######## block 1 ########
Fig. 1: block 1, sequential cells colored by netlist name
The bar under the picture is 20 µm long.
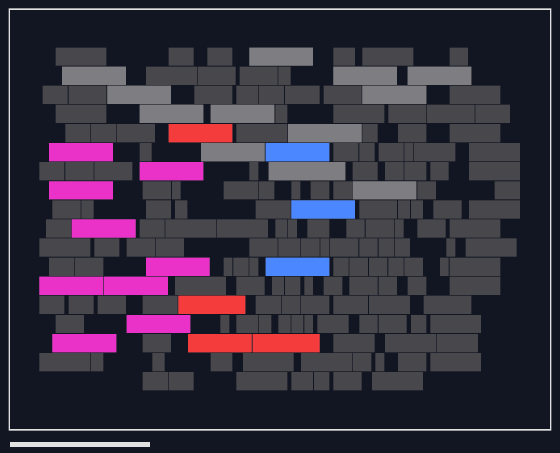

<file path="config.mk">
export PLATFORM = sky130hd
export DESIGN_NAME = fifo8x9_ctrl_flat
export DESIGN_NICKNAME = d
export VERILOG_FILES = /design/src/rtl/fifo8x9_pkg.sv /design/src/rtl/fifo8x9_if.sv /design/src/rtl/fifo8x9_ctrl.sv /design/src/flat_wrapper.sv
export SDC_FILE = /design/constraint.sdc
export NUM_CORES = 1
export LEC_CHECK = 0
export CAP_MARGIN = 30
export CORE_ASPECT_RATIO = 0.75
export CORE_MARGIN = 4
export CORE_UTILIZATION = 38
export CTS_CLUSTER_DIAMETER = 30
export DETAILED_ROUTE_END_ITERATION = 7
export GPL_ROUTABILITY_DRIVEN = 0
export PLACE_DENSITY = 0.75
export RECOVER_POWER = 50
export SLEW_MARGIN = 20
export SYNTH_ARGS = -nofsm -noshare
export SYNTH_HDL_FRONTEND = slang
export SYNTH_SLANG_ARGS = --single-unit
</file>
<file path="constraint.sdc">
create_clock -name clk -period 2.1 [get_ports clk]
set_input_delay 0.63 -clock clk [delete_from_list [all_inputs] [get_ports clk]]
set_output_delay 0.63 -clock clk [all_outputs]
set_load 0.1 [all_outputs]
</file>
<file path="src/rtl/fifo8x9_pkg.sv">
// Shared definitions for the FIFO8x9 sequencing controller: array geometry,
// occupancy-counter width and the controller state encoding.
package fifo8x9_pkg;

    localparam int FIFO_WIDTH = 9;
    localparam int FIFO_DEPTH = 8;
    localparam int CNT_W      = $clog2(FIFO_DEPTH) + 1;

    typedef enum logic [2:0] {
        INIT_R  = 3'd0,
        INIT_W  = 3'd1,
        IDLE    = 3'd2,
        WR_DATA = 3'd3,
        WR_INC  = 3'd4,
        RD_DATA = 3'd5,
        RD_INC  = 3'd6
    } state_e;

endpackage

</file>
<file path="src/rtl/fifo8x9_if.sv">
// Push/pop handshake bundle between the surrounding logic (master) and the
// FIFO8x9 controller (slave).
interface fifo8x9_if #(
    parameter int WIDTH = 9
);
    logic             push_valid;
    logic [WIDTH-1:0] push_data;
    logic             push_ready;
    logic             pop_req;
    logic             pop_ready;
    logic [WIDTH-1:0] pop_data;
    logic             pop_dvalid;

    modport master (
        output push_valid, push_data, pop_req,
        input  push_ready, pop_ready, pop_data, pop_dvalid
    );

    modport slave (
        input  push_valid, push_data, pop_req,
        output push_ready, pop_ready, pop_data, pop_dvalid
    );
endinterface

</file>
<file path="src/rtl/fifo8x9_ctrl.sv">
// Sequencing controller for the FIFO8x9 array: one array control pin per cycle,
// push/pop arbitration with alternating priority, and registered occupancy.
module fifo8x9_ctrl
    import fifo8x9_pkg::*;
#(
    parameter int WIDTH = FIFO_WIDTH,
    parameter int DEPTH = FIFO_DEPTH
) (
    input  logic                     clk,
    input  logic                     rst,
    input  logic                     flush,
    fifo8x9_if.slave                 bus,
    output logic                     mem_wren,
    output logic                     mem_rden,
    output logic                     mem_wrinc,
    output logic                     mem_rdinc,
    output logic                     mem_wrptrclr,
    output logic                     mem_rdptrclr,
    output logic [WIDTH-1:0]         mem_din,
    input  logic [WIDTH-1:0]         mem_dout,
    output logic [$clog2(DEPTH):0]   count,
    output logic                     full,
    output logic                     empty
);

    localparam int CW = $clog2(DEPTH) + 1;
    localparam logic [CW-1:0] DEPTH_C = CW'(DEPTH);

    localparam logic [2:0] S_INIT_R  = INIT_R;
    localparam logic [2:0] S_INIT_W  = INIT_W;
    localparam logic [2:0] S_IDLE    = IDLE;
    localparam logic [2:0] S_WR_DATA = WR_DATA;
    localparam logic [2:0] S_WR_INC  = WR_INC;
    localparam logic [2:0] S_RD_DATA = RD_DATA;
    localparam logic [2:0] S_RD_INC  = RD_INC;

    logic [2:0]       state_q, state_d;
    logic [CW-1:0]    count_q, count_d;
    logic             full_q, full_d;
    logic             empty_q, empty_d;
    logic             last_pop_q, last_pop_d;
    logic [WIDTH-1:0] din_q, din_d;
    logic [WIDTH-1:0] pop_data_q, pop_data_d;

    logic is_idle;
    logic push_elig;
    logic pop_elig;
    logic sel_pop;
    logic push_go;
    logic pop_go;

    // Arbiter: pop is selected when it is the only eligible request, or when
    // both are eligible and the previous grant was a push.
    always_comb begin
        is_idle   = (state_q == S_IDLE) && !flush;
        push_elig = bus.push_valid && !full_q;
        pop_elig  = bus.pop_req && !empty_q;
        sel_pop   = pop_elig && (!push_elig || !last_pop_q);
        pop_go    = is_idle && sel_pop;
        push_go   = is_idle && !full_q && !sel_pop && bus.push_valid;
    end

    assign bus.pop_ready  = is_idle && sel_pop;
    assign bus.push_ready = is_idle && !full_q && !sel_pop;

    always_comb begin
        state_d    = state_q;
        count_d    = count_q;
        last_pop_d = last_pop_q;
        din_d      = din_q;
        pop_data_d = pop_data_q;
        case (state_q)
            S_INIT_R:  state_d = S_INIT_W;
            S_INIT_W:  state_d = S_IDLE;
            S_IDLE: begin
                if (pop_go) begin
                    state_d    = S_RD_DATA;
                    last_pop_d = 1'b1;
                end else if (push_go) begin
                    state_d    = S_WR_DATA;
                    last_pop_d = 1'b0;
                    din_d      = bus.push_data;
                end
            end
            S_WR_DATA: state_d = S_WR_INC;
            S_WR_INC: begin
                state_d = S_IDLE;
                count_d = count_q + CW'(1);
            end
            S_RD_DATA: begin
                state_d    = S_RD_INC;
                pop_data_d = mem_dout;
            end
            S_RD_INC: begin
                state_d = S_IDLE;
                count_d = count_q - CW'(1);
            end
            default:   state_d = S_INIT_R;
        endcase

        // Flush abandons whatever is in flight, including a pending read capture.
        if (flush) begin
            state_d    = S_INIT_R;
            count_d    = '0;
            pop_data_d = pop_data_q;
        end

        full_d  = (count_d == DEPTH_C);
        empty_d = (count_d == '0);
    end

    always_ff @(posedge clk or negedge rst) begin
        if (!rst) begin
            state_q    <= S_INIT_R;
            count_q    <= '0;
            full_q     <= 1'b0;
            empty_q    <= 1'b1;
            last_pop_q <= 1'b0;
            din_q      <= '0;
            pop_data_q <= '0;
        end else begin
            state_q    <= state_d;
            count_q    <= count_d;
            full_q     <= full_d;
            empty_q    <= empty_d;
            last_pop_q <= last_pop_d;
            din_q      <= din_d;
            pop_data_q <= pop_data_d;
        end
    end

    // Array controls are pure state decodes, so at most one is ever active.
    assign mem_rdptrclr = (state_q == S_INIT_R);
    assign mem_wrptrclr = (state_q == S_INIT_W);
    assign mem_wren     = (state_q == S_WR_DATA);
    assign mem_wrinc    = (state_q == S_WR_INC);
    assign mem_rden     = (state_q == S_RD_DATA);
    assign mem_rdinc    = (state_q == S_RD_INC);
    assign mem_din      = din_q;

    assign bus.pop_data   = pop_data_q;
    assign bus.pop_dvalid = (state_q == S_RD_INC) && !flush;

    assign count = count_q;
    assign full  = full_q;
    assign empty = empty_q;

endmodule

</file>
<file path="src/flat_wrapper.sv">
// flat-port wrapper written by rule: the top's interface ports become plain ports
module fifo8x9_ctrl_flat import fifo8x9_pkg::*;
#(
    parameter int WIDTH = FIFO_WIDTH,
    parameter int DEPTH = FIFO_DEPTH
)
  (clk, rst, flush, mem_wren, mem_rden, mem_wrinc, mem_rdinc, mem_wrptrclr, mem_rdptrclr, mem_din, mem_dout, count, full, empty, bus_push_valid, bus_push_data, bus_pop_req, bus_push_ready, bus_pop_ready, bus_pop_data, bus_pop_dvalid);
  fifo8x9_if #(.WIDTH(WIDTH)) bus_i ();
  input  logic clk;
  input  logic rst;
  input  logic flush;
  output logic mem_wren;
  output logic mem_rden;
  output logic mem_wrinc;
  output logic mem_rdinc;
  output logic mem_wrptrclr;
  output logic mem_rdptrclr;
  output logic [WIDTH-1:0] mem_din;
  input  logic [WIDTH-1:0] mem_dout;
  output logic [$clog2(DEPTH):0] count;
  output logic full;
  output logic empty;
  input wire logic [$bits(bus_i.push_valid)-1:0] bus_push_valid;
  input wire logic [$bits(bus_i.push_data)-1:0] bus_push_data;
  input wire logic [$bits(bus_i.pop_req)-1:0] bus_pop_req;
  output wire logic [$bits(bus_i.push_ready)-1:0] bus_push_ready;
  output wire logic [$bits(bus_i.pop_ready)-1:0] bus_pop_ready;
  output wire logic [$bits(bus_i.pop_data)-1:0] bus_pop_data;
  output wire logic [$bits(bus_i.pop_dvalid)-1:0] bus_pop_dvalid;
  assign bus_i.push_valid = bus_push_valid;
  assign bus_i.push_data = bus_push_data;
  assign bus_i.pop_req = bus_pop_req;
  assign bus_push_ready = bus_i.push_ready;
  assign bus_pop_ready = bus_i.pop_ready;
  assign bus_pop_data = bus_i.pop_data;
  assign bus_pop_dvalid = bus_i.pop_dvalid;
  fifo8x9_ctrl #(.WIDTH(WIDTH), .DEPTH(DEPTH)) u_core (.clk(clk), .rst(rst), .flush(flush), .bus(bus_i), .mem_wren(mem_wren), .mem_rden(mem_rden), .mem_wrinc(mem_wrinc), .mem_rdinc(mem_rdinc), .mem_wrptrclr(mem_wrptrclr), .mem_rdptrclr(mem_rdptrclr), .mem_din(mem_din), .mem_dout(mem_dout), .count(count), .full(full), .empty(empty));
endmodule
</file>
######## block 2 ########
[config.mk]
export PLATFORM = sky130hd
export DESIGN_NAME = multiply_divide_unit
export DESIGN_NICKNAME = d
export VERILOG_FILES = /design/src/rtl/mips_pkg.sv /design/src/rtl/mdu_divider_core.sv /design/src/rtl/multiply_divide_unit.sv
export SDC_FILE = /design/constraint.sdc
export NUM_CORES = 1
export LEC_CHECK = 0
export CAP_MARGIN = 20
export CORE_AREA = 2 2 136 138
export CTS_BUF_LIST = sky130_fd_sc_hd__clkbuf_8
export DETAILED_ROUTE_END_ITERATION = 8
export DIE_AREA = 0 0 138 140
export PLACE_DENSITY = 0.88
export SLEW_MARGIN = 25
export SYNTH_ARGS = -nofsm -noshare
export SYNTH_HDL_FRONTEND = slang
export SYNTH_SLANG_ARGS = --single-unit
[constraint.sdc]
create_clock -name clk -period 7.05 [get_ports clk]
set_input_delay 1.7625 -clock clk [delete_from_list [all_inputs] [get_ports clk]]
set_output_delay 1.7625 -clock clk [all_outputs]
set_load 0.02 [all_outputs]
[src/rtl/mips_pkg.sv]
// Shared MIPS core types: MDU opcodes, MDU FSM states and datapath width.
package mips_pkg;

  localparam int MDU_WIDTH = 32;

  typedef enum logic [2:0] {
    MDU_MULT  = 3'd0,
    MDU_MULTU = 3'd1,
    MDU_DIV   = 3'd2,
    MDU_DIVU  = 3'd3,
    MDU_MTHI  = 3'd4,
    MDU_MTLO  = 3'd5
  } mdu_op_t;

  typedef enum logic [1:0] {
    MDU_IDLE,
    MDU_RUN,
    MDU_FINISH
  } mdu_state_t;

endpackage

[src/rtl/mdu_divider_core.sv]
// One restoring-division step on unsigned magnitudes; only built when MDU_DIV_EN is defined.
`ifdef MDU_DIV_EN
module mdu_divider_core #(
  parameter int WIDTH = 32
) (
  input  logic [WIDTH-1:0] rem,
  input  logic [WIDTH-1:0] quo,
  input  logic [WIDTH-1:0] divisor,
  output logic [WIDTH-1:0] rem_next,
  output logic [WIDTH-1:0] quo_next
);

  logic [WIDTH:0] shifted;
  logic [WIDTH:0] diff;

  // rem < divisor holds between steps, so diff[WIDTH] is a clean borrow flag
  always_comb begin
    shifted = {rem, quo[WIDTH-1]};
    diff    = shifted - {1'b0, divisor};
    if (!diff[WIDTH]) begin
      rem_next = diff[WIDTH-1:0];
      quo_next = {quo[WIDTH-2:0], 1'b1};
    end else begin
      rem_next = shifted[WIDTH-1:0];
      quo_next = {quo[WIDTH-2:0], 1'b0};
    end
  end

endmodule
`endif

[src/rtl/multiply_divide_unit.sv]
// Iterative MIPS multiply/divide unit with HI/LO and stall request; divider present only
// when MDU_DIV_EN is defined, otherwise DIV/DIVU are silently dropped.
module multiply_divide_unit
  import mips_pkg::*;
#(
  parameter int WIDTH = MDU_WIDTH
) (
  input  logic             clk,
  input  logic             reset_n,
  input  logic             start_execute,
  input  logic [2:0]       mdu_op_execute,
  input  logic [WIDTH-1:0] src_a_execute,
  input  logic [WIDTH-1:0] src_b_execute,
  input  logic             cancel_execute,
  input  logic             hilo_read_decode,
  input  logic             mdu_op_decode,
  output logic [WIDTH-1:0] hi,
  output logic [WIDTH-1:0] lo,
  output logic             busy,
  output logic             done,
  output logic             stall_request_mdu
);

  localparam int CNT_W = $clog2(WIDTH);

  function automatic logic [WIDTH-1:0] negate_w(input logic [WIDTH-1:0] v, input logic en);
    return en ? -v : v;
  endfunction

  function automatic logic [2*WIDTH-1:0] negate_2w(input logic [2*WIDTH-1:0] v, input logic en);
    return en ? -v : v;
  endfunction

  mdu_state_t       state;
  logic [CNT_W-1:0] counter;
  mdu_op_t          op_sel;
  logic             op_is_mul, op_is_div, op_signed;
  logic             sign_a_in, sign_b_in, accept;
  logic [WIDTH-1:0] abs_a, abs_b;
  logic [WIDTH-1:0] mag_a, mag_b, acc_hi, acc_lo;
  logic             neg_res, sign_a, op_div;
  logic [WIDTH:0]   mul_sum;
  logic [WIDTH-1:0] mul_hi_next, mul_lo_next, div_hi_next, div_lo_next;
  logic [2*WIDTH-1:0] prod_res;
  logic [WIDTH-1:0] res_hi, res_lo;

  assign op_sel    = mdu_op_t'(mdu_op_execute);
  assign op_is_mul = (op_sel == MDU_MULT) || (op_sel == MDU_MULTU);
  assign op_signed = (op_sel == MDU_MULT) || (op_sel == MDU_DIV);
  assign sign_a_in = op_signed & src_a_execute[WIDTH-1];
  assign sign_b_in = op_signed & src_b_execute[WIDTH-1];
  assign abs_a     = negate_w(src_a_execute, sign_a_in);
  assign abs_b     = negate_w(src_b_execute, sign_b_in);
  assign accept    = start_execute && !cancel_execute && (state == MDU_IDLE)
                     && (op_is_mul || op_is_div);

`ifdef MDU_DIV_EN
  assign op_is_div = (op_sel == MDU_DIV) || (op_sel == MDU_DIVU);

  mdu_divider_core #(.WIDTH(WIDTH)) u_divider (
    .rem      (acc_hi),
    .quo      (acc_lo),
    .divisor  (mag_b),
    .rem_next (div_hi_next),
    .quo_next (div_lo_next)
  );
`else
  assign op_is_div   = 1'b0;
  assign div_hi_next = acc_hi;
  assign div_lo_next = acc_lo;
`endif

  // Shift-add: acc_lo starts as the multiplier and drains out as product bits shift in
  assign mul_sum     = {1'b0, acc_hi} + (acc_lo[0] ? {1'b0, mag_a} : '0);
  assign mul_hi_next = mul_sum[WIDTH:1];
  assign mul_lo_next = {mul_sum[0], acc_lo[WIDTH-1:1]};

  // ---- finish stage: sign correction and divide-by-zero override ----
  assign prod_res = negate_2w({acc_hi, acc_lo}, neg_res);

  always_comb begin
    res_hi = prod_res[2*WIDTH-1:WIDTH];
    res_lo = prod_res[WIDTH-1:0];
    if (op_div) begin
      if (mag_b == '0) begin
        res_lo = '1;
        res_hi = negate_w(mag_a, sign_a);
      end else begin
        res_lo = negate_w(acc_lo, neg_res);
        res_hi = negate_w(acc_hi, sign_a);
      end
    end
  end

  // ---- operand capture and iteration datapath (no reset) ----
  always_ff @(posedge clk) begin
    if (accept) begin
      mag_a   <= abs_a;
      mag_b   <= abs_b;
      acc_hi  <= '0;
      acc_lo  <= op_is_div ? abs_a : abs_b;
      neg_res <= sign_a_in ^ sign_b_in;
      sign_a  <= sign_a_in;
      op_div  <= op_is_div;
    end else if (state == MDU_RUN) begin
      if (op_div) begin
        acc_hi <= div_hi_next;
        acc_lo <= div_lo_next;
      end else begin
        acc_hi <= mul_hi_next;
        acc_lo <= mul_lo_next;
      end
    end
  end

  // ---- control FSM and architectural HI/LO ----
  always_ff @(posedge clk or negedge reset_n) begin
    if (!reset_n) begin
      state   <= MDU_IDLE;
      counter <= '0;
      busy    <= 1'b0;
      done    <= 1'b0;
      hi      <= '0;
      lo      <= '0;
    end else begin
      done <= 1'b0;
      case (state)
        MDU_IDLE: begin
          if (accept) begin
            state   <= MDU_RUN;
            busy    <= 1'b1;
            counter <= CNT_W'(WIDTH - 1);
          end else if (start_execute && !cancel_execute) begin
            if (op_sel == MDU_MTHI) hi <= src_a_execute;
            else if (op_sel == MDU_MTLO) lo <= src_a_execute;
          end
        end
        MDU_RUN: begin
          if (cancel_execute) begin
            state <= MDU_IDLE;
            busy  <= 1'b0;
          end else if (counter == '0) begin
            state <= MDU_FINISH;
          end else begin
            counter <= counter - CNT_W'(1);
          end
        end
        MDU_FINISH: begin
          state <= MDU_IDLE;
          busy  <= 1'b0;
          if (!cancel_execute) begin
            hi   <= res_hi;
            lo   <= res_lo;
            done <= 1'b1;
          end
        end
        default: begin
          state <= MDU_IDLE;
          busy  <= 1'b0;
        end
      endcase
    end
  end

  assign stall_request_mdu = busy && (hilo_read_decode || mdu_op_decode);

endmodule

######## block 3 ########
--- src/rtl/uart_command_processor.sv ---
// uart_command_processor
//
// Purpose:
//   Serial command front end for an 8-bit register file and a 16-bit ALU.
//   Bytes received on RX_IN drive a command FSM that can write registers,
//   read registers, or run an ALU operation. Results are queued and sent
//   back on TX_OUT. Register 2 holds the parity configuration shared by RX
//   and TX (bit0 = parity enable, bit1 = odd parity).
//
// Ports:
//   REF_CLK  in   system clock, rising edge
//   RST      in   asynchronous active-low reset
//   RX_IN    in   serial receive line, idle high
//   TX_OUT   out  serial transmit line, idle high
//
// Frame format (both directions): start(0), 8 data bits LSB first,
// optional parity, stop(1).

module uart_command_processor #(
    parameter int CLKS_PER_BIT = 16,
    parameter int RF_DEPTH     = 16,
    parameter int TXQ_DEPTH    = 4
) (
    input  logic REF_CLK,
    input  logic RST,
    input  logic RX_IN,
    output logic TX_OUT
);

    localparam int AW   = (RF_DEPTH > 1) ? $clog2(RF_DEPTH) : 1;
    localparam int QW   = (TXQ_DEPTH > 1) ? $clog2(TXQ_DEPTH) : 1;
    localparam int QCW  = $clog2(TXQ_DEPTH + 1);
    localparam int CW   = $clog2(CLKS_PER_BIT);
    localparam logic [CW-1:0] BIT_LAST  = CW'(CLKS_PER_BIT - 1);
    localparam logic [CW-1:0] HALF_LAST = CW'(CLKS_PER_BIT / 2 - 1);

    typedef enum logic [2:0] {RX_IDLE, RX_START, RX_DATA, RX_PARITY, RX_STOP} rx_state_t;
    typedef enum logic [2:0] {TX_IDLE, TX_START, TX_DATA, TX_PARITY, TX_STOP} tx_state_t;
    typedef enum logic [3:0] {IDLE, WR_ADDR, WR_DATA, RD_ADDR, ALU_A, ALU_B,
                              ALU_FUN, ALU_LO, ALU_HI} cmd_state_t;

    logic [7:0] regs [RF_DEPTH];
    logic       cfg_par_en;
    logic       cfg_par_odd;

    assign cfg_par_en  = regs[2][0];
    assign cfg_par_odd = regs[2][1];

    // ------------------------------------------------------------------
    // Receiver
    // ------------------------------------------------------------------
    logic            rx_meta, rx_sync, rx_prev;
    rx_state_t       rx_state, rx_state_nxt;
    logic [CW-1:0]   rx_cnt, rx_cnt_nxt;
    logic [2:0]      rx_bit, rx_bit_nxt;
    logic [7:0]      rx_shift, rx_shift_nxt;
    logic            rx_par_en, rx_par_en_nxt;
    logic            rx_par_odd, rx_par_odd_nxt;
    logic            rx_err, rx_err_nxt;
    logic            rx_valid;

    // Two-flop synchroniser plus one delayed copy for falling-edge detection.
    always_ff @(posedge REF_CLK or negedge RST) begin
        if (!RST) begin
            rx_meta <= 1'b1;
            rx_sync <= 1'b1;
            rx_prev <= 1'b1;
        end else begin
            rx_meta <= RX_IN;
            rx_sync <= rx_meta;
            rx_prev <= rx_sync;
        end
    end

    always_ff @(posedge REF_CLK or negedge RST) begin
        if (!RST) begin
            rx_state   <= RX_IDLE;
            rx_cnt     <= '0;
            rx_bit     <= '0;
            rx_shift   <= '0;
            rx_par_en  <= 1'b0;
            rx_par_odd <= 1'b0;
            rx_err     <= 1'b0;
        end else begin
            rx_state   <= rx_state_nxt;
            rx_cnt     <= rx_cnt_nxt;
            rx_bit     <= rx_bit_nxt;
            rx_shift   <= rx_shift_nxt;
            rx_par_en  <= rx_par_en_nxt;
            rx_par_odd <= rx_par_odd_nxt;
            rx_err     <= rx_err_nxt;
        end
    end

    // Parity config is captured at the start edge so a reg2 write only
    // affects frames that begin afterwards. rx_valid pulses at mid stop bit.
    always_comb begin
        rx_state_nxt   = rx_state;
        rx_cnt_nxt     = rx_cnt + CW'(1);
        rx_bit_nxt     = rx_bit;
        rx_shift_nxt   = rx_shift;
        rx_par_en_nxt  = rx_par_en;
        rx_par_odd_nxt = rx_par_odd;
        rx_err_nxt     = rx_err;
        rx_valid       = 1'b0;
        case (rx_state)
            RX_IDLE: begin
                rx_cnt_nxt = '0;
                if (rx_prev && !rx_sync) begin
                    rx_state_nxt   = RX_START;
                    rx_par_en_nxt  = cfg_par_en;
                    rx_par_odd_nxt = cfg_par_odd;
                    rx_err_nxt     = 1'b0;
                end
            end
            RX_START: begin
                if (rx_cnt == HALF_LAST) begin
                    rx_cnt_nxt   = '0;
                    rx_bit_nxt   = '0;
                    rx_state_nxt = rx_sync ? RX_IDLE : RX_DATA;
                end
            end
            RX_DATA: begin
                if (rx_cnt == BIT_LAST) begin
                    rx_cnt_nxt   = '0;
                    rx_shift_nxt = {rx_sync, rx_shift[7:1]};
                    rx_bit_nxt   = rx_bit + 3'd1;
                    if (rx_bit == 3'd7) begin
                        rx_state_nxt = rx_par_en ? RX_PARITY : RX_STOP;
                    end
                end
            end
            RX_PARITY: begin
                if (rx_cnt == BIT_LAST) begin
                    rx_cnt_nxt   = '0;
                    rx_err_nxt   = rx_sync != (rx_par_odd ? ~^rx_shift : ^rx_shift);
                    rx_state_nxt = RX_STOP;
                end
            end
            RX_STOP: begin
                if (rx_cnt == BIT_LAST) begin
                    rx_cnt_nxt   = '0;
                    rx_state_nxt = RX_IDLE;
                    rx_valid     = rx_sync && !rx_err;
                end
            end
            default: rx_state_nxt = RX_IDLE;
        endcase
    end

    // ------------------------------------------------------------------
    // TX queue
    // ------------------------------------------------------------------
    logic [7:0]     q_mem [TXQ_DEPTH];
    logic [QW-1:0]  q_wr, q_rd;
    logic [QCW-1:0] q_count;
    logic           q_empty, q_full;
    logic           push_en, do_push, pop;
    logic [7:0]     push_data;

    assign q_empty = (q_count == '0);
    assign q_full  = (q_count == QCW'(TXQ_DEPTH));
    assign do_push = push_en && !q_full;

    always_ff @(posedge REF_CLK) begin
        if (do_push) begin
            q_mem[q_wr] <= push_data;
        end
    end

    always_ff @(posedge REF_CLK or negedge RST) begin
        if (!RST) begin
            q_wr    <= '0;
            q_rd    <= '0;
            q_count <= '0;
        end else begin
            if (do_push) begin
                q_wr <= (q_wr == QW'(TXQ_DEPTH - 1)) ? '0 : q_wr + QW'(1);
            end
            if (pop) begin
                q_rd <= (q_rd == QW'(TXQ_DEPTH - 1)) ? '0 : q_rd + QW'(1);
            end
            case ({do_push, pop})
                2'b10:   q_count <= q_count + QCW'(1);
                2'b01:   q_count <= q_count - QCW'(1);
                default: q_count <= q_count;
            endcase
        end
    end

    // ------------------------------------------------------------------
    // Transmitter
    // ------------------------------------------------------------------
    tx_state_t     tx_state, tx_state_nxt;
    logic [CW-1:0] tx_cnt, tx_cnt_nxt;
    logic [2:0]    tx_bit, tx_bit_nxt;
    logic [7:0]    tx_shift, tx_shift_nxt;
    logic          tx_par_en, tx_par_en_nxt;
    logic          tx_par, tx_par_nxt;
    logic          tx_line, tx_line_nxt;

    assign TX_OUT = tx_line;

    always_ff @(posedge REF_CLK or negedge RST) begin
        if (!RST) begin
            tx_state  <= TX_IDLE;
            tx_cnt    <= '0;
            tx_bit    <= '0;
            tx_shift  <= '0;
            tx_par_en <= 1'b0;
            tx_par    <= 1'b0;
            tx_line   <= 1'b1;
        end else begin
            tx_state  <= tx_state_nxt;
            tx_cnt    <= tx_cnt_nxt;
            tx_bit    <= tx_bit_nxt;
            tx_shift  <= tx_shift_nxt;
            tx_par_en <= tx_par_en_nxt;
            tx_par    <= tx_par_nxt;
            tx_line   <= tx_line_nxt;
        end
    end

    // The line level is derived from the next state so TX_OUT comes
    // straight from a flop and each bit lasts exactly CLKS_PER_BIT cycles.
    always_comb begin
        tx_state_nxt  = tx_state;
        tx_cnt_nxt    = tx_cnt + CW'(1);
        tx_bit_nxt    = tx_bit;
        tx_shift_nxt  = tx_shift;
        tx_par_en_nxt = tx_par_en;
        tx_par_nxt    = tx_par;
        pop           = 1'b0;
        case (tx_state)
            TX_IDLE: begin
                tx_cnt_nxt = '0;
                if (!q_empty) begin
                    pop           = 1'b1;
                    tx_state_nxt  = TX_START;
                    tx_shift_nxt  = q_mem[q_rd];
                    tx_par_en_nxt = cfg_par_en;
                    tx_par_nxt    = cfg_par_odd ? ~^q_mem[q_rd] : ^q_mem[q_rd];
                end
            end
            TX_START: begin
                if (tx_cnt == BIT_LAST) begin
                    tx_cnt_nxt   = '0;
                    tx_bit_nxt   = '0;
                    tx_state_nxt = TX_DATA;
                end
            end
            TX_DATA: begin
                if (tx_cnt == BIT_LAST) begin
                    tx_cnt_nxt = '0;
                    tx_bit_nxt = tx_bit + 3'd1;
                    if (tx_bit == 3'd7) begin
                        tx_state_nxt = tx_par_en ? TX_PARITY : TX_STOP;
                    end else begin
                        tx_shift_nxt = {1'b0, tx_shift[7:1]};
                    end
                end
            end
            TX_PARITY: begin
                if (tx_cnt == BIT_LAST) begin
                    tx_cnt_nxt   = '0;
                    tx_state_nxt = TX_STOP;
                end
            end
            TX_STOP: begin
                if (tx_cnt == BIT_LAST) begin
                    tx_cnt_nxt   = '0;
                    tx_state_nxt = TX_IDLE;
                end
            end
            default: tx_state_nxt = TX_IDLE;
        endcase
        case (tx_state_nxt)
            TX_START:  tx_line_nxt = 1'b0;
            TX_DATA:   tx_line_nxt = tx_shift_nxt[0];
            TX_PARITY: tx_line_nxt = tx_par_nxt;
            default:   tx_line_nxt = 1'b1;
        endcase
    end

    // ------------------------------------------------------------------
    // ALU: operands are always reg0/reg1, function comes from the
    // received byte; the result is registered when the function byte lands.
    // ------------------------------------------------------------------
    logic [7:0]  alu_a, alu_b;
    logic [3:0]  alu_fun;
    logic [15:0] alu_res, alu_q;

    assign alu_a   = regs[0];
    assign alu_b   = regs[1];
    assign alu_fun = rx_shift[3:0];

    always_comb begin
        alu_res = '0;
        case (alu_fun)
            4'd0:    alu_res = {8'h00, alu_a} + {8'h00, alu_b};
            4'd1:    alu_res = {8'h00, alu_a} - {8'h00, alu_b};
            4'd2:    alu_res = {8'h00, alu_a} * {8'h00, alu_b};
            4'd3:    alu_res = (alu_b == 8'h00) ? 16'h0000 : {8'h00, alu_a / alu_b};
            4'd4:    alu_res = {8'h00, alu_a & alu_b};
            4'd5:    alu_res = {8'h00, alu_a | alu_b};
            4'd6:    alu_res = {8'h00, ~(alu_a & alu_b)};
            4'd7:    alu_res = {8'h00, ~(alu_a | alu_b)};
            4'd8:    alu_res = {8'h00, alu_a ^ alu_b};
            4'd9:    alu_res = {8'h00, ~(alu_a ^ alu_b)};
            4'd10:   alu_res = (alu_a == alu_b) ? 16'd1 : 16'd0;
            4'd11:   alu_res = (alu_a > alu_b) ? 16'd2 : 16'd0;
            4'd12:   alu_res = (alu_a < alu_b) ? 16'd3 : 16'd0;
            4'd13:   alu_res = {9'h000, alu_a[7:1]};
            4'd14:   alu_res = {7'h00, alu_a, 1'b0};
            default: alu_res = {9'h000, alu_b[7:1]};
        endcase
    end

    // ------------------------------------------------------------------
    // Command FSM and register file
    // ------------------------------------------------------------------
    cmd_state_t     cmd_state, cmd_state_nxt;
    logic [AW-1:0]  addr_q;
    logic           addr_load, alu_load, rf_we;
    logic [AW-1:0]  rf_waddr;

    always_ff @(posedge REF_CLK or negedge RST) begin
        if (!RST) begin
            cmd_state <= IDLE;
            addr_q    <= '0;
            alu_q     <= '0;
            for (int i = 0; i < RF_DEPTH; i++) begin
                regs[i] <= (i == 2) ? 8'h01 : 8'h00;
            end
        end else begin
            cmd_state <= cmd_state_nxt;
            if (addr_load) addr_q <= rx_shift[AW-1:0];
            if (alu_load)  alu_q  <= alu_res;
            if (rf_we)     regs[rf_waddr] <= rx_shift;
        end
    end

    // Advances one step per valid byte; the two ALU push states follow the
    // function byte on consecutive cycles, well before the next byte.
    always_comb begin
        cmd_state_nxt = cmd_state;
        addr_load     = 1'b0;
        alu_load      = 1'b0;
        rf_we         = 1'b0;
        rf_waddr      = '0;
        push_en       = 1'b0;
        push_data     = alu_q[7:0];
        case (cmd_state)
            IDLE: begin
                if (rx_valid) begin
                    case (rx_shift)
                        8'hAA:   cmd_state_nxt = WR_ADDR;
                        8'hBB:   cmd_state_nxt = RD_ADDR;
                        8'hCC:   cmd_state_nxt = ALU_A;
                        8'hDD:   cmd_state_nxt = ALU_FUN;
                        default: cmd_state_nxt = IDLE;
                    endcase
                end
            end
            WR_ADDR: if (rx_valid) begin
                addr_load     = 1'b1;
                cmd_state_nxt = WR_DATA;
            end
            WR_DATA: if (rx_valid) begin
                rf_we         = 1'b1;
                rf_waddr      = addr_q;
                cmd_state_nxt = IDLE;
            end
            RD_ADDR: if (rx_valid) begin
                push_en       = 1'b1;
                push_data     = regs[rx_shift[AW-1:0]];
                cmd_state_nxt = IDLE;
            end
            ALU_A: if (rx_valid) begin
                rf_we         = 1'b1;
                rf_waddr      = AW'(0);
                cmd_state_nxt = ALU_B;
            end
            ALU_B: if (rx_valid) begin
                rf_we         = 1'b1;
                rf_waddr      = AW'(1);
                cmd_state_nxt = ALU_FUN;
            end
            ALU_FUN: if (rx_valid) begin
                alu_load      = 1'b1;
                cmd_state_nxt = ALU_LO;
            end
            ALU_LO: begin
                push_en       = 1'b1;
                push_data     = alu_q[7:0];
                cmd_state_nxt = ALU_HI;
            end
            ALU_HI: begin
                push_en       = 1'b1;
                push_data     = alu_q[15:8];
                cmd_state_nxt = IDLE;
            end
            default: cmd_state_nxt = IDLE;
        endcase
    end

endmodule

--- config.mk ---
export PLATFORM = sky130hd
export DESIGN_NAME = uart_command_processor
export DESIGN_NICKNAME = d
export VERILOG_FILES = /design/src/rtl/uart_command_processor.sv
export SDC_FILE = /design/constraint.sdc
export NUM_CORES = 1
export LEC_CHECK = 0
export CAP_MARGIN = 20
export CORE_MARGIN = 4
export CORE_UTILIZATION = 42
export CTS_BUF_LIST = sky130_fd_sc_hd__clkbuf_16
export DETAILED_ROUTE_END_ITERATION = 8
export SYNTH_ARGS = -nofsm -noshare
export SYNTH_HDL_FRONTEND = slang
export SYNTH_SLANG_ARGS = --single-unit
--- constraint.sdc ---
create_clock -name REF_CLK -period 9.55 [get_ports REF_CLK]
set_input_delay 0.955 -clock REF_CLK [delete_from_list [all_inputs] [get_ports REF_CLK]]
set_output_delay 0.955 -clock REF_CLK [all_outputs]
set_load 0.005 [all_outputs]
Fig. 2: block 2, wire density map
28 x 28 tiles, from dark blue (low) to red (high), scaled to the fullest tile. Values are wire area over tile area, all layers added.
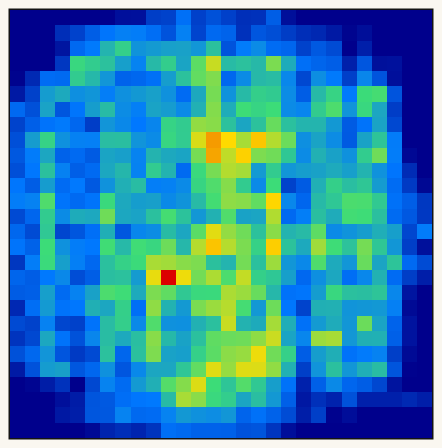
12% of the tiles are nearly empty. 15% of the tiles are over half the peak. The mean over all tiles is 0.27.
routed len/inst: 19.3 µm
Routed WL: 30900 µm

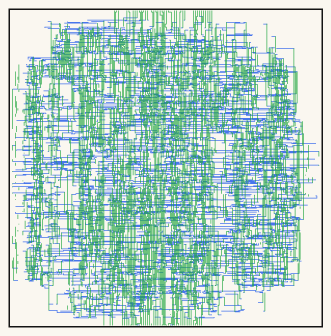
Fig. 3. Wiring by layer (block 2).
Two of the layers only.
Key: green = metal 2 [wire length 14700 µm]; blue = metal 1 [wire length 12600 µm]
GRT Total Usage: 31.4%
vias: 10200

==> impl_metrics.tcl, block 2 <==
# flow metrics
set metrics [dict create \
    logic_area_um2 6290 \
    critPathCaptureType "primary output" \
    place_congestion 0.929 \
    seq_cells 170 \
    route.met2.wl_um 14700 \
    power_switching_mw 1.56 \
    grt_antenna_before_repair 0 \
    clkCellAreaFrac_pct 2.80 \
    synthTopLogicFamily "simple AND/OR/NAND/NOR gates" \
    yosysSeqAreaShare_pct 39.9 \
    buf_share_pct 11.4 \
    setup_violations 0 \
    async_reset_ff_share_pct 42.9 \
    hold_path_end "lo[6]" \
    clkTransAtPathRegs_ns 0.09 \
    fin_util_pct 72.6 \
    log.warning_count 27 \
    slew_violations 0 \
    p_clk_mw 0.655 \
    finalInstanceArea_um2 12900 \
    ios 140 \
    p_int_mw 2.23 \
    r2r_cells 11 \
    min_period_ns 4.70 \
    r2r_end "acc_hi[29]" \
    cts_tree "built" \
    status "complete, no violations" \
    combPwrFrac_pct 41.1 \
    fp_nets 1375 \
    critPathArrivalTime_ns 2.93 \
    worst_setup_path_start_kind "primary input" \
    post-place-ws_ns 1.88 \
]
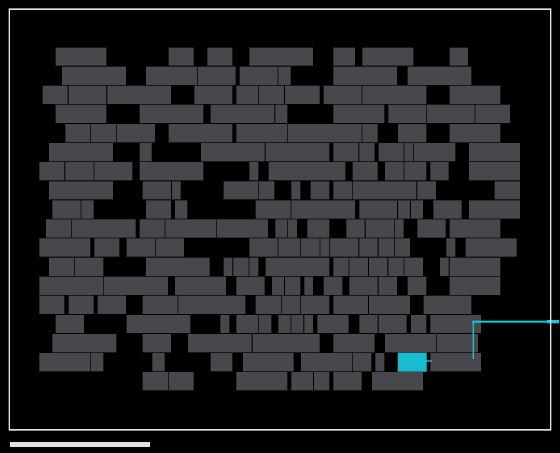
Fig. 4. Port wiring (block 1).
The bar under the picture is 20 µm long.
Key: cyan = `mem_wrinc` [direction output, end cells 1, wire 16.7 µm]
I/O Buffers: 55
IO Count: 56

Notes on Fig. 1 above:
Key: blue = `u_core.state_q` [sequential cells 3]; magenta = `u_core.bus.pop_data` [sequential cells 9]; red = `u_core.count` [sequential cells 4]
Another 12 sequential cells are not colored.
flop share of the area: 28.7%
sequential power: 0.813 mW
final core utilization: 74.0%

==> impl_metrics.tcl, block 1 <==
# flow metrics
set metrics [dict create \
    placed_area_um2 2450 \
    path_delay_family "buffers and inverters" \
    vias_per_cell 5.10 \
    ys_sh_aoi_pct 5.73 \
    dp.cells 212 \
    power_switching_mw 1.57 \
    worst_setup_path_start_kind "flop" \
    yosysCellCount 109 \
    setup_tns_ns -0.188 \
    yosysTopAreaCellShare_pct 49.9 \
    yosys_warnings 0 \
    finalWorstSetupSlack_ns -0.0769 \
    inverters 3 \
    grt_pass1_vias 1238 \
    p_clk_mw 0.323 \
    setup_violations 4 \
    grt_antenna_before_repair 0 \
    core_area_um2 3360 \
    route.met2.wl_um 1850 \
    synthTopLogicFamily "multiplexers" \
    routed.top_layer "met4" \
    dp_hpwl_um 2770 \
    clk_latency_ns 0.27 \
    fp.dieH_um 59.7 \
    die_area_um2 4590 \
    status "finished, violations left" \
    grt_max_degree 16 \
    buffers_excl_clock 77 \
    first_pass_iters 5 \
    cp_slowest_cell "dfrtp_1" \
    synth-xor-area-share_pct 1.94 \
    drv_cap 0 \
    path_cells "buf_6, nor3_4, nand2_2, buf_4, nor2_4, buf_12" \
    slew_violations 0 \
    violations "negative setup slack" \
    antenna_left 0 \
]
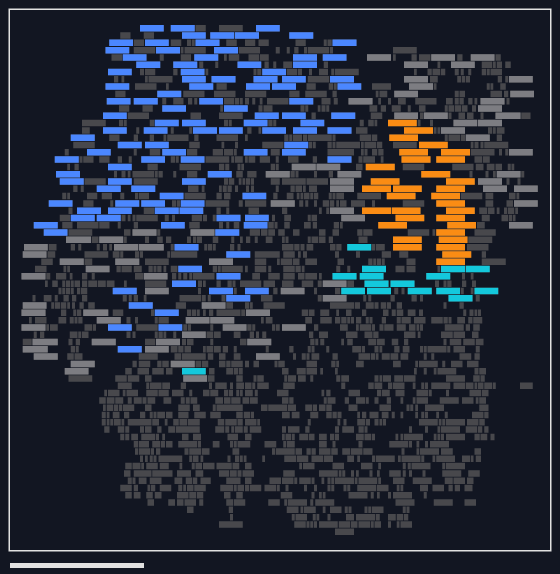
Fig. 5. Sequential cells colored by netlist name (block 3).
The bar under the picture is 50 µm long.
Key: blue = `regs` [sequential cells 110]; cyan = `alu_q` [sequential cells 16]; orange = `q_mem` [sequential cells 32]
sequential power: 1.05 mW
final core utilization: 47.4%
FF+latch area: 6070 µm²
flop share of the area: 34.9%

==> impl_metrics.tcl, block 3 <==
# flow metrics
set metrics [dict create \
    instances_no_fill 2075 \
    cp_max_fo 5 \
    synthCells 1587 \
    reg_top3 "regs: 110 flops, q_mem: 32 flops, alu_q: 16 flops" \
    logic_area_um2 9060 \
    finalWorstSetupSlack_ns 0.192 \
    post_cts_buffers 15 \
    first_pass_iters 5 \
    die_area_um2 40500 \
    async_reset_ff_share_pct 86.4 \
    num_rows 70 \
    crit_type "reg2reg" \
    clockBufferDepth 3 \
    r2r-start "alu_b[7]" \
    status "complete, no violations" \
    cts-root-buf "clkbuf_16" \
    htreeDepth 1 \
    fp_nets 1754 \
    holdWs_ns 0.357 \
    p_clk_share_pct 43.4 \
    ys_ff 236 \
]

==> layout pictures side by side <==
The clock network.
(a)
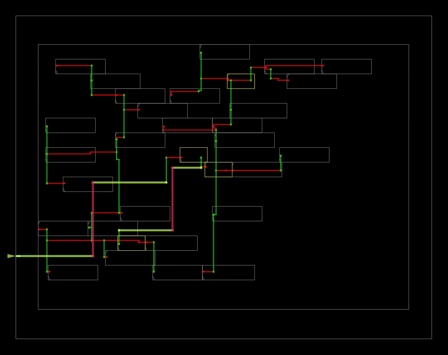
(b)
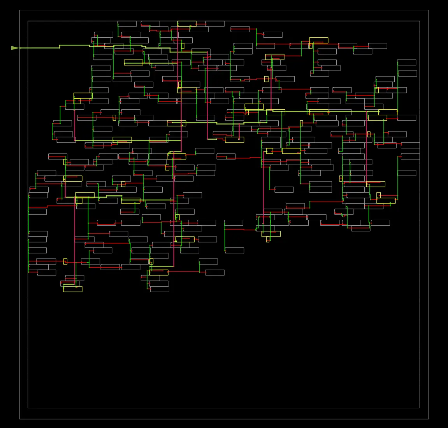
(c)
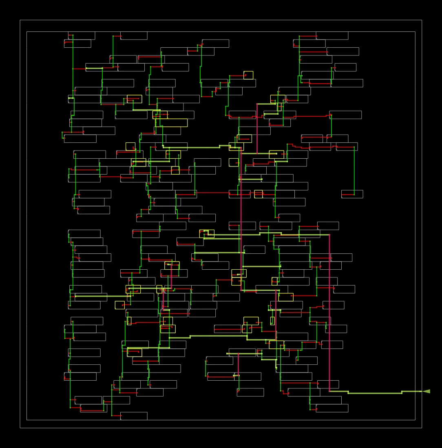
- (b) = block 3
- (c) = block 2
- (a) = block 1
The one with the fewest sequential cells is (a).
The one with the most sequential cells is (b).


######## block 4 ########
Fig. 6: block 4, wiring by layer
Two of the layers only.
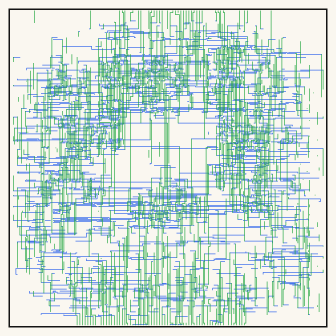

<file path="src/rtl/rv32i_pkg.sv">
// Shared RV32I front-end definitions: fetch FSM encoding, default datapath width
// and the PC alignment helper.
package rv32i_pkg;

    localparam int XLEN_DEFAULT = 32;

    typedef enum logic [1:0] {
        S_REQ   = 2'd0,
        S_WAIT  = 2'd1,
        S_HOLD  = 2'd2,
        S_DRAIN = 2'd3
    } fetch_state_t;

    // Instruction addresses are word aligned; low two bits are always cleared.
    function automatic logic [XLEN_DEFAULT-1:0] align_word(input logic [XLEN_DEFAULT-1:0] addr);
        return addr & ~(XLEN_DEFAULT'(2'b11));
    endfunction

endpackage

</file>
<file path="src/rtl/pc_select.sv">
// Next-PC selector: redirect from execute beats predictor, predictor beats
// sequential PC+4. The chosen value is returned word aligned.
module pc_select
    import rv32i_pkg::*;
#(
    parameter int XLEN = XLEN_DEFAULT
) (
    input  logic            mispredict,
    input  logic [XLEN-1:0] mispredict_target,
    input  logic            predict_taken,
    input  logic [XLEN-1:0] predict_target,
    input  logic [XLEN-1:0] pc_plus4,
    output logic [XLEN-1:0] next_pc
);
    localparam logic [XLEN-1:0] ALIGN_MASK = XLEN'(2'b11);

    logic [XLEN-1:0] sel_s;

    // Priority mux over the three candidate targets
    always_comb begin
        sel_s = pc_plus4;
        if (mispredict) begin
            sel_s = mispredict_target;
        end else if (predict_taken) begin
            sel_s = predict_target;
        end else begin
            sel_s = pc_plus4;
        end
    end

    assign next_pc = sel_s & ~ALIGN_MASK;

endmodule

</file>
<file path="src/rtl/fetch_controller.sv">
// Instruction fetch controller: keeps at most one imem request in flight, holds
// the fetched word for decode and steers the PC on redirects and predictions.
module fetch_controller
    import rv32i_pkg::*;
#(
    parameter int              XLEN         = XLEN_DEFAULT,
    parameter logic [XLEN-1:0] RESET_VECTOR = {XLEN{1'b0}}
) (
    input  logic            clk,
    input  logic            rst,
    input  logic            evaluated_branch_mispredicted,
    input  logic [XLEN-1:0] evaluated_branch_result,
    input  logic            predicted_branch_taken,
    input  logic [XLEN-1:0] predicted_branch_target,
    output logic            imem_req_valid,
    output logic [XLEN-1:0] imem_req_addr,
    input  logic            imem_req_ready,
    input  logic            imem_resp_valid,
    input  logic [31:0]     imem_resp_data,
    output logic            if_valid,
    output logic [XLEN-1:0] if_pc,
    output logic [31:0]     if_instr,
    input  logic            if_ready
);
    localparam logic [XLEN-1:0] PC_STEP    = XLEN'(3'd4);
    localparam logic [XLEN-1:0] ALIGN_MASK = XLEN'(2'b11);

    fetch_state_t    state_r;
    fetch_state_t    state_nxt_s;
    logic [XLEN-1:0] pc_r;
    logic [XLEN-1:0] pc_nxt_s;
    logic [XLEN-1:0] pc_plus4_s;
    logic [XLEN-1:0] pc_sel_s;
    logic            req_valid_r;
    logic            if_valid_r;
    logic [XLEN-1:0] if_pc_r;
    logic [31:0]     if_instr_r;
    logic            hold_accept_s;
    logic            pred_taken_s;
    logic            pc_load_s;
    logic            capture_s;

    // The predictor only matters when decode takes the held instruction.
    assign hold_accept_s = (state_r == S_HOLD) && if_ready;
    assign pred_taken_s  = hold_accept_s && predicted_branch_taken;
    assign pc_load_s     = evaluated_branch_mispredicted || hold_accept_s;
    assign pc_plus4_s    = pc_r + PC_STEP;

    pc_select #(.XLEN(XLEN)) u_pc_select (
        .mispredict        (evaluated_branch_mispredicted),
        .mispredict_target (evaluated_branch_result),
        .predict_taken     (pred_taken_s),
        .predict_target    (predicted_branch_target),
        .pc_plus4          (pc_plus4_s),
        .next_pc           (pc_sel_s)
    );

    // PC update: redirect in any state, or sequential/predicted step on decode accept
    always_comb begin
        pc_nxt_s = pc_r;
        if (pc_load_s) begin
            pc_nxt_s = pc_sel_s;
        end else begin
            pc_nxt_s = pc_r;
        end
    end

    // Fetch FSM next state; a redirect turns any in-flight response into one to drop
    always_comb begin
        state_nxt_s = state_r;
        capture_s   = 1'b0;
        case (state_r)
            S_REQ: begin
                if (req_valid_r && imem_req_ready) begin
                    if (evaluated_branch_mispredicted) begin
                        state_nxt_s = S_DRAIN;
                    end else begin
                        state_nxt_s = S_WAIT;
                    end
                end else begin
                    state_nxt_s = S_REQ;
                end
            end
            S_WAIT: begin
                if (imem_resp_valid) begin
                    if (evaluated_branch_mispredicted) begin
                        state_nxt_s = S_REQ;
                    end else begin
                        state_nxt_s = S_HOLD;
                        capture_s   = 1'b1;
                    end
                end else if (evaluated_branch_mispredicted) begin
                    state_nxt_s = S_DRAIN;
                end else begin
                    state_nxt_s = S_WAIT;
                end
            end
            S_HOLD: begin
                if (evaluated_branch_mispredicted || if_ready) begin
                    state_nxt_s = S_REQ;
                end else begin
                    state_nxt_s = S_HOLD;
                end
            end
            S_DRAIN: begin
                if (imem_resp_valid) begin
                    state_nxt_s = S_REQ;
                end else begin
                    state_nxt_s = S_DRAIN;
                end
            end
            default: begin
                state_nxt_s = S_REQ;
            end
        endcase
    end

    // State, PC and output registers; request valid stays low for the reset cycle
    always_ff @(posedge clk or posedge rst) begin
        if (rst) begin
            state_r     <= S_REQ;
            pc_r        <= RESET_VECTOR & ~ALIGN_MASK;
            req_valid_r <= 1'b0;
            if_valid_r  <= 1'b0;
            if_pc_r     <= {XLEN{1'b0}};
            if_instr_r  <= 32'h0000_0000;
        end else begin
            state_r     <= state_nxt_s;
            pc_r        <= pc_nxt_s;
            req_valid_r <= (state_nxt_s == S_REQ);
            if_valid_r  <= (state_nxt_s == S_HOLD);
            if (capture_s) begin
                if_pc_r    <= pc_r;
                if_instr_r <= imem_resp_data;
            end else begin
                if_pc_r    <= if_pc_r;
                if_instr_r <= if_instr_r;
            end
        end
    end

    assign imem_req_valid = req_valid_r;
    assign imem_req_addr  = pc_r;
    assign if_valid       = if_valid_r;
    assign if_pc          = if_pc_r;
    assign if_instr       = if_instr_r;

endmodule

</file>
<file path="config.mk">
export PLATFORM = sky130hd
export DESIGN_NAME = fetch_controller
export DESIGN_NICKNAME = d
export VERILOG_FILES = /design/src/rtl/rv32i_pkg.sv /design/src/rtl/pc_select.sv /design/src/rtl/fetch_controller.sv
export SDC_FILE = /design/constraint.sdc
export NUM_CORES = 1
export LEC_CHECK = 0
export CAP_MARGIN = 25
export CORE_MARGIN = 2
export CORE_UTILIZATION = 45
export DETAILED_ROUTE_END_ITERATION = 10
export PLACE_DENSITY = 0.92
export REMOVE_ABC_BUFFERS = 1
export SLEW_MARGIN = 25
export SYNTH_ARGS = -nofsm -noshare
export SYNTH_HDL_FRONTEND = slang
export SYNTH_SLANG_ARGS = --single-unit
</file>
<file path="constraint.sdc">
create_clock -name clk -period 5.7 [get_ports clk]
set_clock_uncertainty 0.15 [all_clocks]
set_input_delay 0.855 -clock clk [delete_from_list [all_inputs] [get_ports clk]]
set_output_delay 0.855 -clock clk [all_outputs]
set_load 0.02 [all_outputs]
</file>
######## block 5 ########
--- src/rtl/ltc2308_scan_sequencer.sv ---
// Autonomous LTC2308 scan controller: walks the enabled channels in chan_mask,
// runs one CONVST/SPI frame per channel and keeps the latest result per channel.
module ltc2308_scan_sequencer #(
  parameter int CLK_DIV     = 2,
  parameter int CONVST_HIGH = 2,
  parameter int CONV_CYCLES = 80,
  parameter bit UNIPOLAR    = 1'b1
) (
  input  logic        clk,
  input  logic        reset,
  input  logic        enable,
  input  logic [7:0]  chan_mask,
  input  logic [2:0]  rd_addr,
  output logic [11:0] rd_data,
  output logic        result_valid,
  output logic [2:0]  result_chan,
  output logic [11:0] result_data,
  output logic        busy,
  output logic        adc_convst,
  output logic        adc_sck,
  output logic        adc_sdi,
  input  logic        adc_sdo
);

  localparam int CW = 16;

  typedef enum logic [2:0] {IDLE, CONVST, WAIT, SHIFT, DONE} state_t;

  state_t        state, state_n;
  logic [CW-1:0] cnt;
  logic          sck_ph;
  logic [3:0]    bit_idx;
  logic [2:0]    cur_chan, prev_chan, next_chan;
  logic          primed;
  logic [11:0]   shreg;
  logic [11:0]   bank [8];
  logic [5:0]    cfg;
  logic          run, half_end, sample, shift_end, start;

  assign run       = enable && (chan_mask != 8'd0);
  assign half_end  = (cnt == CW'(CLK_DIV - 1));
  assign sample    = (state == SHIFT) && sck_ph && half_end;
  assign shift_end = sample && (bit_idx == 4'd11);
  assign start     = (state_n == CONVST) && ((state == IDLE) || (state == DONE));
  assign cfg       = {1'b1, cur_chan[0], cur_chan[2], cur_chan[1], UNIPOLAR, 1'b0};
  assign rd_data   = bank[rd_addr];

  // Round-robin: lowest enabled channel strictly above cur_chan, wrapping.
  always_comb begin
    logic [2:0] c;
    logic       found;
    c         = '0;
    found     = 1'b0;
    next_chan = cur_chan;
    for (int i = 1; i <= 8; i++) begin
      c = cur_chan + 3'(i);
      if (!found && chan_mask[c]) begin
        next_chan = c;
        found     = 1'b1;
      end
    end
  end

  always_ff @(posedge clk or posedge reset) begin
    if (reset) state <= IDLE;
    else       state <= state_n;
  end

  always_comb begin
    state_n = state;
    case (state)
      IDLE:    if (run) state_n = CONVST;
      CONVST:  if (cnt == CW'(CONVST_HIGH - 1)) state_n = WAIT;
      WAIT:    if (cnt == CW'(CONV_CYCLES - 1)) state_n = SHIFT;
      SHIFT:   if (shift_end) state_n = DONE;
      DONE:    state_n = run ? CONVST : IDLE;
      default: state_n = IDLE;
    endcase
  end

  always_comb begin
    adc_convst = (state == CONVST);
    adc_sck    = (state == SHIFT) && sck_ph;
    adc_sdi    = 1'b0;
    if ((state == SHIFT) && (bit_idx < 4'd6))
      adc_sdi = cfg[3'(4'd5 - bit_idx)];
    busy       = (state != IDLE);
  end

  always_ff @(posedge clk or posedge reset) begin
    if (reset) begin
      cnt          <= '0;
      sck_ph       <= 1'b0;
      bit_idx      <= '0;
      shreg        <= '0;
      cur_chan     <= 3'd7;
      prev_chan    <= '0;
      primed       <= 1'b0;
      result_valid <= 1'b0;
      result_chan  <= '0;
      result_data  <= '0;
      for (int i = 0; i < 8; i++) bank[i] <= '0;
    end else begin
      if ((state != state_n) || (state == IDLE) || ((state == SHIFT) && half_end))
        cnt <= '0;
      else
        cnt <= cnt + 1'b1;

      if (state != SHIFT) begin
        sck_ph  <= 1'b0;
        bit_idx <= '0;
      end else if (half_end) begin
        sck_ph <= ~sck_ph;
        if (sck_ph) bit_idx <= bit_idx + 1'b1;
      end

      if (sample) shreg <= {shreg[10:0], adc_sdo};
      if (start)  cur_chan <= next_chan;

      // Result is presented during DONE; the bank takes it at the end of DONE.
      result_valid <= shift_end && primed;
      if (shift_end && primed) begin
        result_chan <= prev_chan;
        result_data <= {shreg[10:0], adc_sdo};
      end

      if (state == DONE) begin
        if (primed) bank[prev_chan] <= result_data;
        primed    <= (state_n == CONVST);
        prev_chan <= cur_chan;
      end
    end
  end

endmodule

--- config.mk ---
export PLATFORM = sky130hd
export DESIGN_NAME = ltc2308_scan_sequencer
export DESIGN_NICKNAME = d
export VERILOG_FILES = /design/src/rtl/ltc2308_scan_sequencer.sv
export SDC_FILE = /design/constraint.sdc
export NUM_CORES = 1
export LEC_CHECK = 0
export CELL_PAD_IN_SITES_DETAIL_PLACEMENT = 0
export CELL_PAD_IN_SITES_GLOBAL_PLACEMENT = 1
export CORE_UTILIZATION = 39
export DETAILED_ROUTE_END_ITERATION = 6
export GPL_TIMING_DRIVEN = 0
export HOLD_SLACK_MARGIN = 0.15
export PLACE_DENSITY_LB_ADDON = 0.1
export SKIP_CTS_REPAIR_TIMING = 1
export SYNTH_ARGS = -nofsm -noshare
export SYNTH_HDL_FRONTEND = slang
export SYNTH_SLANG_ARGS = --single-unit
--- constraint.sdc ---
create_clock -name clk -period 7.3 [get_ports clk]
set_input_delay 2.19 -clock clk [delete_from_list [all_inputs] [get_ports clk]]
set_output_delay 2.19 -clock clk [all_outputs]
set_load 0.03 [all_outputs]
######## block 6 ########
$ cat src/rtl/axi_rd_arbiter_if.sv
// axi_rd_arbiter_if: requester ports and AXI read-master port of the read arbiter
interface axi_rd_arbiter_if #(
    parameter int ADDR_WIDTH = 64,
    parameter int DATA_WIDTH = 64
);
    logic                  if_req_i;
    logic [ADDR_WIDTH-1:0] if_addr_i;
    logic                  if_gnt_o;
    logic                  if_rsp_valid_o;
    logic [31:0]           if_rdata_o;
    logic                  mem_req_i;
    logic [ADDR_WIDTH-1:0] mem_addr_i;
    logic [1:0]            mem_size_i;
    logic                  mem_signed_i;
    logic                  mem_gnt_o;
    logic                  mem_rsp_valid_o;
    logic [63:0]           mem_rdata_o;
    logic                  rd_addr_valid_o;
    logic [ADDR_WIDTH-1:0] rd_addr_o;
    logic [1:0]            rd_size_o;
    logic                  rd_data_valid_i;
    logic [DATA_WIDTH-1:0] rd_data_i;

    modport slave (
        input  if_req_i, if_addr_i, mem_req_i, mem_addr_i, mem_size_i, mem_signed_i,
        input  rd_data_valid_i, rd_data_i,
        output if_gnt_o, if_rsp_valid_o, if_rdata_o,
        output mem_gnt_o, mem_rsp_valid_o, mem_rdata_o,
        output rd_addr_valid_o, rd_addr_o, rd_size_o
    );

    modport master (
        output if_req_i, if_addr_i, mem_req_i, mem_addr_i, mem_size_i, mem_signed_i,
        output rd_data_valid_i, rd_data_i,
        input  if_gnt_o, if_rsp_valid_o, if_rdata_o,
        input  mem_gnt_o, mem_rsp_valid_o, mem_rdata_o,
        input  rd_addr_valid_o, rd_addr_o, rd_size_o
    );
endinterface

$ cat src/rtl/axi_rd_arbiter.sv
// axi_rd_arbiter: round-robin IF/MEM read arbiter issuing one read at a time with load extension
module axi_rd_arbiter #(
    parameter int ADDR_WIDTH = 64,
    parameter int DATA_WIDTH = 64
) (
    input logic              clk,
    input logic              rst,
    axi_rd_arbiter_if.slave  bus
);
    localparam logic [1:0] IDLE     = 2'd0;
    localparam logic [1:0] BUSY_IF  = 2'd1;
    localparam logic [1:0] BUSY_MEM = 2'd2;
    localparam logic [1:0] RESP     = 2'd3;

    logic [1:0]            state;
    logic                  last_mem;
    logic                  signed_q;
    logic [DATA_WIDTH-1:0] rd_d;
    logic [63:0]           ld;
    logic [63:0]           ld_ext;

    assign rd_d = bus.rd_data_i;
    assign ld   = rd_d[63:0];

    // grant only in IDLE; on conflict the port not granted last wins
    always_comb begin
        bus.if_gnt_o  = state == IDLE && bus.if_req_i && (!bus.mem_req_i || last_mem);
        bus.mem_gnt_o = state == IDLE && bus.mem_req_i && (!bus.if_req_i || !last_mem);
    end

    // width select and sign/zero extension of load data using the size held on the bus
    always_comb begin
        ld_ext = bus.rd_size_o == 2'd0 ? {{56{signed_q & ld[7]}}, ld[7:0]} :
                 bus.rd_size_o == 2'd1 ? {{48{signed_q & ld[15]}}, ld[15:0]} :
                 bus.rd_size_o == 2'd2 ? {{32{signed_q & ld[31]}}, ld[31:0]} : ld;
    end

    // transaction sequencing: capture request on grant, hold it until data, pulse response
    always_ff @(posedge clk) begin
        if (rst) begin
            state               <= IDLE;
            last_mem            <= 1'b0;
            signed_q            <= 1'b0;
            bus.rd_addr_valid_o <= 1'b0;
            bus.rd_addr_o       <= {ADDR_WIDTH{1'b0}};
            bus.rd_size_o       <= 2'd0;
            bus.if_rsp_valid_o  <= 1'b0;
            bus.mem_rsp_valid_o <= 1'b0;
            bus.if_rdata_o      <= 32'd0;
            bus.mem_rdata_o     <= 64'd0;
        end else begin
            bus.if_rsp_valid_o  <= 1'b0;
            bus.mem_rsp_valid_o <= 1'b0;
            if (bus.if_gnt_o || bus.mem_gnt_o) begin
                bus.rd_addr_o       <= bus.mem_gnt_o ? bus.mem_addr_i : bus.if_addr_i;
                bus.rd_size_o       <= bus.mem_gnt_o ? bus.mem_size_i : 2'b10;
                signed_q            <= bus.mem_gnt_o ? bus.mem_signed_i : signed_q;
                last_mem            <= bus.mem_gnt_o;
                bus.rd_addr_valid_o <= 1'b1;
                state               <= bus.mem_gnt_o ? BUSY_MEM : BUSY_IF;
            end else if ((state == BUSY_IF || state == BUSY_MEM) && bus.rd_data_valid_i) begin
                bus.rd_addr_valid_o <= 1'b0;
                state               <= RESP;
                if (state == BUSY_IF) begin
                    bus.if_rsp_valid_o <= 1'b1;
                    bus.if_rdata_o     <= ld[31:0];
                end else begin
                    bus.mem_rsp_valid_o <= 1'b1;
                    bus.mem_rdata_o     <= ld_ext;
                end
            end else if (state == RESP) begin
                state <= IDLE;
            end
        end
    end
endmodule

$ cat src/flat_wrapper.sv
// flat-port wrapper written by rule: the top's interface ports become plain ports
module axi_rd_arbiter_flat 
#(
    parameter int ADDR_WIDTH = 64,
    parameter int DATA_WIDTH = 64
)
  (clk, rst, bus_if_req_i, bus_if_addr_i, bus_mem_req_i, bus_mem_addr_i, bus_mem_size_i, bus_mem_signed_i, bus_rd_data_valid_i, bus_rd_data_i, bus_if_gnt_o, bus_if_rsp_valid_o, bus_if_rdata_o, bus_mem_gnt_o, bus_mem_rsp_valid_o, bus_mem_rdata_o, bus_rd_addr_valid_o, bus_rd_addr_o, bus_rd_size_o);
  axi_rd_arbiter_if #(.ADDR_WIDTH(ADDR_WIDTH), .DATA_WIDTH(DATA_WIDTH)) bus_i ();
  input logic clk;
  input logic rst;
  input wire logic [$bits(bus_i.if_req_i)-1:0] bus_if_req_i;
  input wire logic [$bits(bus_i.if_addr_i)-1:0] bus_if_addr_i;
  input wire logic [$bits(bus_i.mem_req_i)-1:0] bus_mem_req_i;
  input wire logic [$bits(bus_i.mem_addr_i)-1:0] bus_mem_addr_i;
  input wire logic [$bits(bus_i.mem_size_i)-1:0] bus_mem_size_i;
  input wire logic [$bits(bus_i.mem_signed_i)-1:0] bus_mem_signed_i;
  input wire logic [$bits(bus_i.rd_data_valid_i)-1:0] bus_rd_data_valid_i;
  input wire logic [$bits(bus_i.rd_data_i)-1:0] bus_rd_data_i;
  output wire logic [$bits(bus_i.if_gnt_o)-1:0] bus_if_gnt_o;
  output wire logic [$bits(bus_i.if_rsp_valid_o)-1:0] bus_if_rsp_valid_o;
  output wire logic [$bits(bus_i.if_rdata_o)-1:0] bus_if_rdata_o;
  output wire logic [$bits(bus_i.mem_gnt_o)-1:0] bus_mem_gnt_o;
  output wire logic [$bits(bus_i.mem_rsp_valid_o)-1:0] bus_mem_rsp_valid_o;
  output wire logic [$bits(bus_i.mem_rdata_o)-1:0] bus_mem_rdata_o;
  output wire logic [$bits(bus_i.rd_addr_valid_o)-1:0] bus_rd_addr_valid_o;
  output wire logic [$bits(bus_i.rd_addr_o)-1:0] bus_rd_addr_o;
  output wire logic [$bits(bus_i.rd_size_o)-1:0] bus_rd_size_o;
  assign bus_i.if_req_i = bus_if_req_i;
  assign bus_i.if_addr_i = bus_if_addr_i;
  assign bus_i.mem_req_i = bus_mem_req_i;
  assign bus_i.mem_addr_i = bus_mem_addr_i;
  assign bus_i.mem_size_i = bus_mem_size_i;
  assign bus_i.mem_signed_i = bus_mem_signed_i;
  assign bus_i.rd_data_valid_i = bus_rd_data_valid_i;
  assign bus_i.rd_data_i = bus_rd_data_i;
  assign bus_if_gnt_o = bus_i.if_gnt_o;
  assign bus_if_rsp_valid_o = bus_i.if_rsp_valid_o;
  assign bus_if_rdata_o = bus_i.if_rdata_o;
  assign bus_mem_gnt_o = bus_i.mem_gnt_o;
  assign bus_mem_rsp_valid_o = bus_i.mem_rsp_valid_o;
  assign bus_mem_rdata_o = bus_i.mem_rdata_o;
  assign bus_rd_addr_valid_o = bus_i.rd_addr_valid_o;
  assign bus_rd_addr_o = bus_i.rd_addr_o;
  assign bus_rd_size_o = bus_i.rd_size_o;
  axi_rd_arbiter #(.ADDR_WIDTH(ADDR_WIDTH), .DATA_WIDTH(DATA_WIDTH)) u_core (.clk(clk), .rst(rst), .bus(bus_i));
endmodule
$ cat config.mk
export PLATFORM = sky130hd
export DESIGN_NAME = axi_rd_arbiter_flat
export DESIGN_NICKNAME = d
export VERILOG_FILES = /design/src/rtl/axi_rd_arbiter_if.sv /design/src/rtl/axi_rd_arbiter.sv /design/src/flat_wrapper.sv
export SDC_FILE = /design/constraint.sdc
export NUM_CORES = 1
export LEC_CHECK = 0
export ABC_CLOCK_PERIOD_IN_PS = 3510
export CAP_MARGIN = 20
export CORE_AREA = 4 4 139 141
export CTS_BUF_LIST = sky130_fd_sc_hd__clkbuf_16
export CTS_CLUSTER_DIAMETER = 40
export DETAILED_ROUTE_END_ITERATION = 8
export DIE_AREA = 0 0 143 145
export PLACE_DENSITY = 0.77
export SETUP_SLACK_MARGIN = 0.2
export SLEW_MARGIN = 20
export SYNTH_ARGS = -nofsm -noshare
export SYNTH_HDL_FRONTEND = slang
export SYNTH_SLANG_ARGS = --single-unit
$ cat constraint.sdc
create_clock -name clk -period 3.51 [get_ports clk]
set_input_delay 1.053 -clock clk [delete_from_list [all_inputs] [get_ports clk]]
set_output_delay 1.053 -clock clk [all_outputs]
set_load 0.05 [all_outputs]
######## block 7 ########
[src/rtl/pc_sequencer_if.sv]
// Fetch-side bundle between the PC sequencer, the redirect/hazard logic and instruction memory.
// The master side drives control inputs and imem_ready; the slave side is pc_sequencer.
interface pc_sequencer_if;
   logic        stall;
   logic        redirect_valid;
   logic [31:0] redirect_target;
   logic        trap;
   logic        halt_req;
   logic        imem_ready;
   logic        imem_req;
   logic [31:0] imem_addr;
   logic        instr_valid;
   logic [31:0] pc_out;
   logic [31:0] pc_plus4;
   logic        misalign;
   logic        halted;

   modport master (
      output stall, redirect_valid, redirect_target, trap, halt_req, imem_ready,
      input  imem_req, imem_addr, instr_valid, pc_out, pc_plus4, misalign, halted
   );

   modport slave (
      input  stall, redirect_valid, redirect_target, trap, halt_req, imem_ready,
      output imem_req, imem_addr, instr_valid, pc_out, pc_plus4, misalign, halted
   );
endinterface

[src/rtl/pc_sequencer.sv]
// Fetch-stage PC controller: owns fetch_pc, picks the next PC and runs the imem handshake.
//
// state    | meaning
// ST_RESET | held in reset / first cycle after release, no request yet
// ST_FETCH | requesting imem_addr, last request accepted
// ST_WAIT  | requesting imem_addr, memory not ready
// ST_HALT  | fetch stopped, only rst leaves
module pc_sequencer #(
   parameter logic [31:0] RESET_VECTOR = 32'h0000_0000,
   parameter logic [31:0] TRAP_VECTOR  = 32'h0000_0100
) (
   input logic           clk,
   input logic           rst,
   pc_sequencer_if.slave bus
);

   typedef enum logic [1:0] {
      ST_RESET = 2'd0,
      ST_FETCH = 2'd1,
      ST_WAIT  = 2'd2,
      ST_HALT  = 2'd3
   } state_t;

   state_t      state_q, state_d;
   logic [31:0] fetch_pc_q, fetch_pc_d;
   logic [31:0] pc_out_q, pc_out_d;
   logic        imem_req_q, imem_req_d;
   logic        instr_valid_q, instr_valid_d;
   logic        misalign_q, misalign_d;
   logic        halted_q, halted_d;

   logic        handshake;
   logic        target_misaligned;
   logic        flush;
   logic [31:0] seq_pc;

   always_comb begin
      seq_pc            = fetch_pc_q + 32'd4;
      target_misaligned = (bus.redirect_target[1:0] != 2'b00);
      flush             = bus.trap | bus.redirect_valid;
      // imem_req_q already reflects the previous stall; the current stall also blocks acceptance
      handshake         = imem_req_q & bus.imem_ready & ~bus.stall;
   end

   always_ff @(posedge clk) begin
      if (rst) begin
         state_q       <= ST_RESET;
         fetch_pc_q    <= RESET_VECTOR;
         pc_out_q      <= 32'h0000_0000;
         imem_req_q    <= 1'b0;
         instr_valid_q <= 1'b0;
         misalign_q    <= 1'b0;
         halted_q      <= 1'b0;
      end else begin
         state_q       <= state_d;
         fetch_pc_q    <= fetch_pc_d;
         pc_out_q      <= pc_out_d;
         imem_req_q    <= imem_req_d;
         instr_valid_q <= instr_valid_d;
         misalign_q    <= misalign_d;
         halted_q      <= halted_d;
      end
   end

   always_comb begin
      state_d = state_q;
      case (state_q)
         ST_RESET: state_d = ST_FETCH;
         ST_FETCH, ST_WAIT: begin
            if (flush) begin
               state_d = ST_FETCH;
            end else if (bus.halt_req) begin
               state_d = ST_HALT;
            end else if (!bus.stall && imem_req_q) begin
               state_d = bus.imem_ready ? ST_FETCH : ST_WAIT;
            end
         end
         ST_HALT:  state_d = ST_HALT;
         default:  state_d = ST_RESET;
      endcase
   end

   always_comb begin
      fetch_pc_d    = fetch_pc_q;
      pc_out_d      = pc_out_q;
      imem_req_d    = 1'b0;
      instr_valid_d = 1'b0;
      misalign_d    = 1'b0;
      halted_d      = 1'b0;
      if (state_q == ST_HALT) begin
         halted_d = 1'b1;
      end else if (bus.trap) begin
         fetch_pc_d = TRAP_VECTOR;
         imem_req_d = ~bus.stall;
      end else if (bus.redirect_valid) begin
         fetch_pc_d = target_misaligned ? TRAP_VECTOR : bus.redirect_target;
         misalign_d = target_misaligned;
         imem_req_d = ~bus.stall;
      end else if (bus.halt_req && state_q != ST_RESET) begin
         halted_d = 1'b1;
      end else if (bus.stall) begin
         instr_valid_d = instr_valid_q;
      end else begin
         imem_req_d = 1'b1;
         if (handshake) begin
            pc_out_d      = fetch_pc_q;
            instr_valid_d = 1'b1;
            fetch_pc_d    = seq_pc;
         end
      end
   end

   always_comb begin
      bus.imem_req    = imem_req_q;
      bus.imem_addr   = fetch_pc_q;
      bus.instr_valid = instr_valid_q;
      bus.pc_out      = pc_out_q;
      bus.pc_plus4    = seq_pc;
      bus.misalign    = misalign_q;
      bus.halted      = halted_q;
   end

endmodule
[src/flat_wrapper.sv]
// flat-port wrapper written by rule: the top's interface ports become plain ports
module pc_sequencer_flat 
#(
   parameter logic [31:0] RESET_VECTOR = 32'h0000_0000,
   parameter logic [31:0] TRAP_VECTOR  = 32'h0000_0100
)
  (clk, rst, bus_stall, bus_redirect_valid, bus_redirect_target, bus_trap, bus_halt_req, bus_imem_ready, bus_imem_req, bus_imem_addr, bus_instr_valid, bus_pc_out, bus_pc_plus4, bus_misalign, bus_halted);
  pc_sequencer_if bus_i ();
  input logic clk;
  input logic rst;
  input wire logic [$bits(bus_i.stall)-1:0] bus_stall;
  input wire logic [$bits(bus_i.redirect_valid)-1:0] bus_redirect_valid;
  input wire logic [$bits(bus_i.redirect_target)-1:0] bus_redirect_target;
  input wire logic [$bits(bus_i.trap)-1:0] bus_trap;
  input wire logic [$bits(bus_i.halt_req)-1:0] bus_halt_req;
  input wire logic [$bits(bus_i.imem_ready)-1:0] bus_imem_ready;
  output wire logic [$bits(bus_i.imem_req)-1:0] bus_imem_req;
  output wire logic [$bits(bus_i.imem_addr)-1:0] bus_imem_addr;
  output wire logic [$bits(bus_i.instr_valid)-1:0] bus_instr_valid;
  output wire logic [$bits(bus_i.pc_out)-1:0] bus_pc_out;
  output wire logic [$bits(bus_i.pc_plus4)-1:0] bus_pc_plus4;
  output wire logic [$bits(bus_i.misalign)-1:0] bus_misalign;
  output wire logic [$bits(bus_i.halted)-1:0] bus_halted;
  assign bus_i.stall = bus_stall;
  assign bus_i.redirect_valid = bus_redirect_valid;
  assign bus_i.redirect_target = bus_redirect_target;
  assign bus_i.trap = bus_trap;
  assign bus_i.halt_req = bus_halt_req;
  assign bus_i.imem_ready = bus_imem_ready;
  assign bus_imem_req = bus_i.imem_req;
  assign bus_imem_addr = bus_i.imem_addr;
  assign bus_instr_valid = bus_i.instr_valid;
  assign bus_pc_out = bus_i.pc_out;
  assign bus_pc_plus4 = bus_i.pc_plus4;
  assign bus_misalign = bus_i.misalign;
  assign bus_halted = bus_i.halted;
  pc_sequencer #(.RESET_VECTOR(RESET_VECTOR), .TRAP_VECTOR(TRAP_VECTOR)) u_core (.clk(clk), .rst(rst), .bus(bus_i));
endmodule
[config.mk]
export PLATFORM = sky130hd
export DESIGN_NAME = pc_sequencer_flat
export DESIGN_NICKNAME = d
export VERILOG_FILES = /design/src/rtl/pc_sequencer_if.sv /design/src/rtl/pc_sequencer.sv /design/src/flat_wrapper.sv
export SDC_FILE = /design/constraint.sdc
export NUM_CORES = 1
export LEC_CHECK = 0
export ABC_AREA = 1
export ABC_CLOCK_PERIOD_IN_PS = 3000
export CAP_MARGIN = 15
export CORE_UTILIZATION = 48
export DETAILED_ROUTE_END_ITERATION = 16
export PLACE_DENSITY = 0.86
export SLEW_MARGIN = 10
export SYNTH_ARGS = -nofsm -noshare
export SYNTH_HDL_FRONTEND = slang
export SYNTH_SLANG_ARGS = --single-unit
[constraint.sdc]
create_clock -name clk -period 3 [get_ports clk]
set_input_delay 0.6 -clock clk [delete_from_list [all_inputs] [get_ports clk]]
set_output_delay 0.6 -clock clk [all_outputs]
set_load 0.05 [all_outputs]
Fig. 7: block 6, the clock network
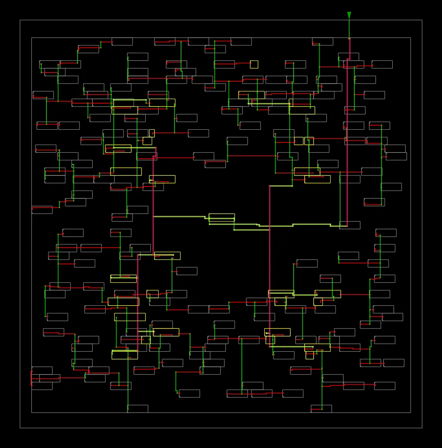
clk latency of the worst-skew pair: 0.43 ns
clk_skew: 0.00641 ns
CTS buffer count: 17
Seq cells: 169

==> impl_metrics.tcl, block 6 <==
# flow metrics
set metrics [dict create \
    status "complete, no violations" \
    period_used_pct 91.5 \
    worst_setup_path_start_kind "primary input" \
    r2r_slack_ns 1.16 \
    fp.dieH_um 145 \
    cts.sink_count 169 \
    clockBufferDepth 2 \
    cp_max_fo 5 \
    cp-startpoint "bus_if_req_i" \
    min_from "u_core.bus.mem_rdata_o[3]" \
    worstPathRequired_ns 2.46 \
    dr_wl_met3_um 2310 \
    max_freq_mhz 311 \
    finalHoldViolations 0 \
    synthFlopType "dfxtp_1" \
    nWellTaps 229 \
    rsz0062_at_grt "false" \
    flop_area_um2 3380 \
    power_switching_mw 3.06 \
    synth_cell_types 39 \
    ir_drop_v 0.000353 \
    cts_hold_buf 0 \
    dp_hpwl_um 17400 \
    log.warning_count 30 \
    grt_max_degree 169 \
    holdPathStages 2 \
    grt_pass1_vias 6709 \
    leakagePower_nw 3.99 \
    place_congestion 0.806 \
    vias 6977 \
    p_clk_share_pct 26.0 \
    placed_area_um2 10500 \
]
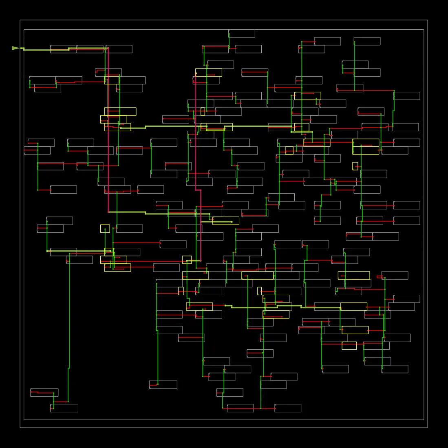
Fig. 8. The clock network (block 5).
Clock Sinks: 154
CTS buffer count: 17
Clk. pwr: 0.917 mW
clk_skew: 0.0118 ns
clk latency of the worst-skew pair: 0.42 ns

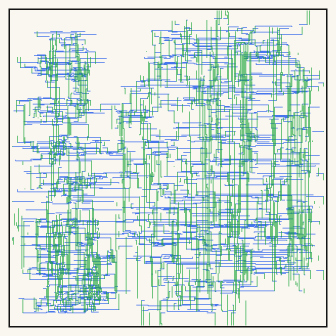
Fig. 9. Wiring by layer (block 5).
Two of the layers only.
Key: green = metal 2 [wire length 8260 µm]; blue = metal 1 [wire length 7730 µm]
vias: 4782
GRT Total Usage: 18.0%
routed len/inst: 18.2 µm
Routed WL: 16700 µm

==> impl_metrics.tcl, block 5 <==
# flow metrics
set metrics [dict create \
    path_delay_family "buffers and inverters" \
    mostFrequentLayoutCell "dfrtp_1" \
    cp_max_fo 10 \
    route.met2.wl_um 8260 \
    p_int_mw 1.44 \
    critPathArrivalTime_ns 4.90 \
    worst_slew_pin_slew_ns 1.01 \
    cp.depth 5 \
    power_switching_mw 0.395 \
    synth_cell_types 54 \
    fp.dieH_um 142 \
    r2r_slack_ns 3.80 \
    synth-xor-area-share_pct 2.52 \
    simple_gate_share_pct 8.98 \
    enable_flop_cells 0 \
    r2r_end "cur_chan[1]" \
    lay_top_cells "dfrtp_1, mux2_2, nand2_1" \
    largest_register "bank" \
    dieWidth_um 142 \
    status "complete, no violations" \
    p_seq_share_pct 46.5 \
    yosys-stat-area_um2 7650 \
    yosysTopAreaCellShare_pct 49.4 \
    num_rows 50 \
    clkCellAreaFrac_pct 6.76 \
    grtUsageMet1_pct 24.0 \
    dr_wl_met3_um 456 \
    clkTransAtPathRegs_ns 0.06 \
    largest_area_cell "dfrtp_1" \
]
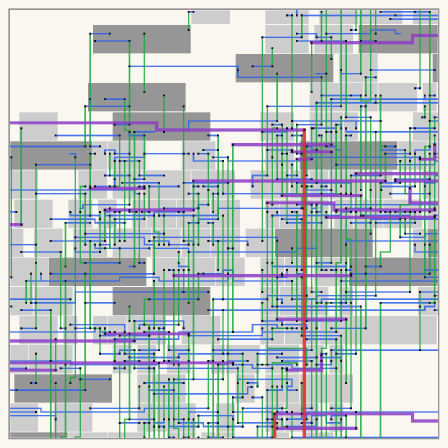
Fig. 10. Close-up of the layout (block 4).
Region (7, 62) to (47, 102) µm. Cells in gray, sequential cells in the stronger gray; small squares are vias.
Key: blue = metal 1; purple = metal 3; red = metal 4; green = metal 2
Sequential cells in the window: 12. 110 logic cells have their middle in the window. Netlist names of flops here include `if_pc` (4), `imem_req_addr` (4), `state_r` (2). Most frequent: dfrtp_1 (12), clkdlybuf4s50_1 (12), nand3_1 (11).

## Picture notes: Fig. 6
Key: green = metal 2 [wire length 7450 µm]; blue = metal 1 [wire length 5940 µm]
routed len/inst: 18.5 µm
vias: 4635
GRT Total Usage: 24.7%

==> impl_metrics.tcl, block 4 <==
# flow metrics
set metrics [dict create \
    holdWs_ns 0.351 \
    largest_area_cell "dfrtp_1" \
    slew_violations 0 \
    dp_hpwl_um 10400 \
    logic_gate_count 339 \
    power_switching_mw 1.12 \
    p_seq_share_pct 37.0 \
    syn2layout_area_growth_pct 44.4 \
    p_clk_mw 0.508 \
    status "complete, no violations" \
    cts_hold_buf 0 \
    synthFlopType "dfrtp_1" \
    synthCells 479 \
    path_cells "clkdlybuf4s50_1, buf_4, inv_1, ha_1, nand3b_1, buf_4, mux2_2" \
    yosysTopAreaCellShare_pct 48.1 \
    use_met2_pct 42.3 \
    critPathCaptureType "flop" \
    p_total_mw 3.10 \
    clkTransAtPathRegs_ns 0.10 \
    cp_max_fo 46 \
    grt_antenna_before_repair 0 \
    crit_type "in2reg" \
    ys_sh_aoi_pct 12.5 \
    dieWidth_um 109 \
    largestPowerGroup "combinational logic" \
    cts-buffers-inserted 9 \
]
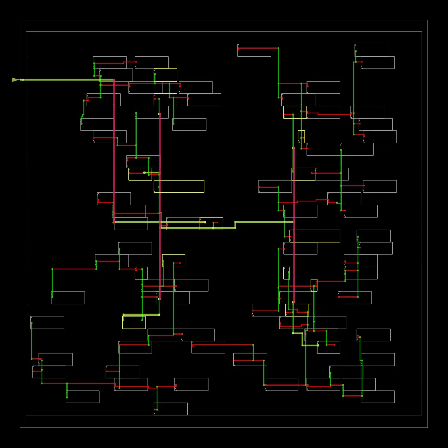
Fig. 11. The clock network (block 7).
CTS buffer count: 9
Seq cells: 70
clk latency of the worst-skew pair: 0.35 ns

==> impl_metrics.tcl, block 7 <==
# flow metrics
set metrics [dict create \
    status "complete, no violations" \
    enable_flop_cells 0 \
    track_usage_pct 30.5 \
    yosys_warnings 0 \
    synthTopCellsByCount "nand2_1, nor2_1, dfxtp_1" \
    num-fill-cells 582 \
    clock_buffers 13 \
    diodes 0 \
    synth_cell_types 35 \
    cts-root-buf "clkbuf_8" \
    p_total_mw 2.34 \
    port_buffers 138 \
    synthCells 545 \
    combPwrFrac_pct 21.1 \
    ys_sh_aoi_pct 19.3 \
    cp-endpoint "bus_pc_plus4[7]" \
    lay_top_cells "nand2_1, clkdlybuf4s50_1, nor2_1" \
    pg_seq_mw 1.00 \
    grtUsageMet3_pct 5.76 \
    antenna_left 0 \
    vias 4285 \
    routed_wl_um 11800 \
    path_cells "nand2_2, nor2_4, xor2_1, clkdlybuf4s50_1" \
    logic_area_um2 2060 \
    synthAdderAreaFrac_pct 1.02 \
    flop_area_um2 1400 \
    clock_skew_ns 0.0114 \
    hold_path_class "reg2reg" \
    ir_drop_v 0.000235 \
    first_pass_iters 5 \
    placed_area_um2 5120 \
    rsz0062_at_grt "false" \
    synthTopLogicFamily "simple AND/OR/NAND/NOR gates" \
    netlist_area_um2 3690 \
    buffers_excl_clock 149 \
    post-place-ws_ns 0.279 \
    holdWs_ns 0.485 \
    logic_gate_count 421 \
    p_clk_mw 0.844 \
    place_congestion 0.939 \
    cp_slowest_cell "clkdlybuf4s50_1" \
    drc 0 \
    mux_share_pct 0 \
    clockBufferDepth 2 \
]

######## block 8 ########
Fig. 12: block 8, sequential cells colored by netlist name
The bar under the picture is 20 µm long.
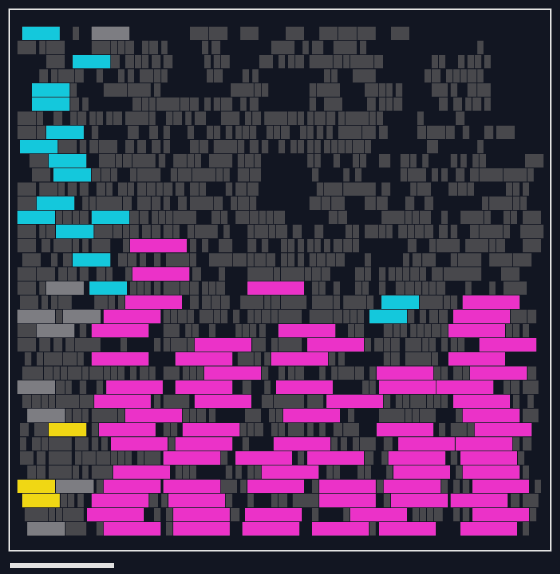

File: src/rtl/pooling_stream_kxk.sv
`default_nettype none
// ============================================================================
//  Module      : pooling_stream_kxk
//  Description : Streaming KxK non-overlapping average/max pooling over an
//                NxN raster-order feature map, one pixel per beat.
//  Revision    : 1.0 - initial release
// ============================================================================
module pooling_stream_kxk #(
    parameter int N  = 8,
    parameter int K  = 2,
    parameter int DW = 16
) (
    input  logic                 clk,
    input  logic                 rst,
    input  logic                 start,
    input  logic                 mode,
    output logic                 in_ready,
    input  logic                 in_valid,
    input  logic signed [DW-1:0] pix_in,
    output logic                 out_valid,
    output logic signed [DW-1:0] pix_out,
    output logic                 finish
);

    localparam int c_LOGK = (K == 4) ? 2 : 1;
    localparam int c_SH   = 2 * c_LOGK;
    localparam int c_AW   = DW + c_SH;
    localparam int c_NW   = N / K;
    localparam int c_CW   = (N > 1) ? $clog2(N) : 1;
    localparam int c_IW   = (c_NW > 1) ? $clog2(c_NW) : 1;
    localparam logic [c_CW-1:0] c_LAST = c_CW'(N - 1);

    localparam logic [0:0] c_IDLE = 1'b0;
    localparam logic [0:0] c_RUN  = 1'b1;

    if (((N % K) != 0) || ((K != 2) && (K != 4))) begin : g_param_check
        $error("pooling_stream_kxk: K must be 2 or 4 and divide N");
    end

    logic [0:0]               r_state;
    logic [0:0]               w_state_nxt;
    logic                     r_mode;
    logic [c_CW-1:0]          r_row;
    logic [c_CW-1:0]          r_col;
    logic signed [c_AW-1:0]   r_acc [c_NW];
    logic                     r_out_valid;
    logic signed [DW-1:0]     r_pix_out;
    logic                     r_finish;

    logic                     w_accept;
    logic                     w_start_acc;
    logic                     w_last;
    logic                     w_win_first;
    logic                     w_win_last;
    logic [c_IW-1:0]          w_idx;
    logic signed [c_AW-1:0]   w_pix_ext;
    logic signed [c_AW-1:0]   w_acc_cur;
    logic signed [c_AW-1:0]   w_acc_new;
    logic signed [DW-1:0]     w_pooled;

    // ---------------- FSM ----------------
    always_ff @(posedge clk) begin
        if (rst) begin
            r_state <= c_IDLE;
        end else begin
            r_state <= w_state_nxt;
        end
    end

    always_comb begin
        w_state_nxt = r_state;
        case (r_state)
            c_IDLE:  if (start) w_state_nxt = c_RUN;
            c_RUN:   if (w_accept && w_last) w_state_nxt = c_IDLE;
            default: w_state_nxt = c_IDLE;
        endcase
    end

    always_comb begin
        in_ready = (r_state == c_RUN);
    end

    // ---------------- Datapath ----------------
    assign w_accept    = in_valid && (r_state == c_RUN);
    assign w_start_acc = start && (r_state == c_IDLE);
    assign w_last      = (r_row == c_LAST) && (r_col == c_LAST);
    assign w_win_first = (r_row[c_LOGK-1:0] == '0) && (r_col[c_LOGK-1:0] == '0);
    assign w_win_last  = (&r_row[c_LOGK-1:0]) && (&r_col[c_LOGK-1:0]);
    assign w_idx       = c_IW'(r_col >> c_LOGK);
    assign w_pix_ext   = {{c_SH{pix_in[DW-1]}}, pix_in};
    assign w_acc_cur   = r_acc[w_idx];

    always_comb begin
        w_acc_new = w_acc_cur;
        if (w_win_first) begin
            w_acc_new = w_pix_ext;
        end else if (r_mode) begin
            w_acc_new = (w_pix_ext > w_acc_cur) ? w_pix_ext : w_acc_cur;
        end else begin
            w_acc_new = w_acc_cur + w_pix_ext;
        end
    end

    // Taking the top DW bits is the arithmetic shift by 2*log2(K), i.e. floor division.
    assign w_pooled = r_mode ? w_acc_new[DW-1:0] : w_acc_new[c_SH +: DW];

    always_ff @(posedge clk) begin
        if (rst) begin
            r_mode      <= 1'b0;
            r_row       <= '0;
            r_col       <= '0;
            r_out_valid <= 1'b0;
            r_pix_out   <= '0;
            r_finish    <= 1'b0;
            for (int i = 0; i < c_NW; i++) begin
                r_acc[i] <= '0;
            end
        end else begin
            r_out_valid <= 1'b0;
            r_finish    <= 1'b0;
            if (w_start_acc) begin
                r_mode <= mode;
                r_row  <= '0;
                r_col  <= '0;
            end else if (w_accept) begin
                r_acc[w_idx] <= w_acc_new;
                if (r_col == c_LAST) begin
                    r_col <= '0;
                    r_row <= (r_row == c_LAST) ? '0 : r_row + 1'b1;
                end else begin
                    r_col <= r_col + 1'b1;
                end
                if (w_win_last) begin
                    r_out_valid <= 1'b1;
                    r_pix_out   <= w_pooled;
                    r_finish    <= w_last;
                end
            end
        end
    end

    assign out_valid = r_out_valid;
    assign pix_out   = r_pix_out;
    assign finish    = r_finish;

endmodule
`default_nettype wire

File: config.mk
export PLATFORM = sky130hd
export DESIGN_NAME = pooling_stream_kxk
export DESIGN_NICKNAME = d
export VERILOG_FILES = /design/src/rtl/pooling_stream_kxk.sv
export SDC_FILE = /design/constraint.sdc
export NUM_CORES = 1
export LEC_CHECK = 0
export ABC_AREA = 1
export CAP_MARGIN = 10
export CORE_UTILIZATION = 63
export DETAILED_ROUTE_END_ITERATION = 8
export PLACE_DENSITY = 0.85
export SETUP_SLACK_MARGIN = 0.4
export SLEW_MARGIN = 20
export SYNTH_ARGS = -nofsm -noshare
export SYNTH_HDL_FRONTEND = slang
export SYNTH_SLANG_ARGS = --single-unit
File: constraint.sdc
create_clock -name clk -period 4.6 [get_ports clk]
set_clock_uncertainty 0.05 [all_clocks]
set_input_delay 0.92 -clock clk [delete_from_list [all_inputs] [get_ports clk]]
set_output_delay 0.92 -clock clk [all_outputs]
set_load 0.01 [all_outputs]
######## block 9 ########
**config.mk**
```make
export PLATFORM = sky130hd
export DESIGN_NAME = issue_queue
export DESIGN_NICKNAME = d
export VERILOG_FILES = /design/src/rtl/issue_queue.sv
export SDC_FILE = /design/constraint.sdc
export NUM_CORES = 1
export LEC_CHECK = 0
export ABC_AREA = 1
export CAP_MARGIN = 20
export CORE_ASPECT_RATIO = 1.2
export CORE_MARGIN = 4
export CORE_UTILIZATION = 50
export CTS_CLUSTER_SIZE = 24
export DETAILED_ROUTE_END_ITERATION = 6
export PLACE_DENSITY = 0.68
export SYNTH_ARGS = -nofsm -noshare
export SYNTH_HDL_FRONTEND = slang
export SYNTH_SLANG_ARGS = --single-unit
```
**constraint.sdc**
```tcl
create_clock -name clk_i -period 5 [get_ports clk_i]
set_clock_uncertainty 0.15 [all_clocks]
set_input_delay 0.5 -clock clk_i [delete_from_list [all_inputs] [get_ports clk_i]]
set_output_delay 0.5 -clock clk_i [all_outputs]
set_load 0.02 [all_outputs]
```
**src/rtl/issue_queue.sv**
```systemverilog
// Age-ordered compacting issue queue: slot 0 holds the oldest renamed instruction.
// Tracks source readiness from a single wakeup bus and issues the oldest ready entry.

module issue_queue_chk #(
    parameter int DEPTH = 8,
    parameter int CNT_W = 4
) (
    input logic             clk_i,
    input logic             rst_i,
    input logic [CNT_W-1:0] count_i,
    input logic             in_ready_i,
    input logic             in_valid_i,
    input logic             iss_valid_i
);
    // Occupancy must stay within the queue and agree with the accept signal.
    a_count_bound: assert property (@(posedge clk_i) disable iff (rst_i)
        count_i <= CNT_W'(DEPTH));
    a_ready_match: assert property (@(posedge clk_i) disable iff (rst_i)
        in_ready_i == (count_i < CNT_W'(DEPTH)));
    a_no_enq_full: assert property (@(posedge clk_i) disable iff (rst_i)
        (in_valid_i && !in_ready_i) |=> (count_i <= CNT_W'(DEPTH)));
    a_empty_idle: assert property (@(posedge clk_i) disable iff (rst_i)
        (count_i == {CNT_W{1'b0}}) |-> !iss_valid_i);
endmodule

module issue_queue #(
    parameter  int DEPTH  = 8,
    parameter  int PREG_W = 6,
    parameter  int PAY_W  = 32,
    localparam int CNT_W  = $clog2(DEPTH + 1),
    localparam int IDX_W  = $clog2(DEPTH)
) (
    input  logic              clk_i,
    input  logic              rst_i,
    input  logic              flush_i,
    input  logic              in_valid_i,
    output logic              in_ready_o,
    input  logic              in_rs1_v_i,
    input  logic [PREG_W-1:0] in_rs1_idx_i,
    input  logic              in_rs1_rdy_i,
    input  logic              in_rs2_v_i,
    input  logic [PREG_W-1:0] in_rs2_idx_i,
    input  logic              in_rs2_rdy_i,
    input  logic              in_rd_v_i,
    input  logic [PREG_W-1:0] in_rd_idx_i,
    input  logic [PAY_W-1:0]  in_pay_i,
    input  logic              wb_valid_i,
    input  logic [PREG_W-1:0] wb_idx_i,
    output logic              iss_valid_o,
    input  logic              iss_ready_i,
    output logic [PREG_W-1:0] iss_rs1_idx_o,
    output logic [PREG_W-1:0] iss_rs2_idx_o,
    output logic [PREG_W-1:0] iss_rd_idx_o,
    output logic              iss_rd_v_o,
    output logic [PAY_W-1:0]  iss_pay_o,
    output logic [CNT_W-1:0]  count_o
);
    logic [CNT_W-1:0]  r_count;
    logic [DEPTH-1:0]  r_rs1_rdy;
    logic [DEPTH-1:0]  r_rs2_rdy;
    logic [DEPTH-1:0]  r_rd_v;
    logic [PREG_W-1:0] r_rs1_idx [DEPTH];
    logic [PREG_W-1:0] r_rs2_idx [DEPTH];
    logic [PREG_W-1:0] r_rd_idx  [DEPTH];
    logic [PAY_W-1:0]  r_pay     [DEPTH];

    logic [CNT_W-1:0]  w_count_nxt;
    logic [CNT_W-1:0]  w_tail;
    logic [DEPTH-1:0]  w_rs1_rdy_nxt;
    logic [DEPTH-1:0]  w_rs2_rdy_nxt;
    logic [DEPTH-1:0]  w_rd_v_nxt;
    logic [PREG_W-1:0] w_rs1_idx_nxt [DEPTH];
    logic [PREG_W-1:0] w_rs2_idx_nxt [DEPTH];
    logic [PREG_W-1:0] w_rd_idx_nxt  [DEPTH];
    logic [PAY_W-1:0]  w_pay_nxt     [DEPTH];

    logic [DEPTH-1:0]  w_cand;
    logic              w_any;
    logic [IDX_W-1:0]  w_sel;
    logic              w_fire;
    logic              w_enq;
    logic              w_wb_hit;
    logic              w_in_rs1_rdy;
    logic              w_in_rs2_rdy;

    assign in_ready_o   = (r_count < CNT_W'(DEPTH));
    assign count_o      = r_count;
    assign w_enq        = in_valid_i & in_ready_o;
    assign w_fire       = w_any & iss_ready_i;
    assign w_tail       = r_count - CNT_W'(w_fire);
    assign w_count_nxt  = r_count + CNT_W'(w_enq) - CNT_W'(w_fire);
    // Physical register 0 is hardwired ready, so a wakeup of index 0 is ignored.
    assign w_wb_hit     = wb_valid_i & (wb_idx_i != {PREG_W{1'b0}});
    assign w_in_rs1_rdy = !in_rs1_v_i | in_rs1_rdy_i | (in_rs1_idx_i == {PREG_W{1'b0}})
                        | (wb_valid_i & (wb_idx_i == in_rs1_idx_i));
    assign w_in_rs2_rdy = !in_rs2_v_i | in_rs2_rdy_i | (in_rs2_idx_i == {PREG_W{1'b0}})
                        | (wb_valid_i & (wb_idx_i == in_rs2_idx_i));

    // Oldest-first select: scanning from the top leaves the lowest ready slot.
    always_comb begin
        w_cand = {DEPTH{1'b0}};
        w_any  = 1'b0;
        w_sel  = {IDX_W{1'b0}};
        for (int i = DEPTH - 1; i >= 0; i--) begin
            w_cand[i] = (CNT_W'(i) < r_count) & r_rs1_rdy[i] & r_rs2_rdy[i];
            w_sel     = w_cand[i] ? IDX_W'(i) : w_sel;
            w_any     = w_any | w_cand[i];
        end
    end

    // Issue port is a pure function of stored state, zeroed when nothing is ready.
    always_comb begin
        iss_valid_o   = w_any;
        iss_rs1_idx_o = w_any ? r_rs1_idx[w_sel] : {PREG_W{1'b0}};
        iss_rs2_idx_o = w_any ? r_rs2_idx[w_sel] : {PREG_W{1'b0}};
        iss_rd_idx_o  = w_any ? r_rd_idx[w_sel]  : {PREG_W{1'b0}};
        iss_rd_v_o    = w_any & r_rd_v[w_sel];
        iss_pay_o     = w_any ? r_pay[w_sel]     : {PAY_W{1'b0}};
    end

    // Next entry state: compact over the issued slot, apply wakeup, then append at the tail.
    always_comb begin
        w_rs1_rdy_nxt = r_rs1_rdy;
        w_rs2_rdy_nxt = r_rs2_rdy;
        w_rd_v_nxt    = r_rd_v;
        w_rs1_idx_nxt = r_rs1_idx;
        w_rs2_idx_nxt = r_rs2_idx;
        w_rd_idx_nxt  = r_rd_idx;
        w_pay_nxt     = r_pay;
        for (int i = 0; i < DEPTH - 1; i++) begin
            if (w_fire && (IDX_W'(i) >= w_sel)) begin
                w_rs1_rdy_nxt[i] = r_rs1_rdy[i+1];
                w_rs2_rdy_nxt[i] = r_rs2_rdy[i+1];
                w_rd_v_nxt[i]    = r_rd_v[i+1];
                w_rs1_idx_nxt[i] = r_rs1_idx[i+1];
                w_rs2_idx_nxt[i] = r_rs2_idx[i+1];
                w_rd_idx_nxt[i]  = r_rd_idx[i+1];
                w_pay_nxt[i]     = r_pay[i+1];
            end else begin
                w_pay_nxt[i]     = r_pay[i];
            end
        end
        for (int i = 0; i < DEPTH; i++) begin
            w_rs1_rdy_nxt[i] = w_rs1_rdy_nxt[i] | (w_wb_hit & (w_rs1_idx_nxt[i] == wb_idx_i));
            w_rs2_rdy_nxt[i] = w_rs2_rdy_nxt[i] | (w_wb_hit & (w_rs2_idx_nxt[i] == wb_idx_i));
        end
        for (int i = 0; i < DEPTH; i++) begin
            if (w_enq && (CNT_W'(i) == w_tail)) begin
                w_rs1_rdy_nxt[i] = w_in_rs1_rdy;
                w_rs2_rdy_nxt[i] = w_in_rs2_rdy;
                w_rd_v_nxt[i]    = in_rd_v_i;
                w_rs1_idx_nxt[i] = in_rs1_idx_i;
                w_rs2_idx_nxt[i] = in_rs2_idx_i;
                w_rd_idx_nxt[i]  = in_rd_idx_i;
                w_pay_nxt[i]     = in_pay_i;
            end else begin
                w_rd_v_nxt[i]    = w_rd_v_nxt[i];
            end
        end
    end

    // State registers; flush only needs to zero the occupancy since validity is positional.
    always_ff @(posedge clk_i) begin
        if (rst_i) begin
            r_count   <= {CNT_W{1'b0}};
            r_rs1_rdy <= {DEPTH{1'b0}};
            r_rs2_rdy <= {DEPTH{1'b0}};
            r_rd_v    <= {DEPTH{1'b0}};
            for (int i = 0; i < DEPTH; i++) begin
                r_rs1_idx[i] <= {PREG_W{1'b0}};
                r_rs2_idx[i] <= {PREG_W{1'b0}};
                r_rd_idx[i]  <= {PREG_W{1'b0}};
                r_pay[i]     <= {PAY_W{1'b0}};
            end
        end else begin
            r_count   <= flush_i ? {CNT_W{1'b0}} : w_count_nxt;
            r_rs1_rdy <= w_rs1_rdy_nxt;
            r_rs2_rdy <= w_rs2_rdy_nxt;
            r_rd_v    <= w_rd_v_nxt;
            r_rs1_idx <= w_rs1_idx_nxt;
            r_rs2_idx <= w_rs2_idx_nxt;
            r_rd_idx  <= w_rd_idx_nxt;
            r_pay     <= w_pay_nxt;
        end
    end

    issue_queue_chk #(.DEPTH(DEPTH), .CNT_W(CNT_W)) u_chk (
        .clk_i       (clk_i),
        .rst_i       (rst_i),
        .count_i     (r_count),
        .in_ready_i  (in_ready_o),
        .in_valid_i  (in_valid_i),
        .iss_valid_i (iss_valid_o)
    );
endmodule

```
######## block 10 ########
`src/rtl/dct_pkg.sv`:
```
// dct_pkg: shared constants and sample/vector types for the 8x8 DCT
// transpose buffer.
//   DCT_W    : width of one signed sample (row-pass output width)
//   DCT_N    : block dimension (8x8 blocks)
//   DCT_AW   : width of a row/column index within a block
//   sample_t : one signed sample
//   vec_t    : one row or one column of DCT_N samples
package dct_pkg;

  localparam int DCT_W  = 16;
  localparam int DCT_N  = 8;
  localparam int DCT_AW = $clog2(DCT_N);

  typedef logic signed [DCT_W-1:0] sample_t;
  typedef sample_t [DCT_N-1:0]     vec_t;

endpackage

```
`src/rtl/dct_tp_bank.sv`:
```
// dct_tp_bank: one N x N sample store of the transpose buffer.
// A whole row is written in one cycle. A whole column is read
// combinationally through a per-row column mux. The data array has no
// reset; the owning controller tracks validity with its full flags.
//   clk     : clock, write on rising edge
//   wr_en   : write wr_data into row wr_row
//   wr_row  : row index to write
//   wr_data : row samples, index = column
//   rd_col  : column index to read
//   rd_data : column samples, index = row
module dct_tp_bank
  import dct_pkg::*;
#(
  parameter int W  = DCT_W,
  parameter int N  = DCT_N,
  parameter int AW = $clog2(N)
) (
  input  logic                clk,
  input  logic                wr_en,
  input  logic [AW-1:0]       wr_row,
  input  logic signed [W-1:0] wr_data [N],
  input  logic [AW-1:0]       rd_col,
  output logic signed [W-1:0] rd_data [N]
);

  logic signed [W-1:0] mem [N][N];

  always_ff @(posedge clk) begin
    if (wr_en) begin
      for (int c = 0; c < N; c++) begin
        mem[wr_row][c] <= wr_data[c];
      end
    end
  end

  always_comb begin
    for (int r = 0; r < N; r++) begin
      rd_data[r] = mem[r][rd_col];
    end
  end

endmodule

```
`src/rtl/dct_transpose.sv`:
```
// dct_transpose: double-buffered 8x8 transpose between the row and
// column passes of a 2-D DCT. Rows go in; columns of the same block
// come out. Samples pass bit-exact. Only N = 8 is supported.
//   clk, rst_n          : clock, asynchronous active-low reset
//   in_valid/in_ready   : row handshake
//   in_sob              : accepted row is row 0 of a new block
//   in_data[c]          : row sample for column c
//   out_valid/out_ready : column handshake
//   out_data[r]         : column sample for row r
//   out_sob/out_eob     : first / last column of a block
//   err_align           : sticky, a partial block was cut short by in_sob
module dct_transpose
  import dct_pkg::*;
#(
  parameter int W = DCT_W,
  parameter int N = DCT_N
) (
  input  logic                clk,
  input  logic                rst_n,
  input  logic                in_valid,
  output logic                in_ready,
  input  logic                in_sob,
  input  logic signed [W-1:0] in_data [N],
  output logic                out_valid,
  input  logic                out_ready,
  output logic signed [W-1:0] out_data [N],
  output logic                out_sob,
  output logic                out_eob,
  output logic                err_align
);

  localparam int            AW   = $clog2(N);
  localparam logic [AW-1:0] LAST = AW'(N - 1);

  logic [1:0]          full;
  logic                wr_sel;
  logic                rd_sel;
  logic [AW-1:0]       wr_row;
  logic [AW-1:0]       rd_col;
  logic [AW-1:0]       wr_idx;
  logic                wr_fire;
  logic                rd_fire;
  logic                wr_last;
  logic                rd_last;
  logic signed [W-1:0] bank0_rd [N];
  logic signed [W-1:0] bank1_rd [N];

  // Both handshakes depend only on registered state, so neither side
  // combinationally waits on the other.
  assign in_ready  = !full[wr_sel];
  assign out_valid = full[rd_sel];
  assign wr_fire   = in_valid && in_ready;
  assign rd_fire   = out_valid && out_ready;

  // A start-of-block row always lands in row 0, abandoning whatever
  // partial block was being collected in the same bank.
  assign wr_idx  = in_sob ? '0 : wr_row;
  assign wr_last = wr_fire && !in_sob && (wr_row == LAST);
  assign rd_last = rd_fire && (rd_col == LAST);

  assign out_sob = out_valid && (rd_col == '0);
  assign out_eob = out_valid && (rd_col == LAST);

  dct_tp_bank #(.W(W), .N(N), .AW(AW)) u_bank0 (
    .clk     (clk),
    .wr_en   (wr_fire && !wr_sel),
    .wr_row  (wr_idx),
    .wr_data (in_data),
    .rd_col  (rd_col),
    .rd_data (bank0_rd)
  );

  dct_tp_bank #(.W(W), .N(N), .AW(AW)) u_bank1 (
    .clk     (clk),
    .wr_en   (wr_fire && wr_sel),
    .wr_row  (wr_idx),
    .wr_data (in_data),
    .rd_col  (rd_col),
    .rd_data (bank1_rd)
  );

  always_comb begin
    for (int r = 0; r < N; r++) begin
      out_data[r] = rd_sel ? bank1_rd[r] : bank0_rd[r];
    end
  end

  // Write side: row counter, bank pointer and alignment error.
  always_ff @(posedge clk or negedge rst_n) begin
    if (!rst_n) begin
      wr_row    <= '0;
      wr_sel    <= 1'b0;
      err_align <= 1'b0;
    end else if (wr_fire) begin
      if (in_sob) begin
        wr_row <= AW'(1);
        if (wr_row != '0) begin
          err_align <= 1'b1;
        end
      end else if (wr_row == LAST) begin
        wr_row <= '0;
        wr_sel <= !wr_sel;
      end else begin
        wr_row <= wr_row + AW'(1);
      end
    end
  end

  // Read side: column counter and bank pointer.
  always_ff @(posedge clk or negedge rst_n) begin
    if (!rst_n) begin
      rd_col <= '0;
      rd_sel <= 1'b0;
    end else if (rd_fire) begin
      if (rd_col == LAST) begin
        rd_col <= '0;
        rd_sel <= !rd_sel;
      end else begin
        rd_col <= rd_col + AW'(1);
      end
    end
  end

  // Full flags. A write can only target a non-full bank and a read only
  // a full one, so the set and the clear never hit the same bank in one
  // cycle and both take effect when they coincide.
  always_ff @(posedge clk or negedge rst_n) begin
    if (!rst_n) begin
      full <= '0;
    end else begin
      if (wr_last) begin
        full[wr_sel] <= 1'b1;
      end
      if (rd_last) begin
        full[rd_sel] <= 1'b0;
      end
    end
  end

endmodule

```
`config.mk`:
```
export PLATFORM = sky130hd
export DESIGN_NAME = dct_transpose
export DESIGN_NICKNAME = d
export VERILOG_FILES = /design/src/rtl/dct_pkg.sv /design/src/rtl/dct_tp_bank.sv /design/src/rtl/dct_transpose.sv
export SDC_FILE = /design/constraint.sdc
export NUM_CORES = 2
export LEC_CHECK = 0
export CORE_ASPECT_RATIO = 0.8
export CORE_MARGIN = 2
export CORE_UTILIZATION = 37
export DETAILED_ROUTE_END_ITERATION = 16
export PLACE_DENSITY = 0.51
export SYNTH_ARGS = -nofsm -noshare
export SYNTH_HDL_FRONTEND = slang
export SYNTH_SLANG_ARGS = --single-unit
```
`constraint.sdc`:
```
create_clock -name clk -period 10.08 [get_ports clk]
set_input_delay 1.512 -clock clk [delete_from_list [all_inputs] [get_ports clk]]
set_output_delay 1.512 -clock clk [all_outputs]
set_load 0.01 [all_outputs]
```
######## block 11 ########
File: config.mk
export PLATFORM = sky130hd
export DESIGN_NAME = decoder_3to8_stream
export DESIGN_NICKNAME = d
export VERILOG_FILES = /design/src/rtl/decoder_3to8_stream.sv
export SDC_FILE = /design/constraint.sdc
export NUM_CORES = 1
export LEC_CHECK = 0
export ABC_AREA = 1
export CAP_MARGIN = 5
export CORE_MARGIN = 2
export CORE_UTILIZATION = 42
export DETAILED_ROUTE_END_ITERATION = 8
export PLACE_DENSITY = 0.73
export SYNTH_ARGS = -nofsm -noshare
export SYNTH_HDL_FRONTEND = slang
export SYNTH_SLANG_ARGS = --single-unit
File: constraint.sdc
create_clock -name clk -period 1.3 [get_ports clk]
set_input_delay 0.195 -clock clk [delete_from_list [all_inputs] [get_ports clk]]
set_output_delay 0.195 -clock clk [all_outputs]
set_load 0.05 [all_outputs]
File: src/rtl/decoder_3to8_stream.sv
// decoder_3to8_stream: registered, handshaked 3-to-8 one-hot decoder with sweep sequencer
//   clk, rst           : clock, synchronous active-high reset
//   din/din_valid/din_ready    : 3-bit index input stream
//   en                 : decode enable, sampled with each accepted din beat
//   sweep              : single-cycle request to emit 8'h01..8'h80 as 8 beats
//   dout/dout_valid/dout_ready : 8-bit one-hot output stream, one register stage
//   busy               : high while sweeping
//   count              : delivered output beats, built only with DECODER_3TO8_STREAM_COUNT_EN
module decoder_3to8_stream #(
    parameter int CNT_W = 8
) (
    input  logic             clk,
    input  logic             rst,
    input  logic [2:0]       din,
    input  logic             din_valid,
    output logic             din_ready,
    input  logic             en,
    input  logic             sweep,
    output logic [7:0]       dout,
    output logic             dout_valid,
    input  logic             dout_ready,
    output logic             busy,
    output logic [CNT_W-1:0] count
);
    typedef enum logic {IDLE, SWEEP} state_t;
    state_t      state_q, state_d;
    logic        pend_q, pend_d;
    logic [2:0]  idx_q, idx_d;
    logic [7:0]  dout_q, dout_d;
    logic        dv_q, dv_d;
    logic        adv, start, in_hs;
    assign adv        = !dv_q || dout_ready;
    assign start      = sweep || pend_q;
    assign din_ready  = !rst && state_q == IDLE && adv && !start;
    assign in_hs      = din_valid && din_ready;
    assign dout       = dout_q;
    assign dout_valid = dv_q;
    assign busy       = state_q == SWEEP;
    always_comb begin
        state_d = state_q;
        pend_d  = pend_q;
        idx_d   = idx_q;
        dout_d  = dout_q;
        dv_d    = dv_q && !dout_ready;
        if (state_q == IDLE) begin
            if (start && adv) begin
                state_d = SWEEP;
                pend_d  = 1'b0;
                dout_d  = 8'h01;
                dv_d    = 1'b1;
                idx_d   = 3'd1;
            end else if (start) begin
                pend_d = 1'b1;
            end else if (in_hs) begin
                dout_d = en ? 8'b1 << din : 8'h00;
                dv_d   = 1'b1;
            end
        end else if (adv) begin
            // idx wraps to 0 after 8'h80 is loaded, marking the end of the sweep
            if (idx_q == 3'd0) begin
                state_d = IDLE;
            end else begin
                dout_d = 8'b1 << idx_q;
                dv_d   = 1'b1;
                idx_d  = idx_q + 3'd1;
            end
        end
    end
    always_ff @(posedge clk) begin
        if (rst) begin
            state_q <= IDLE;
            pend_q  <= 1'b0;
            idx_q   <= 3'd0;
            dout_q  <= 8'h00;
            dv_q    <= 1'b0;
        end else begin
            state_q <= state_d;
            pend_q  <= pend_d;
            idx_q   <= idx_d;
            dout_q  <= dout_d;
            dv_q    <= dv_d;
        end
    end
`ifdef DECODER_3TO8_STREAM_COUNT_EN
    logic [CNT_W-1:0] cnt_q;
    always_ff @(posedge clk) begin
        if (rst) cnt_q <= '0;
        else if (dv_q && dout_ready) cnt_q <= cnt_q + CNT_W'(1);
    end
    assign count = cnt_q;
`else
    assign count = '0;
`endif
endmodule

==> gallery <==
Wiring by layer.
Two of the layers only.
panel A
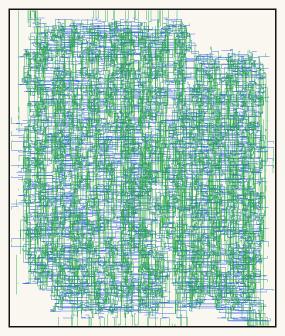
panel B
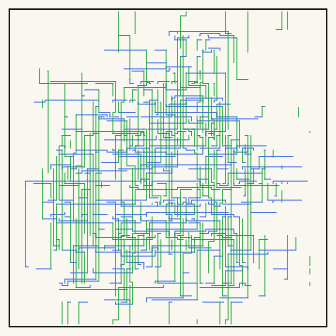
panel C
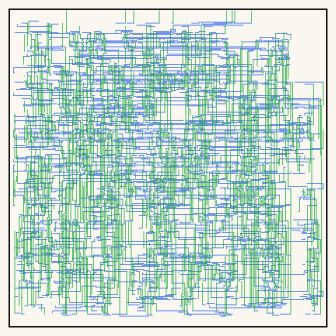
panel D
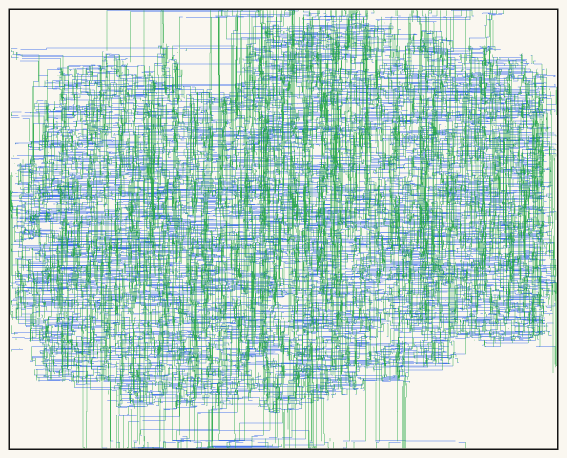
The one with the most wire is panel D.
The one with the least wire is panel B.
- panel B = block 11
- panel A = block 9
- panel C = block 8
- panel D = block 10

Key to panel B:
Key: blue = metal 1 [wire length 1090 µm]; green = metal 2 [wire length 1430 µm]

Fig. 13: block 9, the clock network
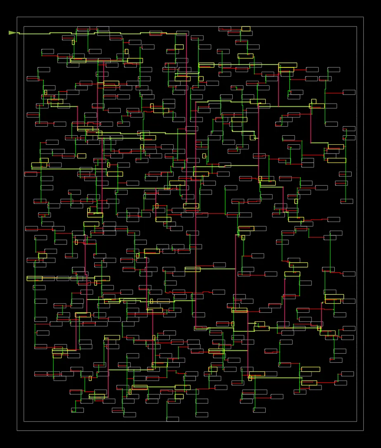
clock buffers: 69
Clk. pwr: 3.66 mW
clk latency of the worst-skew pair: 0.60 ns
Seq cells: 428
Clock Sinks: 428

==> impl_metrics.tcl, block 9 <==
# flow metrics
set metrics [dict create \
    switching_share_pct 26.6 \
    critPathCaptureType "primary output" \
    m1WireLength_um 34500 \
    path_cells "inv_1, ha_1, nand3_1, nand3_2, nand2_4, nor2_8, inv_1, nor2_1, inv_2, buf_4, o22ai_1, clkdlybuf4s50_1" \
    buffers_excl_clock 192 \
    crit_type "reg2out" \
    slew_violations 0 \
    drt_iter0_drc 3183 \
    flop_area_um2 8570 \
    lay_top_cells "nand2_1, o21ai_0, dfxtp_1" \
    p_seq_share_pct 44.4 \
    ir_drop_v 0.000291 \
    fp_util_pct 50.7 \
    ios 124 \
    gr-total-overflow 0 \
    mux_share_pct 0 \
    inverters 210 \
    status "complete, no violations" \
    clkCellAreaFrac_pct 5.92 \
    grt_max_degree 167 \
    busiest_layer "met2" \
]
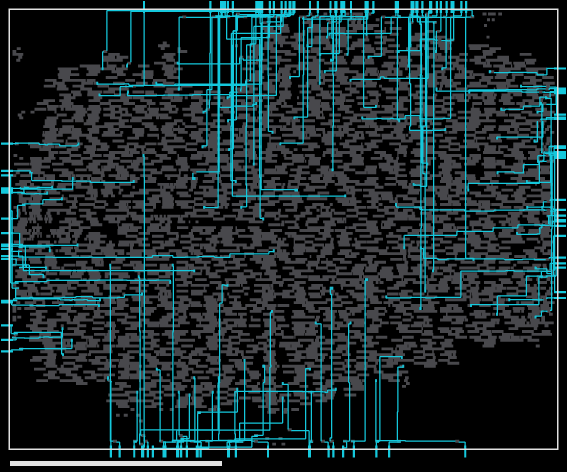
Fig. 14. Port wiring (block 10).
The bar under the picture is 200 µm long.
Key: cyan = `out_data` [direction output, end cells 128, wire 15800 µm]
IO Count: 266
I/O Buffers: 265

==> impl_metrics.tcl, block 10 <==
# flow metrics
set metrics [dict create \
    p_seq_share_pct 42.6 \
    setup_tns_ns 0 \
    worstPathRequired_ns 8.57 \
    synth_cell_types 36 \
    hold_path_end "err_align" \
    drc 0 \
    setup_violations 0 \
    vias_per_cell 5.46 \
    instances_no_fill 6652 \
    logic_gate_count 1068 \
    leakagePower_nw 27.3 \
    ys_sh_aoi_pct 2.87 \
    drive_gt1_share_pct 22.0 \
    clock_buffers 251 \
    min_from "err_align" \
    vias 36300 \
    yosys-stat-area_um2 77400 \
    status "complete, no violations" \
    synth-xor-area-share_pct 0.0113 \
]
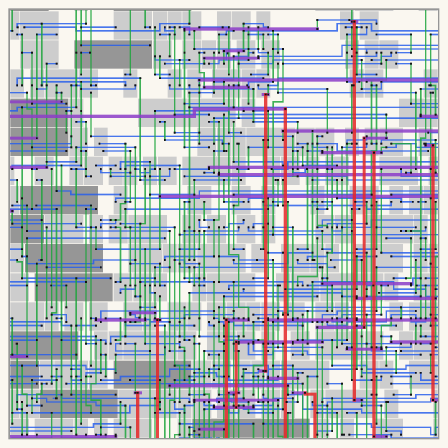
Fig. 15. Close-up of the layout (block 8).
Region (6, 58) to (46, 98) µm. Cells in gray, sequential cells in the stronger gray; small squares are vias.
Key: red = metal 4; purple = metal 3; green = metal 2; blue = metal 1
Sequential cells in the window: 10. 183 logic cells have their middle in the window. Netlist names of flops here include `pix_out` (9), `r_acc` (1). Most frequent: nand2_1 (47), nand3_1 (24), inv_1 (23).

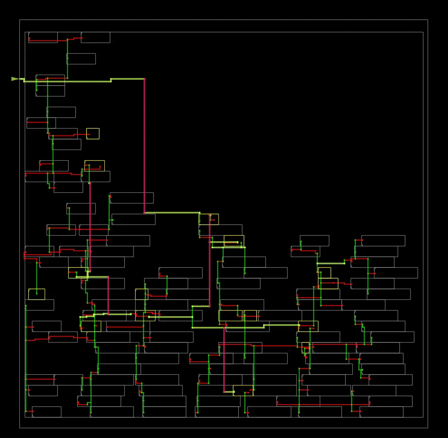
Fig. 16. The clock network (block 8).
clk latency of the worst-skew pair: 0.38 ns
clock buffers: 9
Clk. pwr: 0.536 mW
Clock Sinks: 100

About Fig. 12:
Key: magenta = `r_acc` [sequential cells 72]; cyan = `pix_out` [sequential cells 16]; yellow = `r_col` [sequential cells 3]
Another 9 sequential cells are not colored.
sequential power: 1.00 mW
flop share of the area: 37.7%

==> impl_metrics.tcl, block 8 <==
# flow metrics
set metrics [dict create \
    status "complete, no violations" \
    wl_per_cell_um 18.5 \
    post-place-ws_ns 0.516 \
    num_rows 36 \
    yosysTopAreaCellShare_pct 33.1 \
    cts_hold_buf 0 \
    gr-total-overflow 0 \
    grt_antenna_before_repair 0 \
    logic_area_um2 3220 \
    p_per_area_nw_per_um2 287 \
    yosysCellCount 852 \
    dp_hpwl_um 13500 \
    largest_class "logic gates" \
    path_delay_family "AND-OR/OR-AND gates" \
    fp_util_pct 65.8 \
    crit_top_cell "nand2_1" \
    avgSynthCellArea_um2 7.66 \
    worstPathRequired_ns 4.68 \
    use_met2_pct 59.4 \
    combPwrFrac_pct 25.8 \
    grtUsageMet1_pct 46.9 \
    min_period_ns 3.94 \
    buffers_excl_clock 53 \
    mostFrequentLayoutCell "nand2_1" \
    instances_no_fill 1021 \
    cts_tree "built" \
    diodes 0 \
    p_int_mw 1.37 \
    critical_path_buf_inv_count 3 \
    synthCells 852 \
    critPathCaptureType "flop" \
    vias_per_cell 5.99 \
    routed_wl_um 18900 \
    min_from "pix_out[9]" \
    comb_share_pct 44.6 \
    grt_pass1_wl_um 29500 \
    nets 950 \
    yosysSeqAreaShare_pct 41.7 \
    synth-xor-area-share_pct 0.134 \
    dr_wl_met3_um 1940 \
    synthTopCellsByCount "nand2_1, inv_1, nor2_1" \
    fin_util_pct 72.9 \
    r2r_slack_ns 0.66 \
    clkTransAtPathRegs_ns 0.11 \
    grt_pass1_vias 5695 \
]
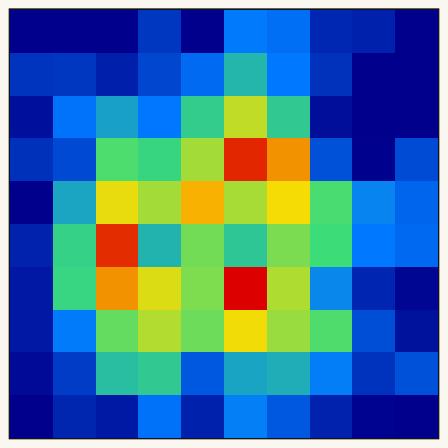
Fig. 17. Wire density map (block 11).
10 x 10 tiles, from dark blue (low) to red (high), scaled to the fullest tile. Values are wire area over tile area, all layers added.
The emptiest ninth of the die: upper right. The densest ninth of the die: center. The mean over all tiles is 0.16.
routed len/inst: 12.6 µm
Routed WL: 2720 µm
vias: 1034
GRT Total Usage: 21.1%

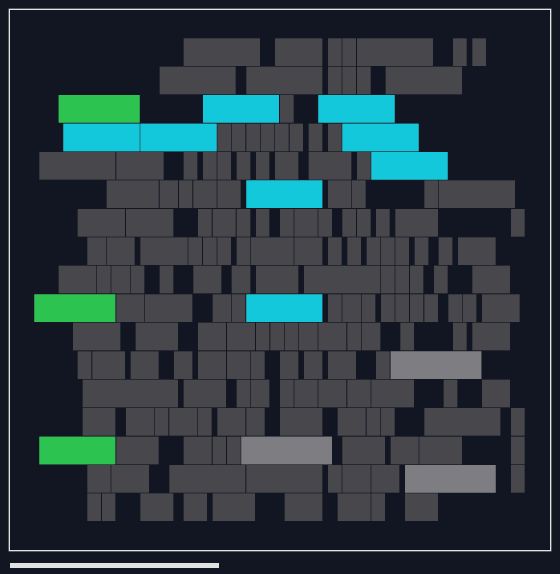
Fig. 18. Sequential cells colored by netlist name (block 11).
The bar under the picture is 20 µm long.
Key: green = `idx_q` [sequential cells 3]; cyan = `dout` [sequential cells 8, where top center]
Another 3 sequential cells are not colored.
final core utilization: 70.6%
flop share of the area: 19.2%
FF+latch area: 294 µm²

==> impl_metrics.tcl, block 11 <==
# flow metrics
set metrics [dict create \
    m1WireLength_um 1090 \
    cts_tree "built" \
    largest_register_ffs 8 \
    largestPowerGroup "combinational logic" \
    ys_ff 14 \
    worstPathRequired_ns 1.11 \
    synthTopLogicFamily "simple AND/OR/NAND/NOR gates" \
    synth_cell_types 22 \
    synthTopCellsByCount "nand2_1, nor2_1, inv_1" \
    placed_area_um2 1320 \
    simple_gate_share_pct 35.5 \
    r2r_cells 9 \
    route.met2.wl_um 1430 \
    finalWorstSetupSlack_ns -0.0136 \
    p_total_mw 2.00 \
    p_per_area_nw_per_um2 1300 \
    status "finished, violations left" \
    cp.depth 4 \
    grtUsageMet3_pct 5.17 \
    critPathArrivalTime_ns 1.12 \
    holdPathStages 3 \
    combPwrFrac_pct 54.9 \
    cts_hold_buf 0 \
    setup_violations 1 \
    core_area_um2 2170 \
    violations "negative setup slack" \
    cp_slowest_cell "dfxtp_4" \
    diodes 0 \
    lay_top_cells "nand2_1, nor2_1, inv_1" \
    clkCellAreaFrac_pct 2.37 \
    slew_violations 0 \
    yosys-stat-area_um2 952 \
    min_from "rst" \
    synthCells 149 \
    die_area_um2 2660 \
    netlist_area_um2 952 \
    cp-startpoint "pend_q" \
    num_rows 17 \
    drv_cap 0 \
]


==> screenshots <==
The clock network.
image #1
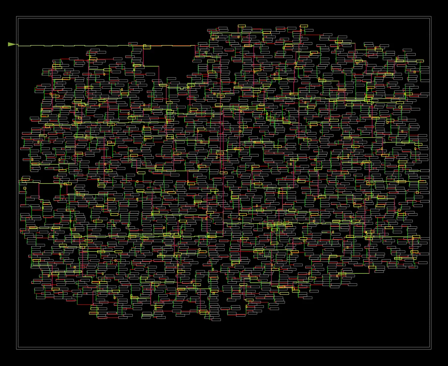
image #2
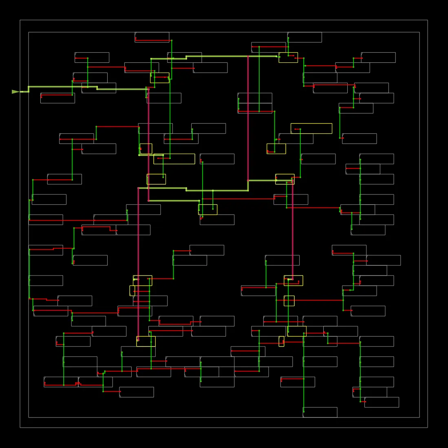
image #3
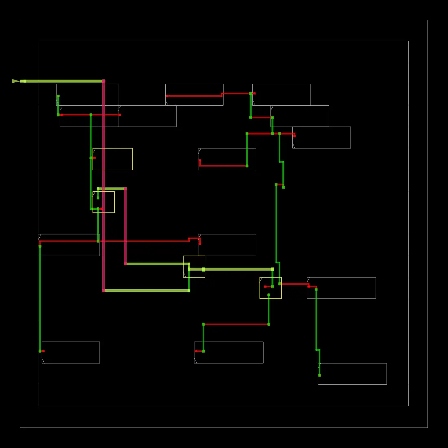
The one with the fewest sequential cells is image #3.
block 4: image #2
block 11: image #3
block 10: image #1


==> layout pictures side by side <==
Port wiring.
picture 1
The bar under the picture is 20 µm long.
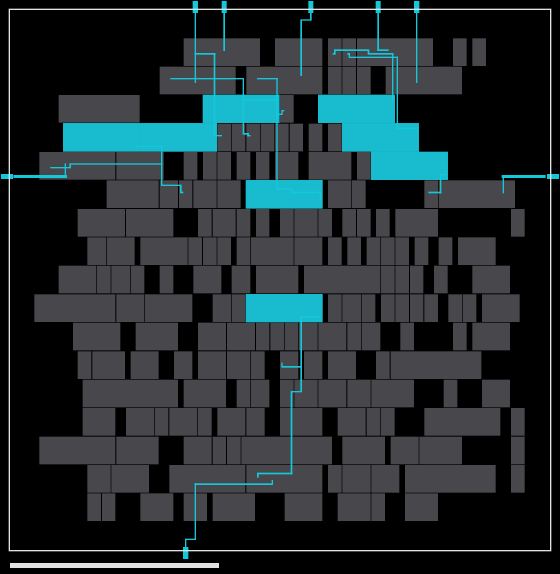
picture 2
The bar under the picture is 20 µm long.
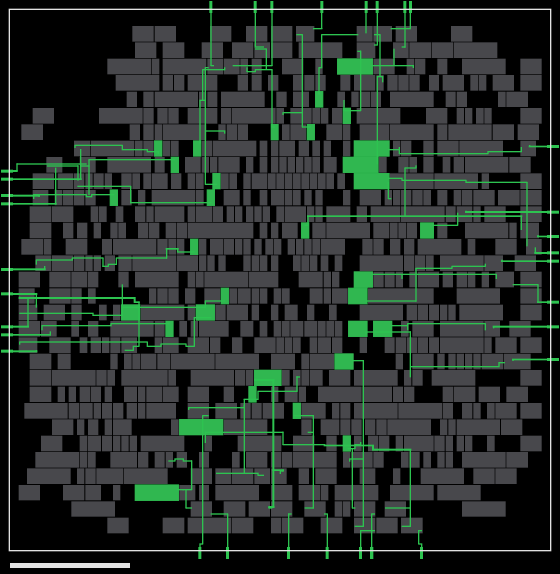
picture 3
The bar under the picture is 50 µm long.
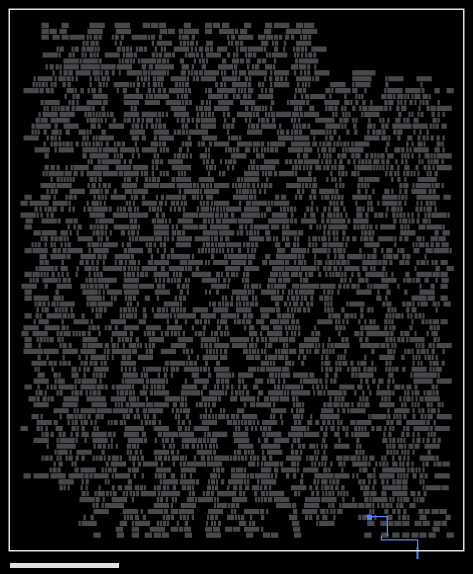
picture 4
The bar under the picture is 50 µm long.
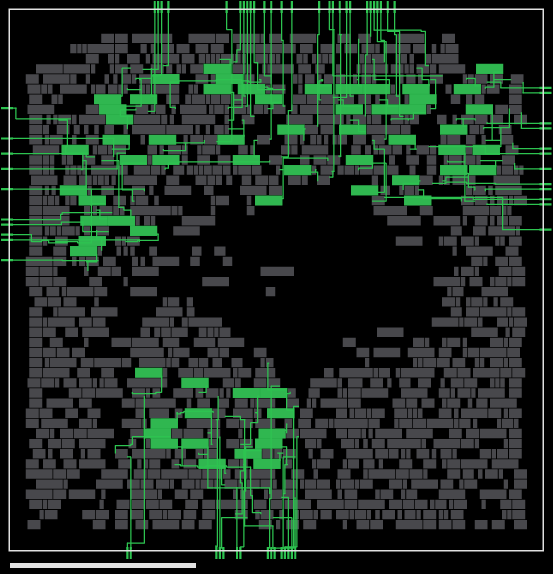
picture 5
The bar under the picture is 50 µm long.
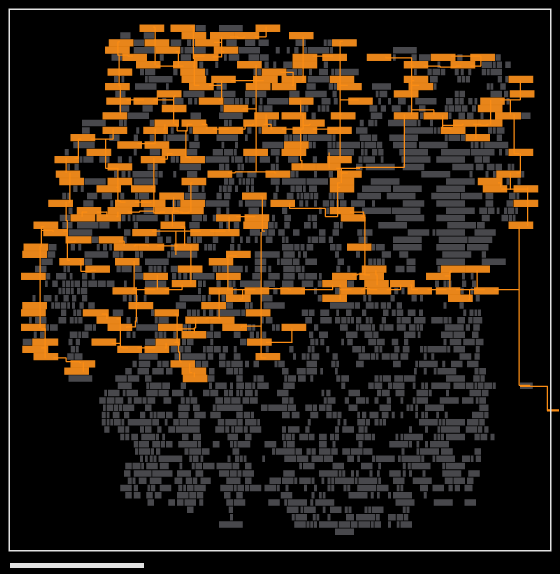
picture 6
The bar under the picture is 20 µm long.
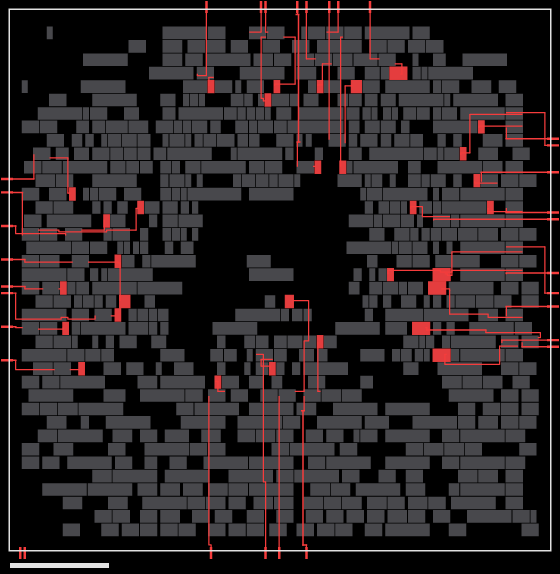
picture 1: block 11
picture 5: block 3
picture 3: block 9
picture 2: block 7
picture 6: block 4
picture 4: block 6
The one with the fewest cells is picture 1.
The one with the largest die is picture 3.

Power figures rest on the tool's default switching activity, not on a simulated workload.
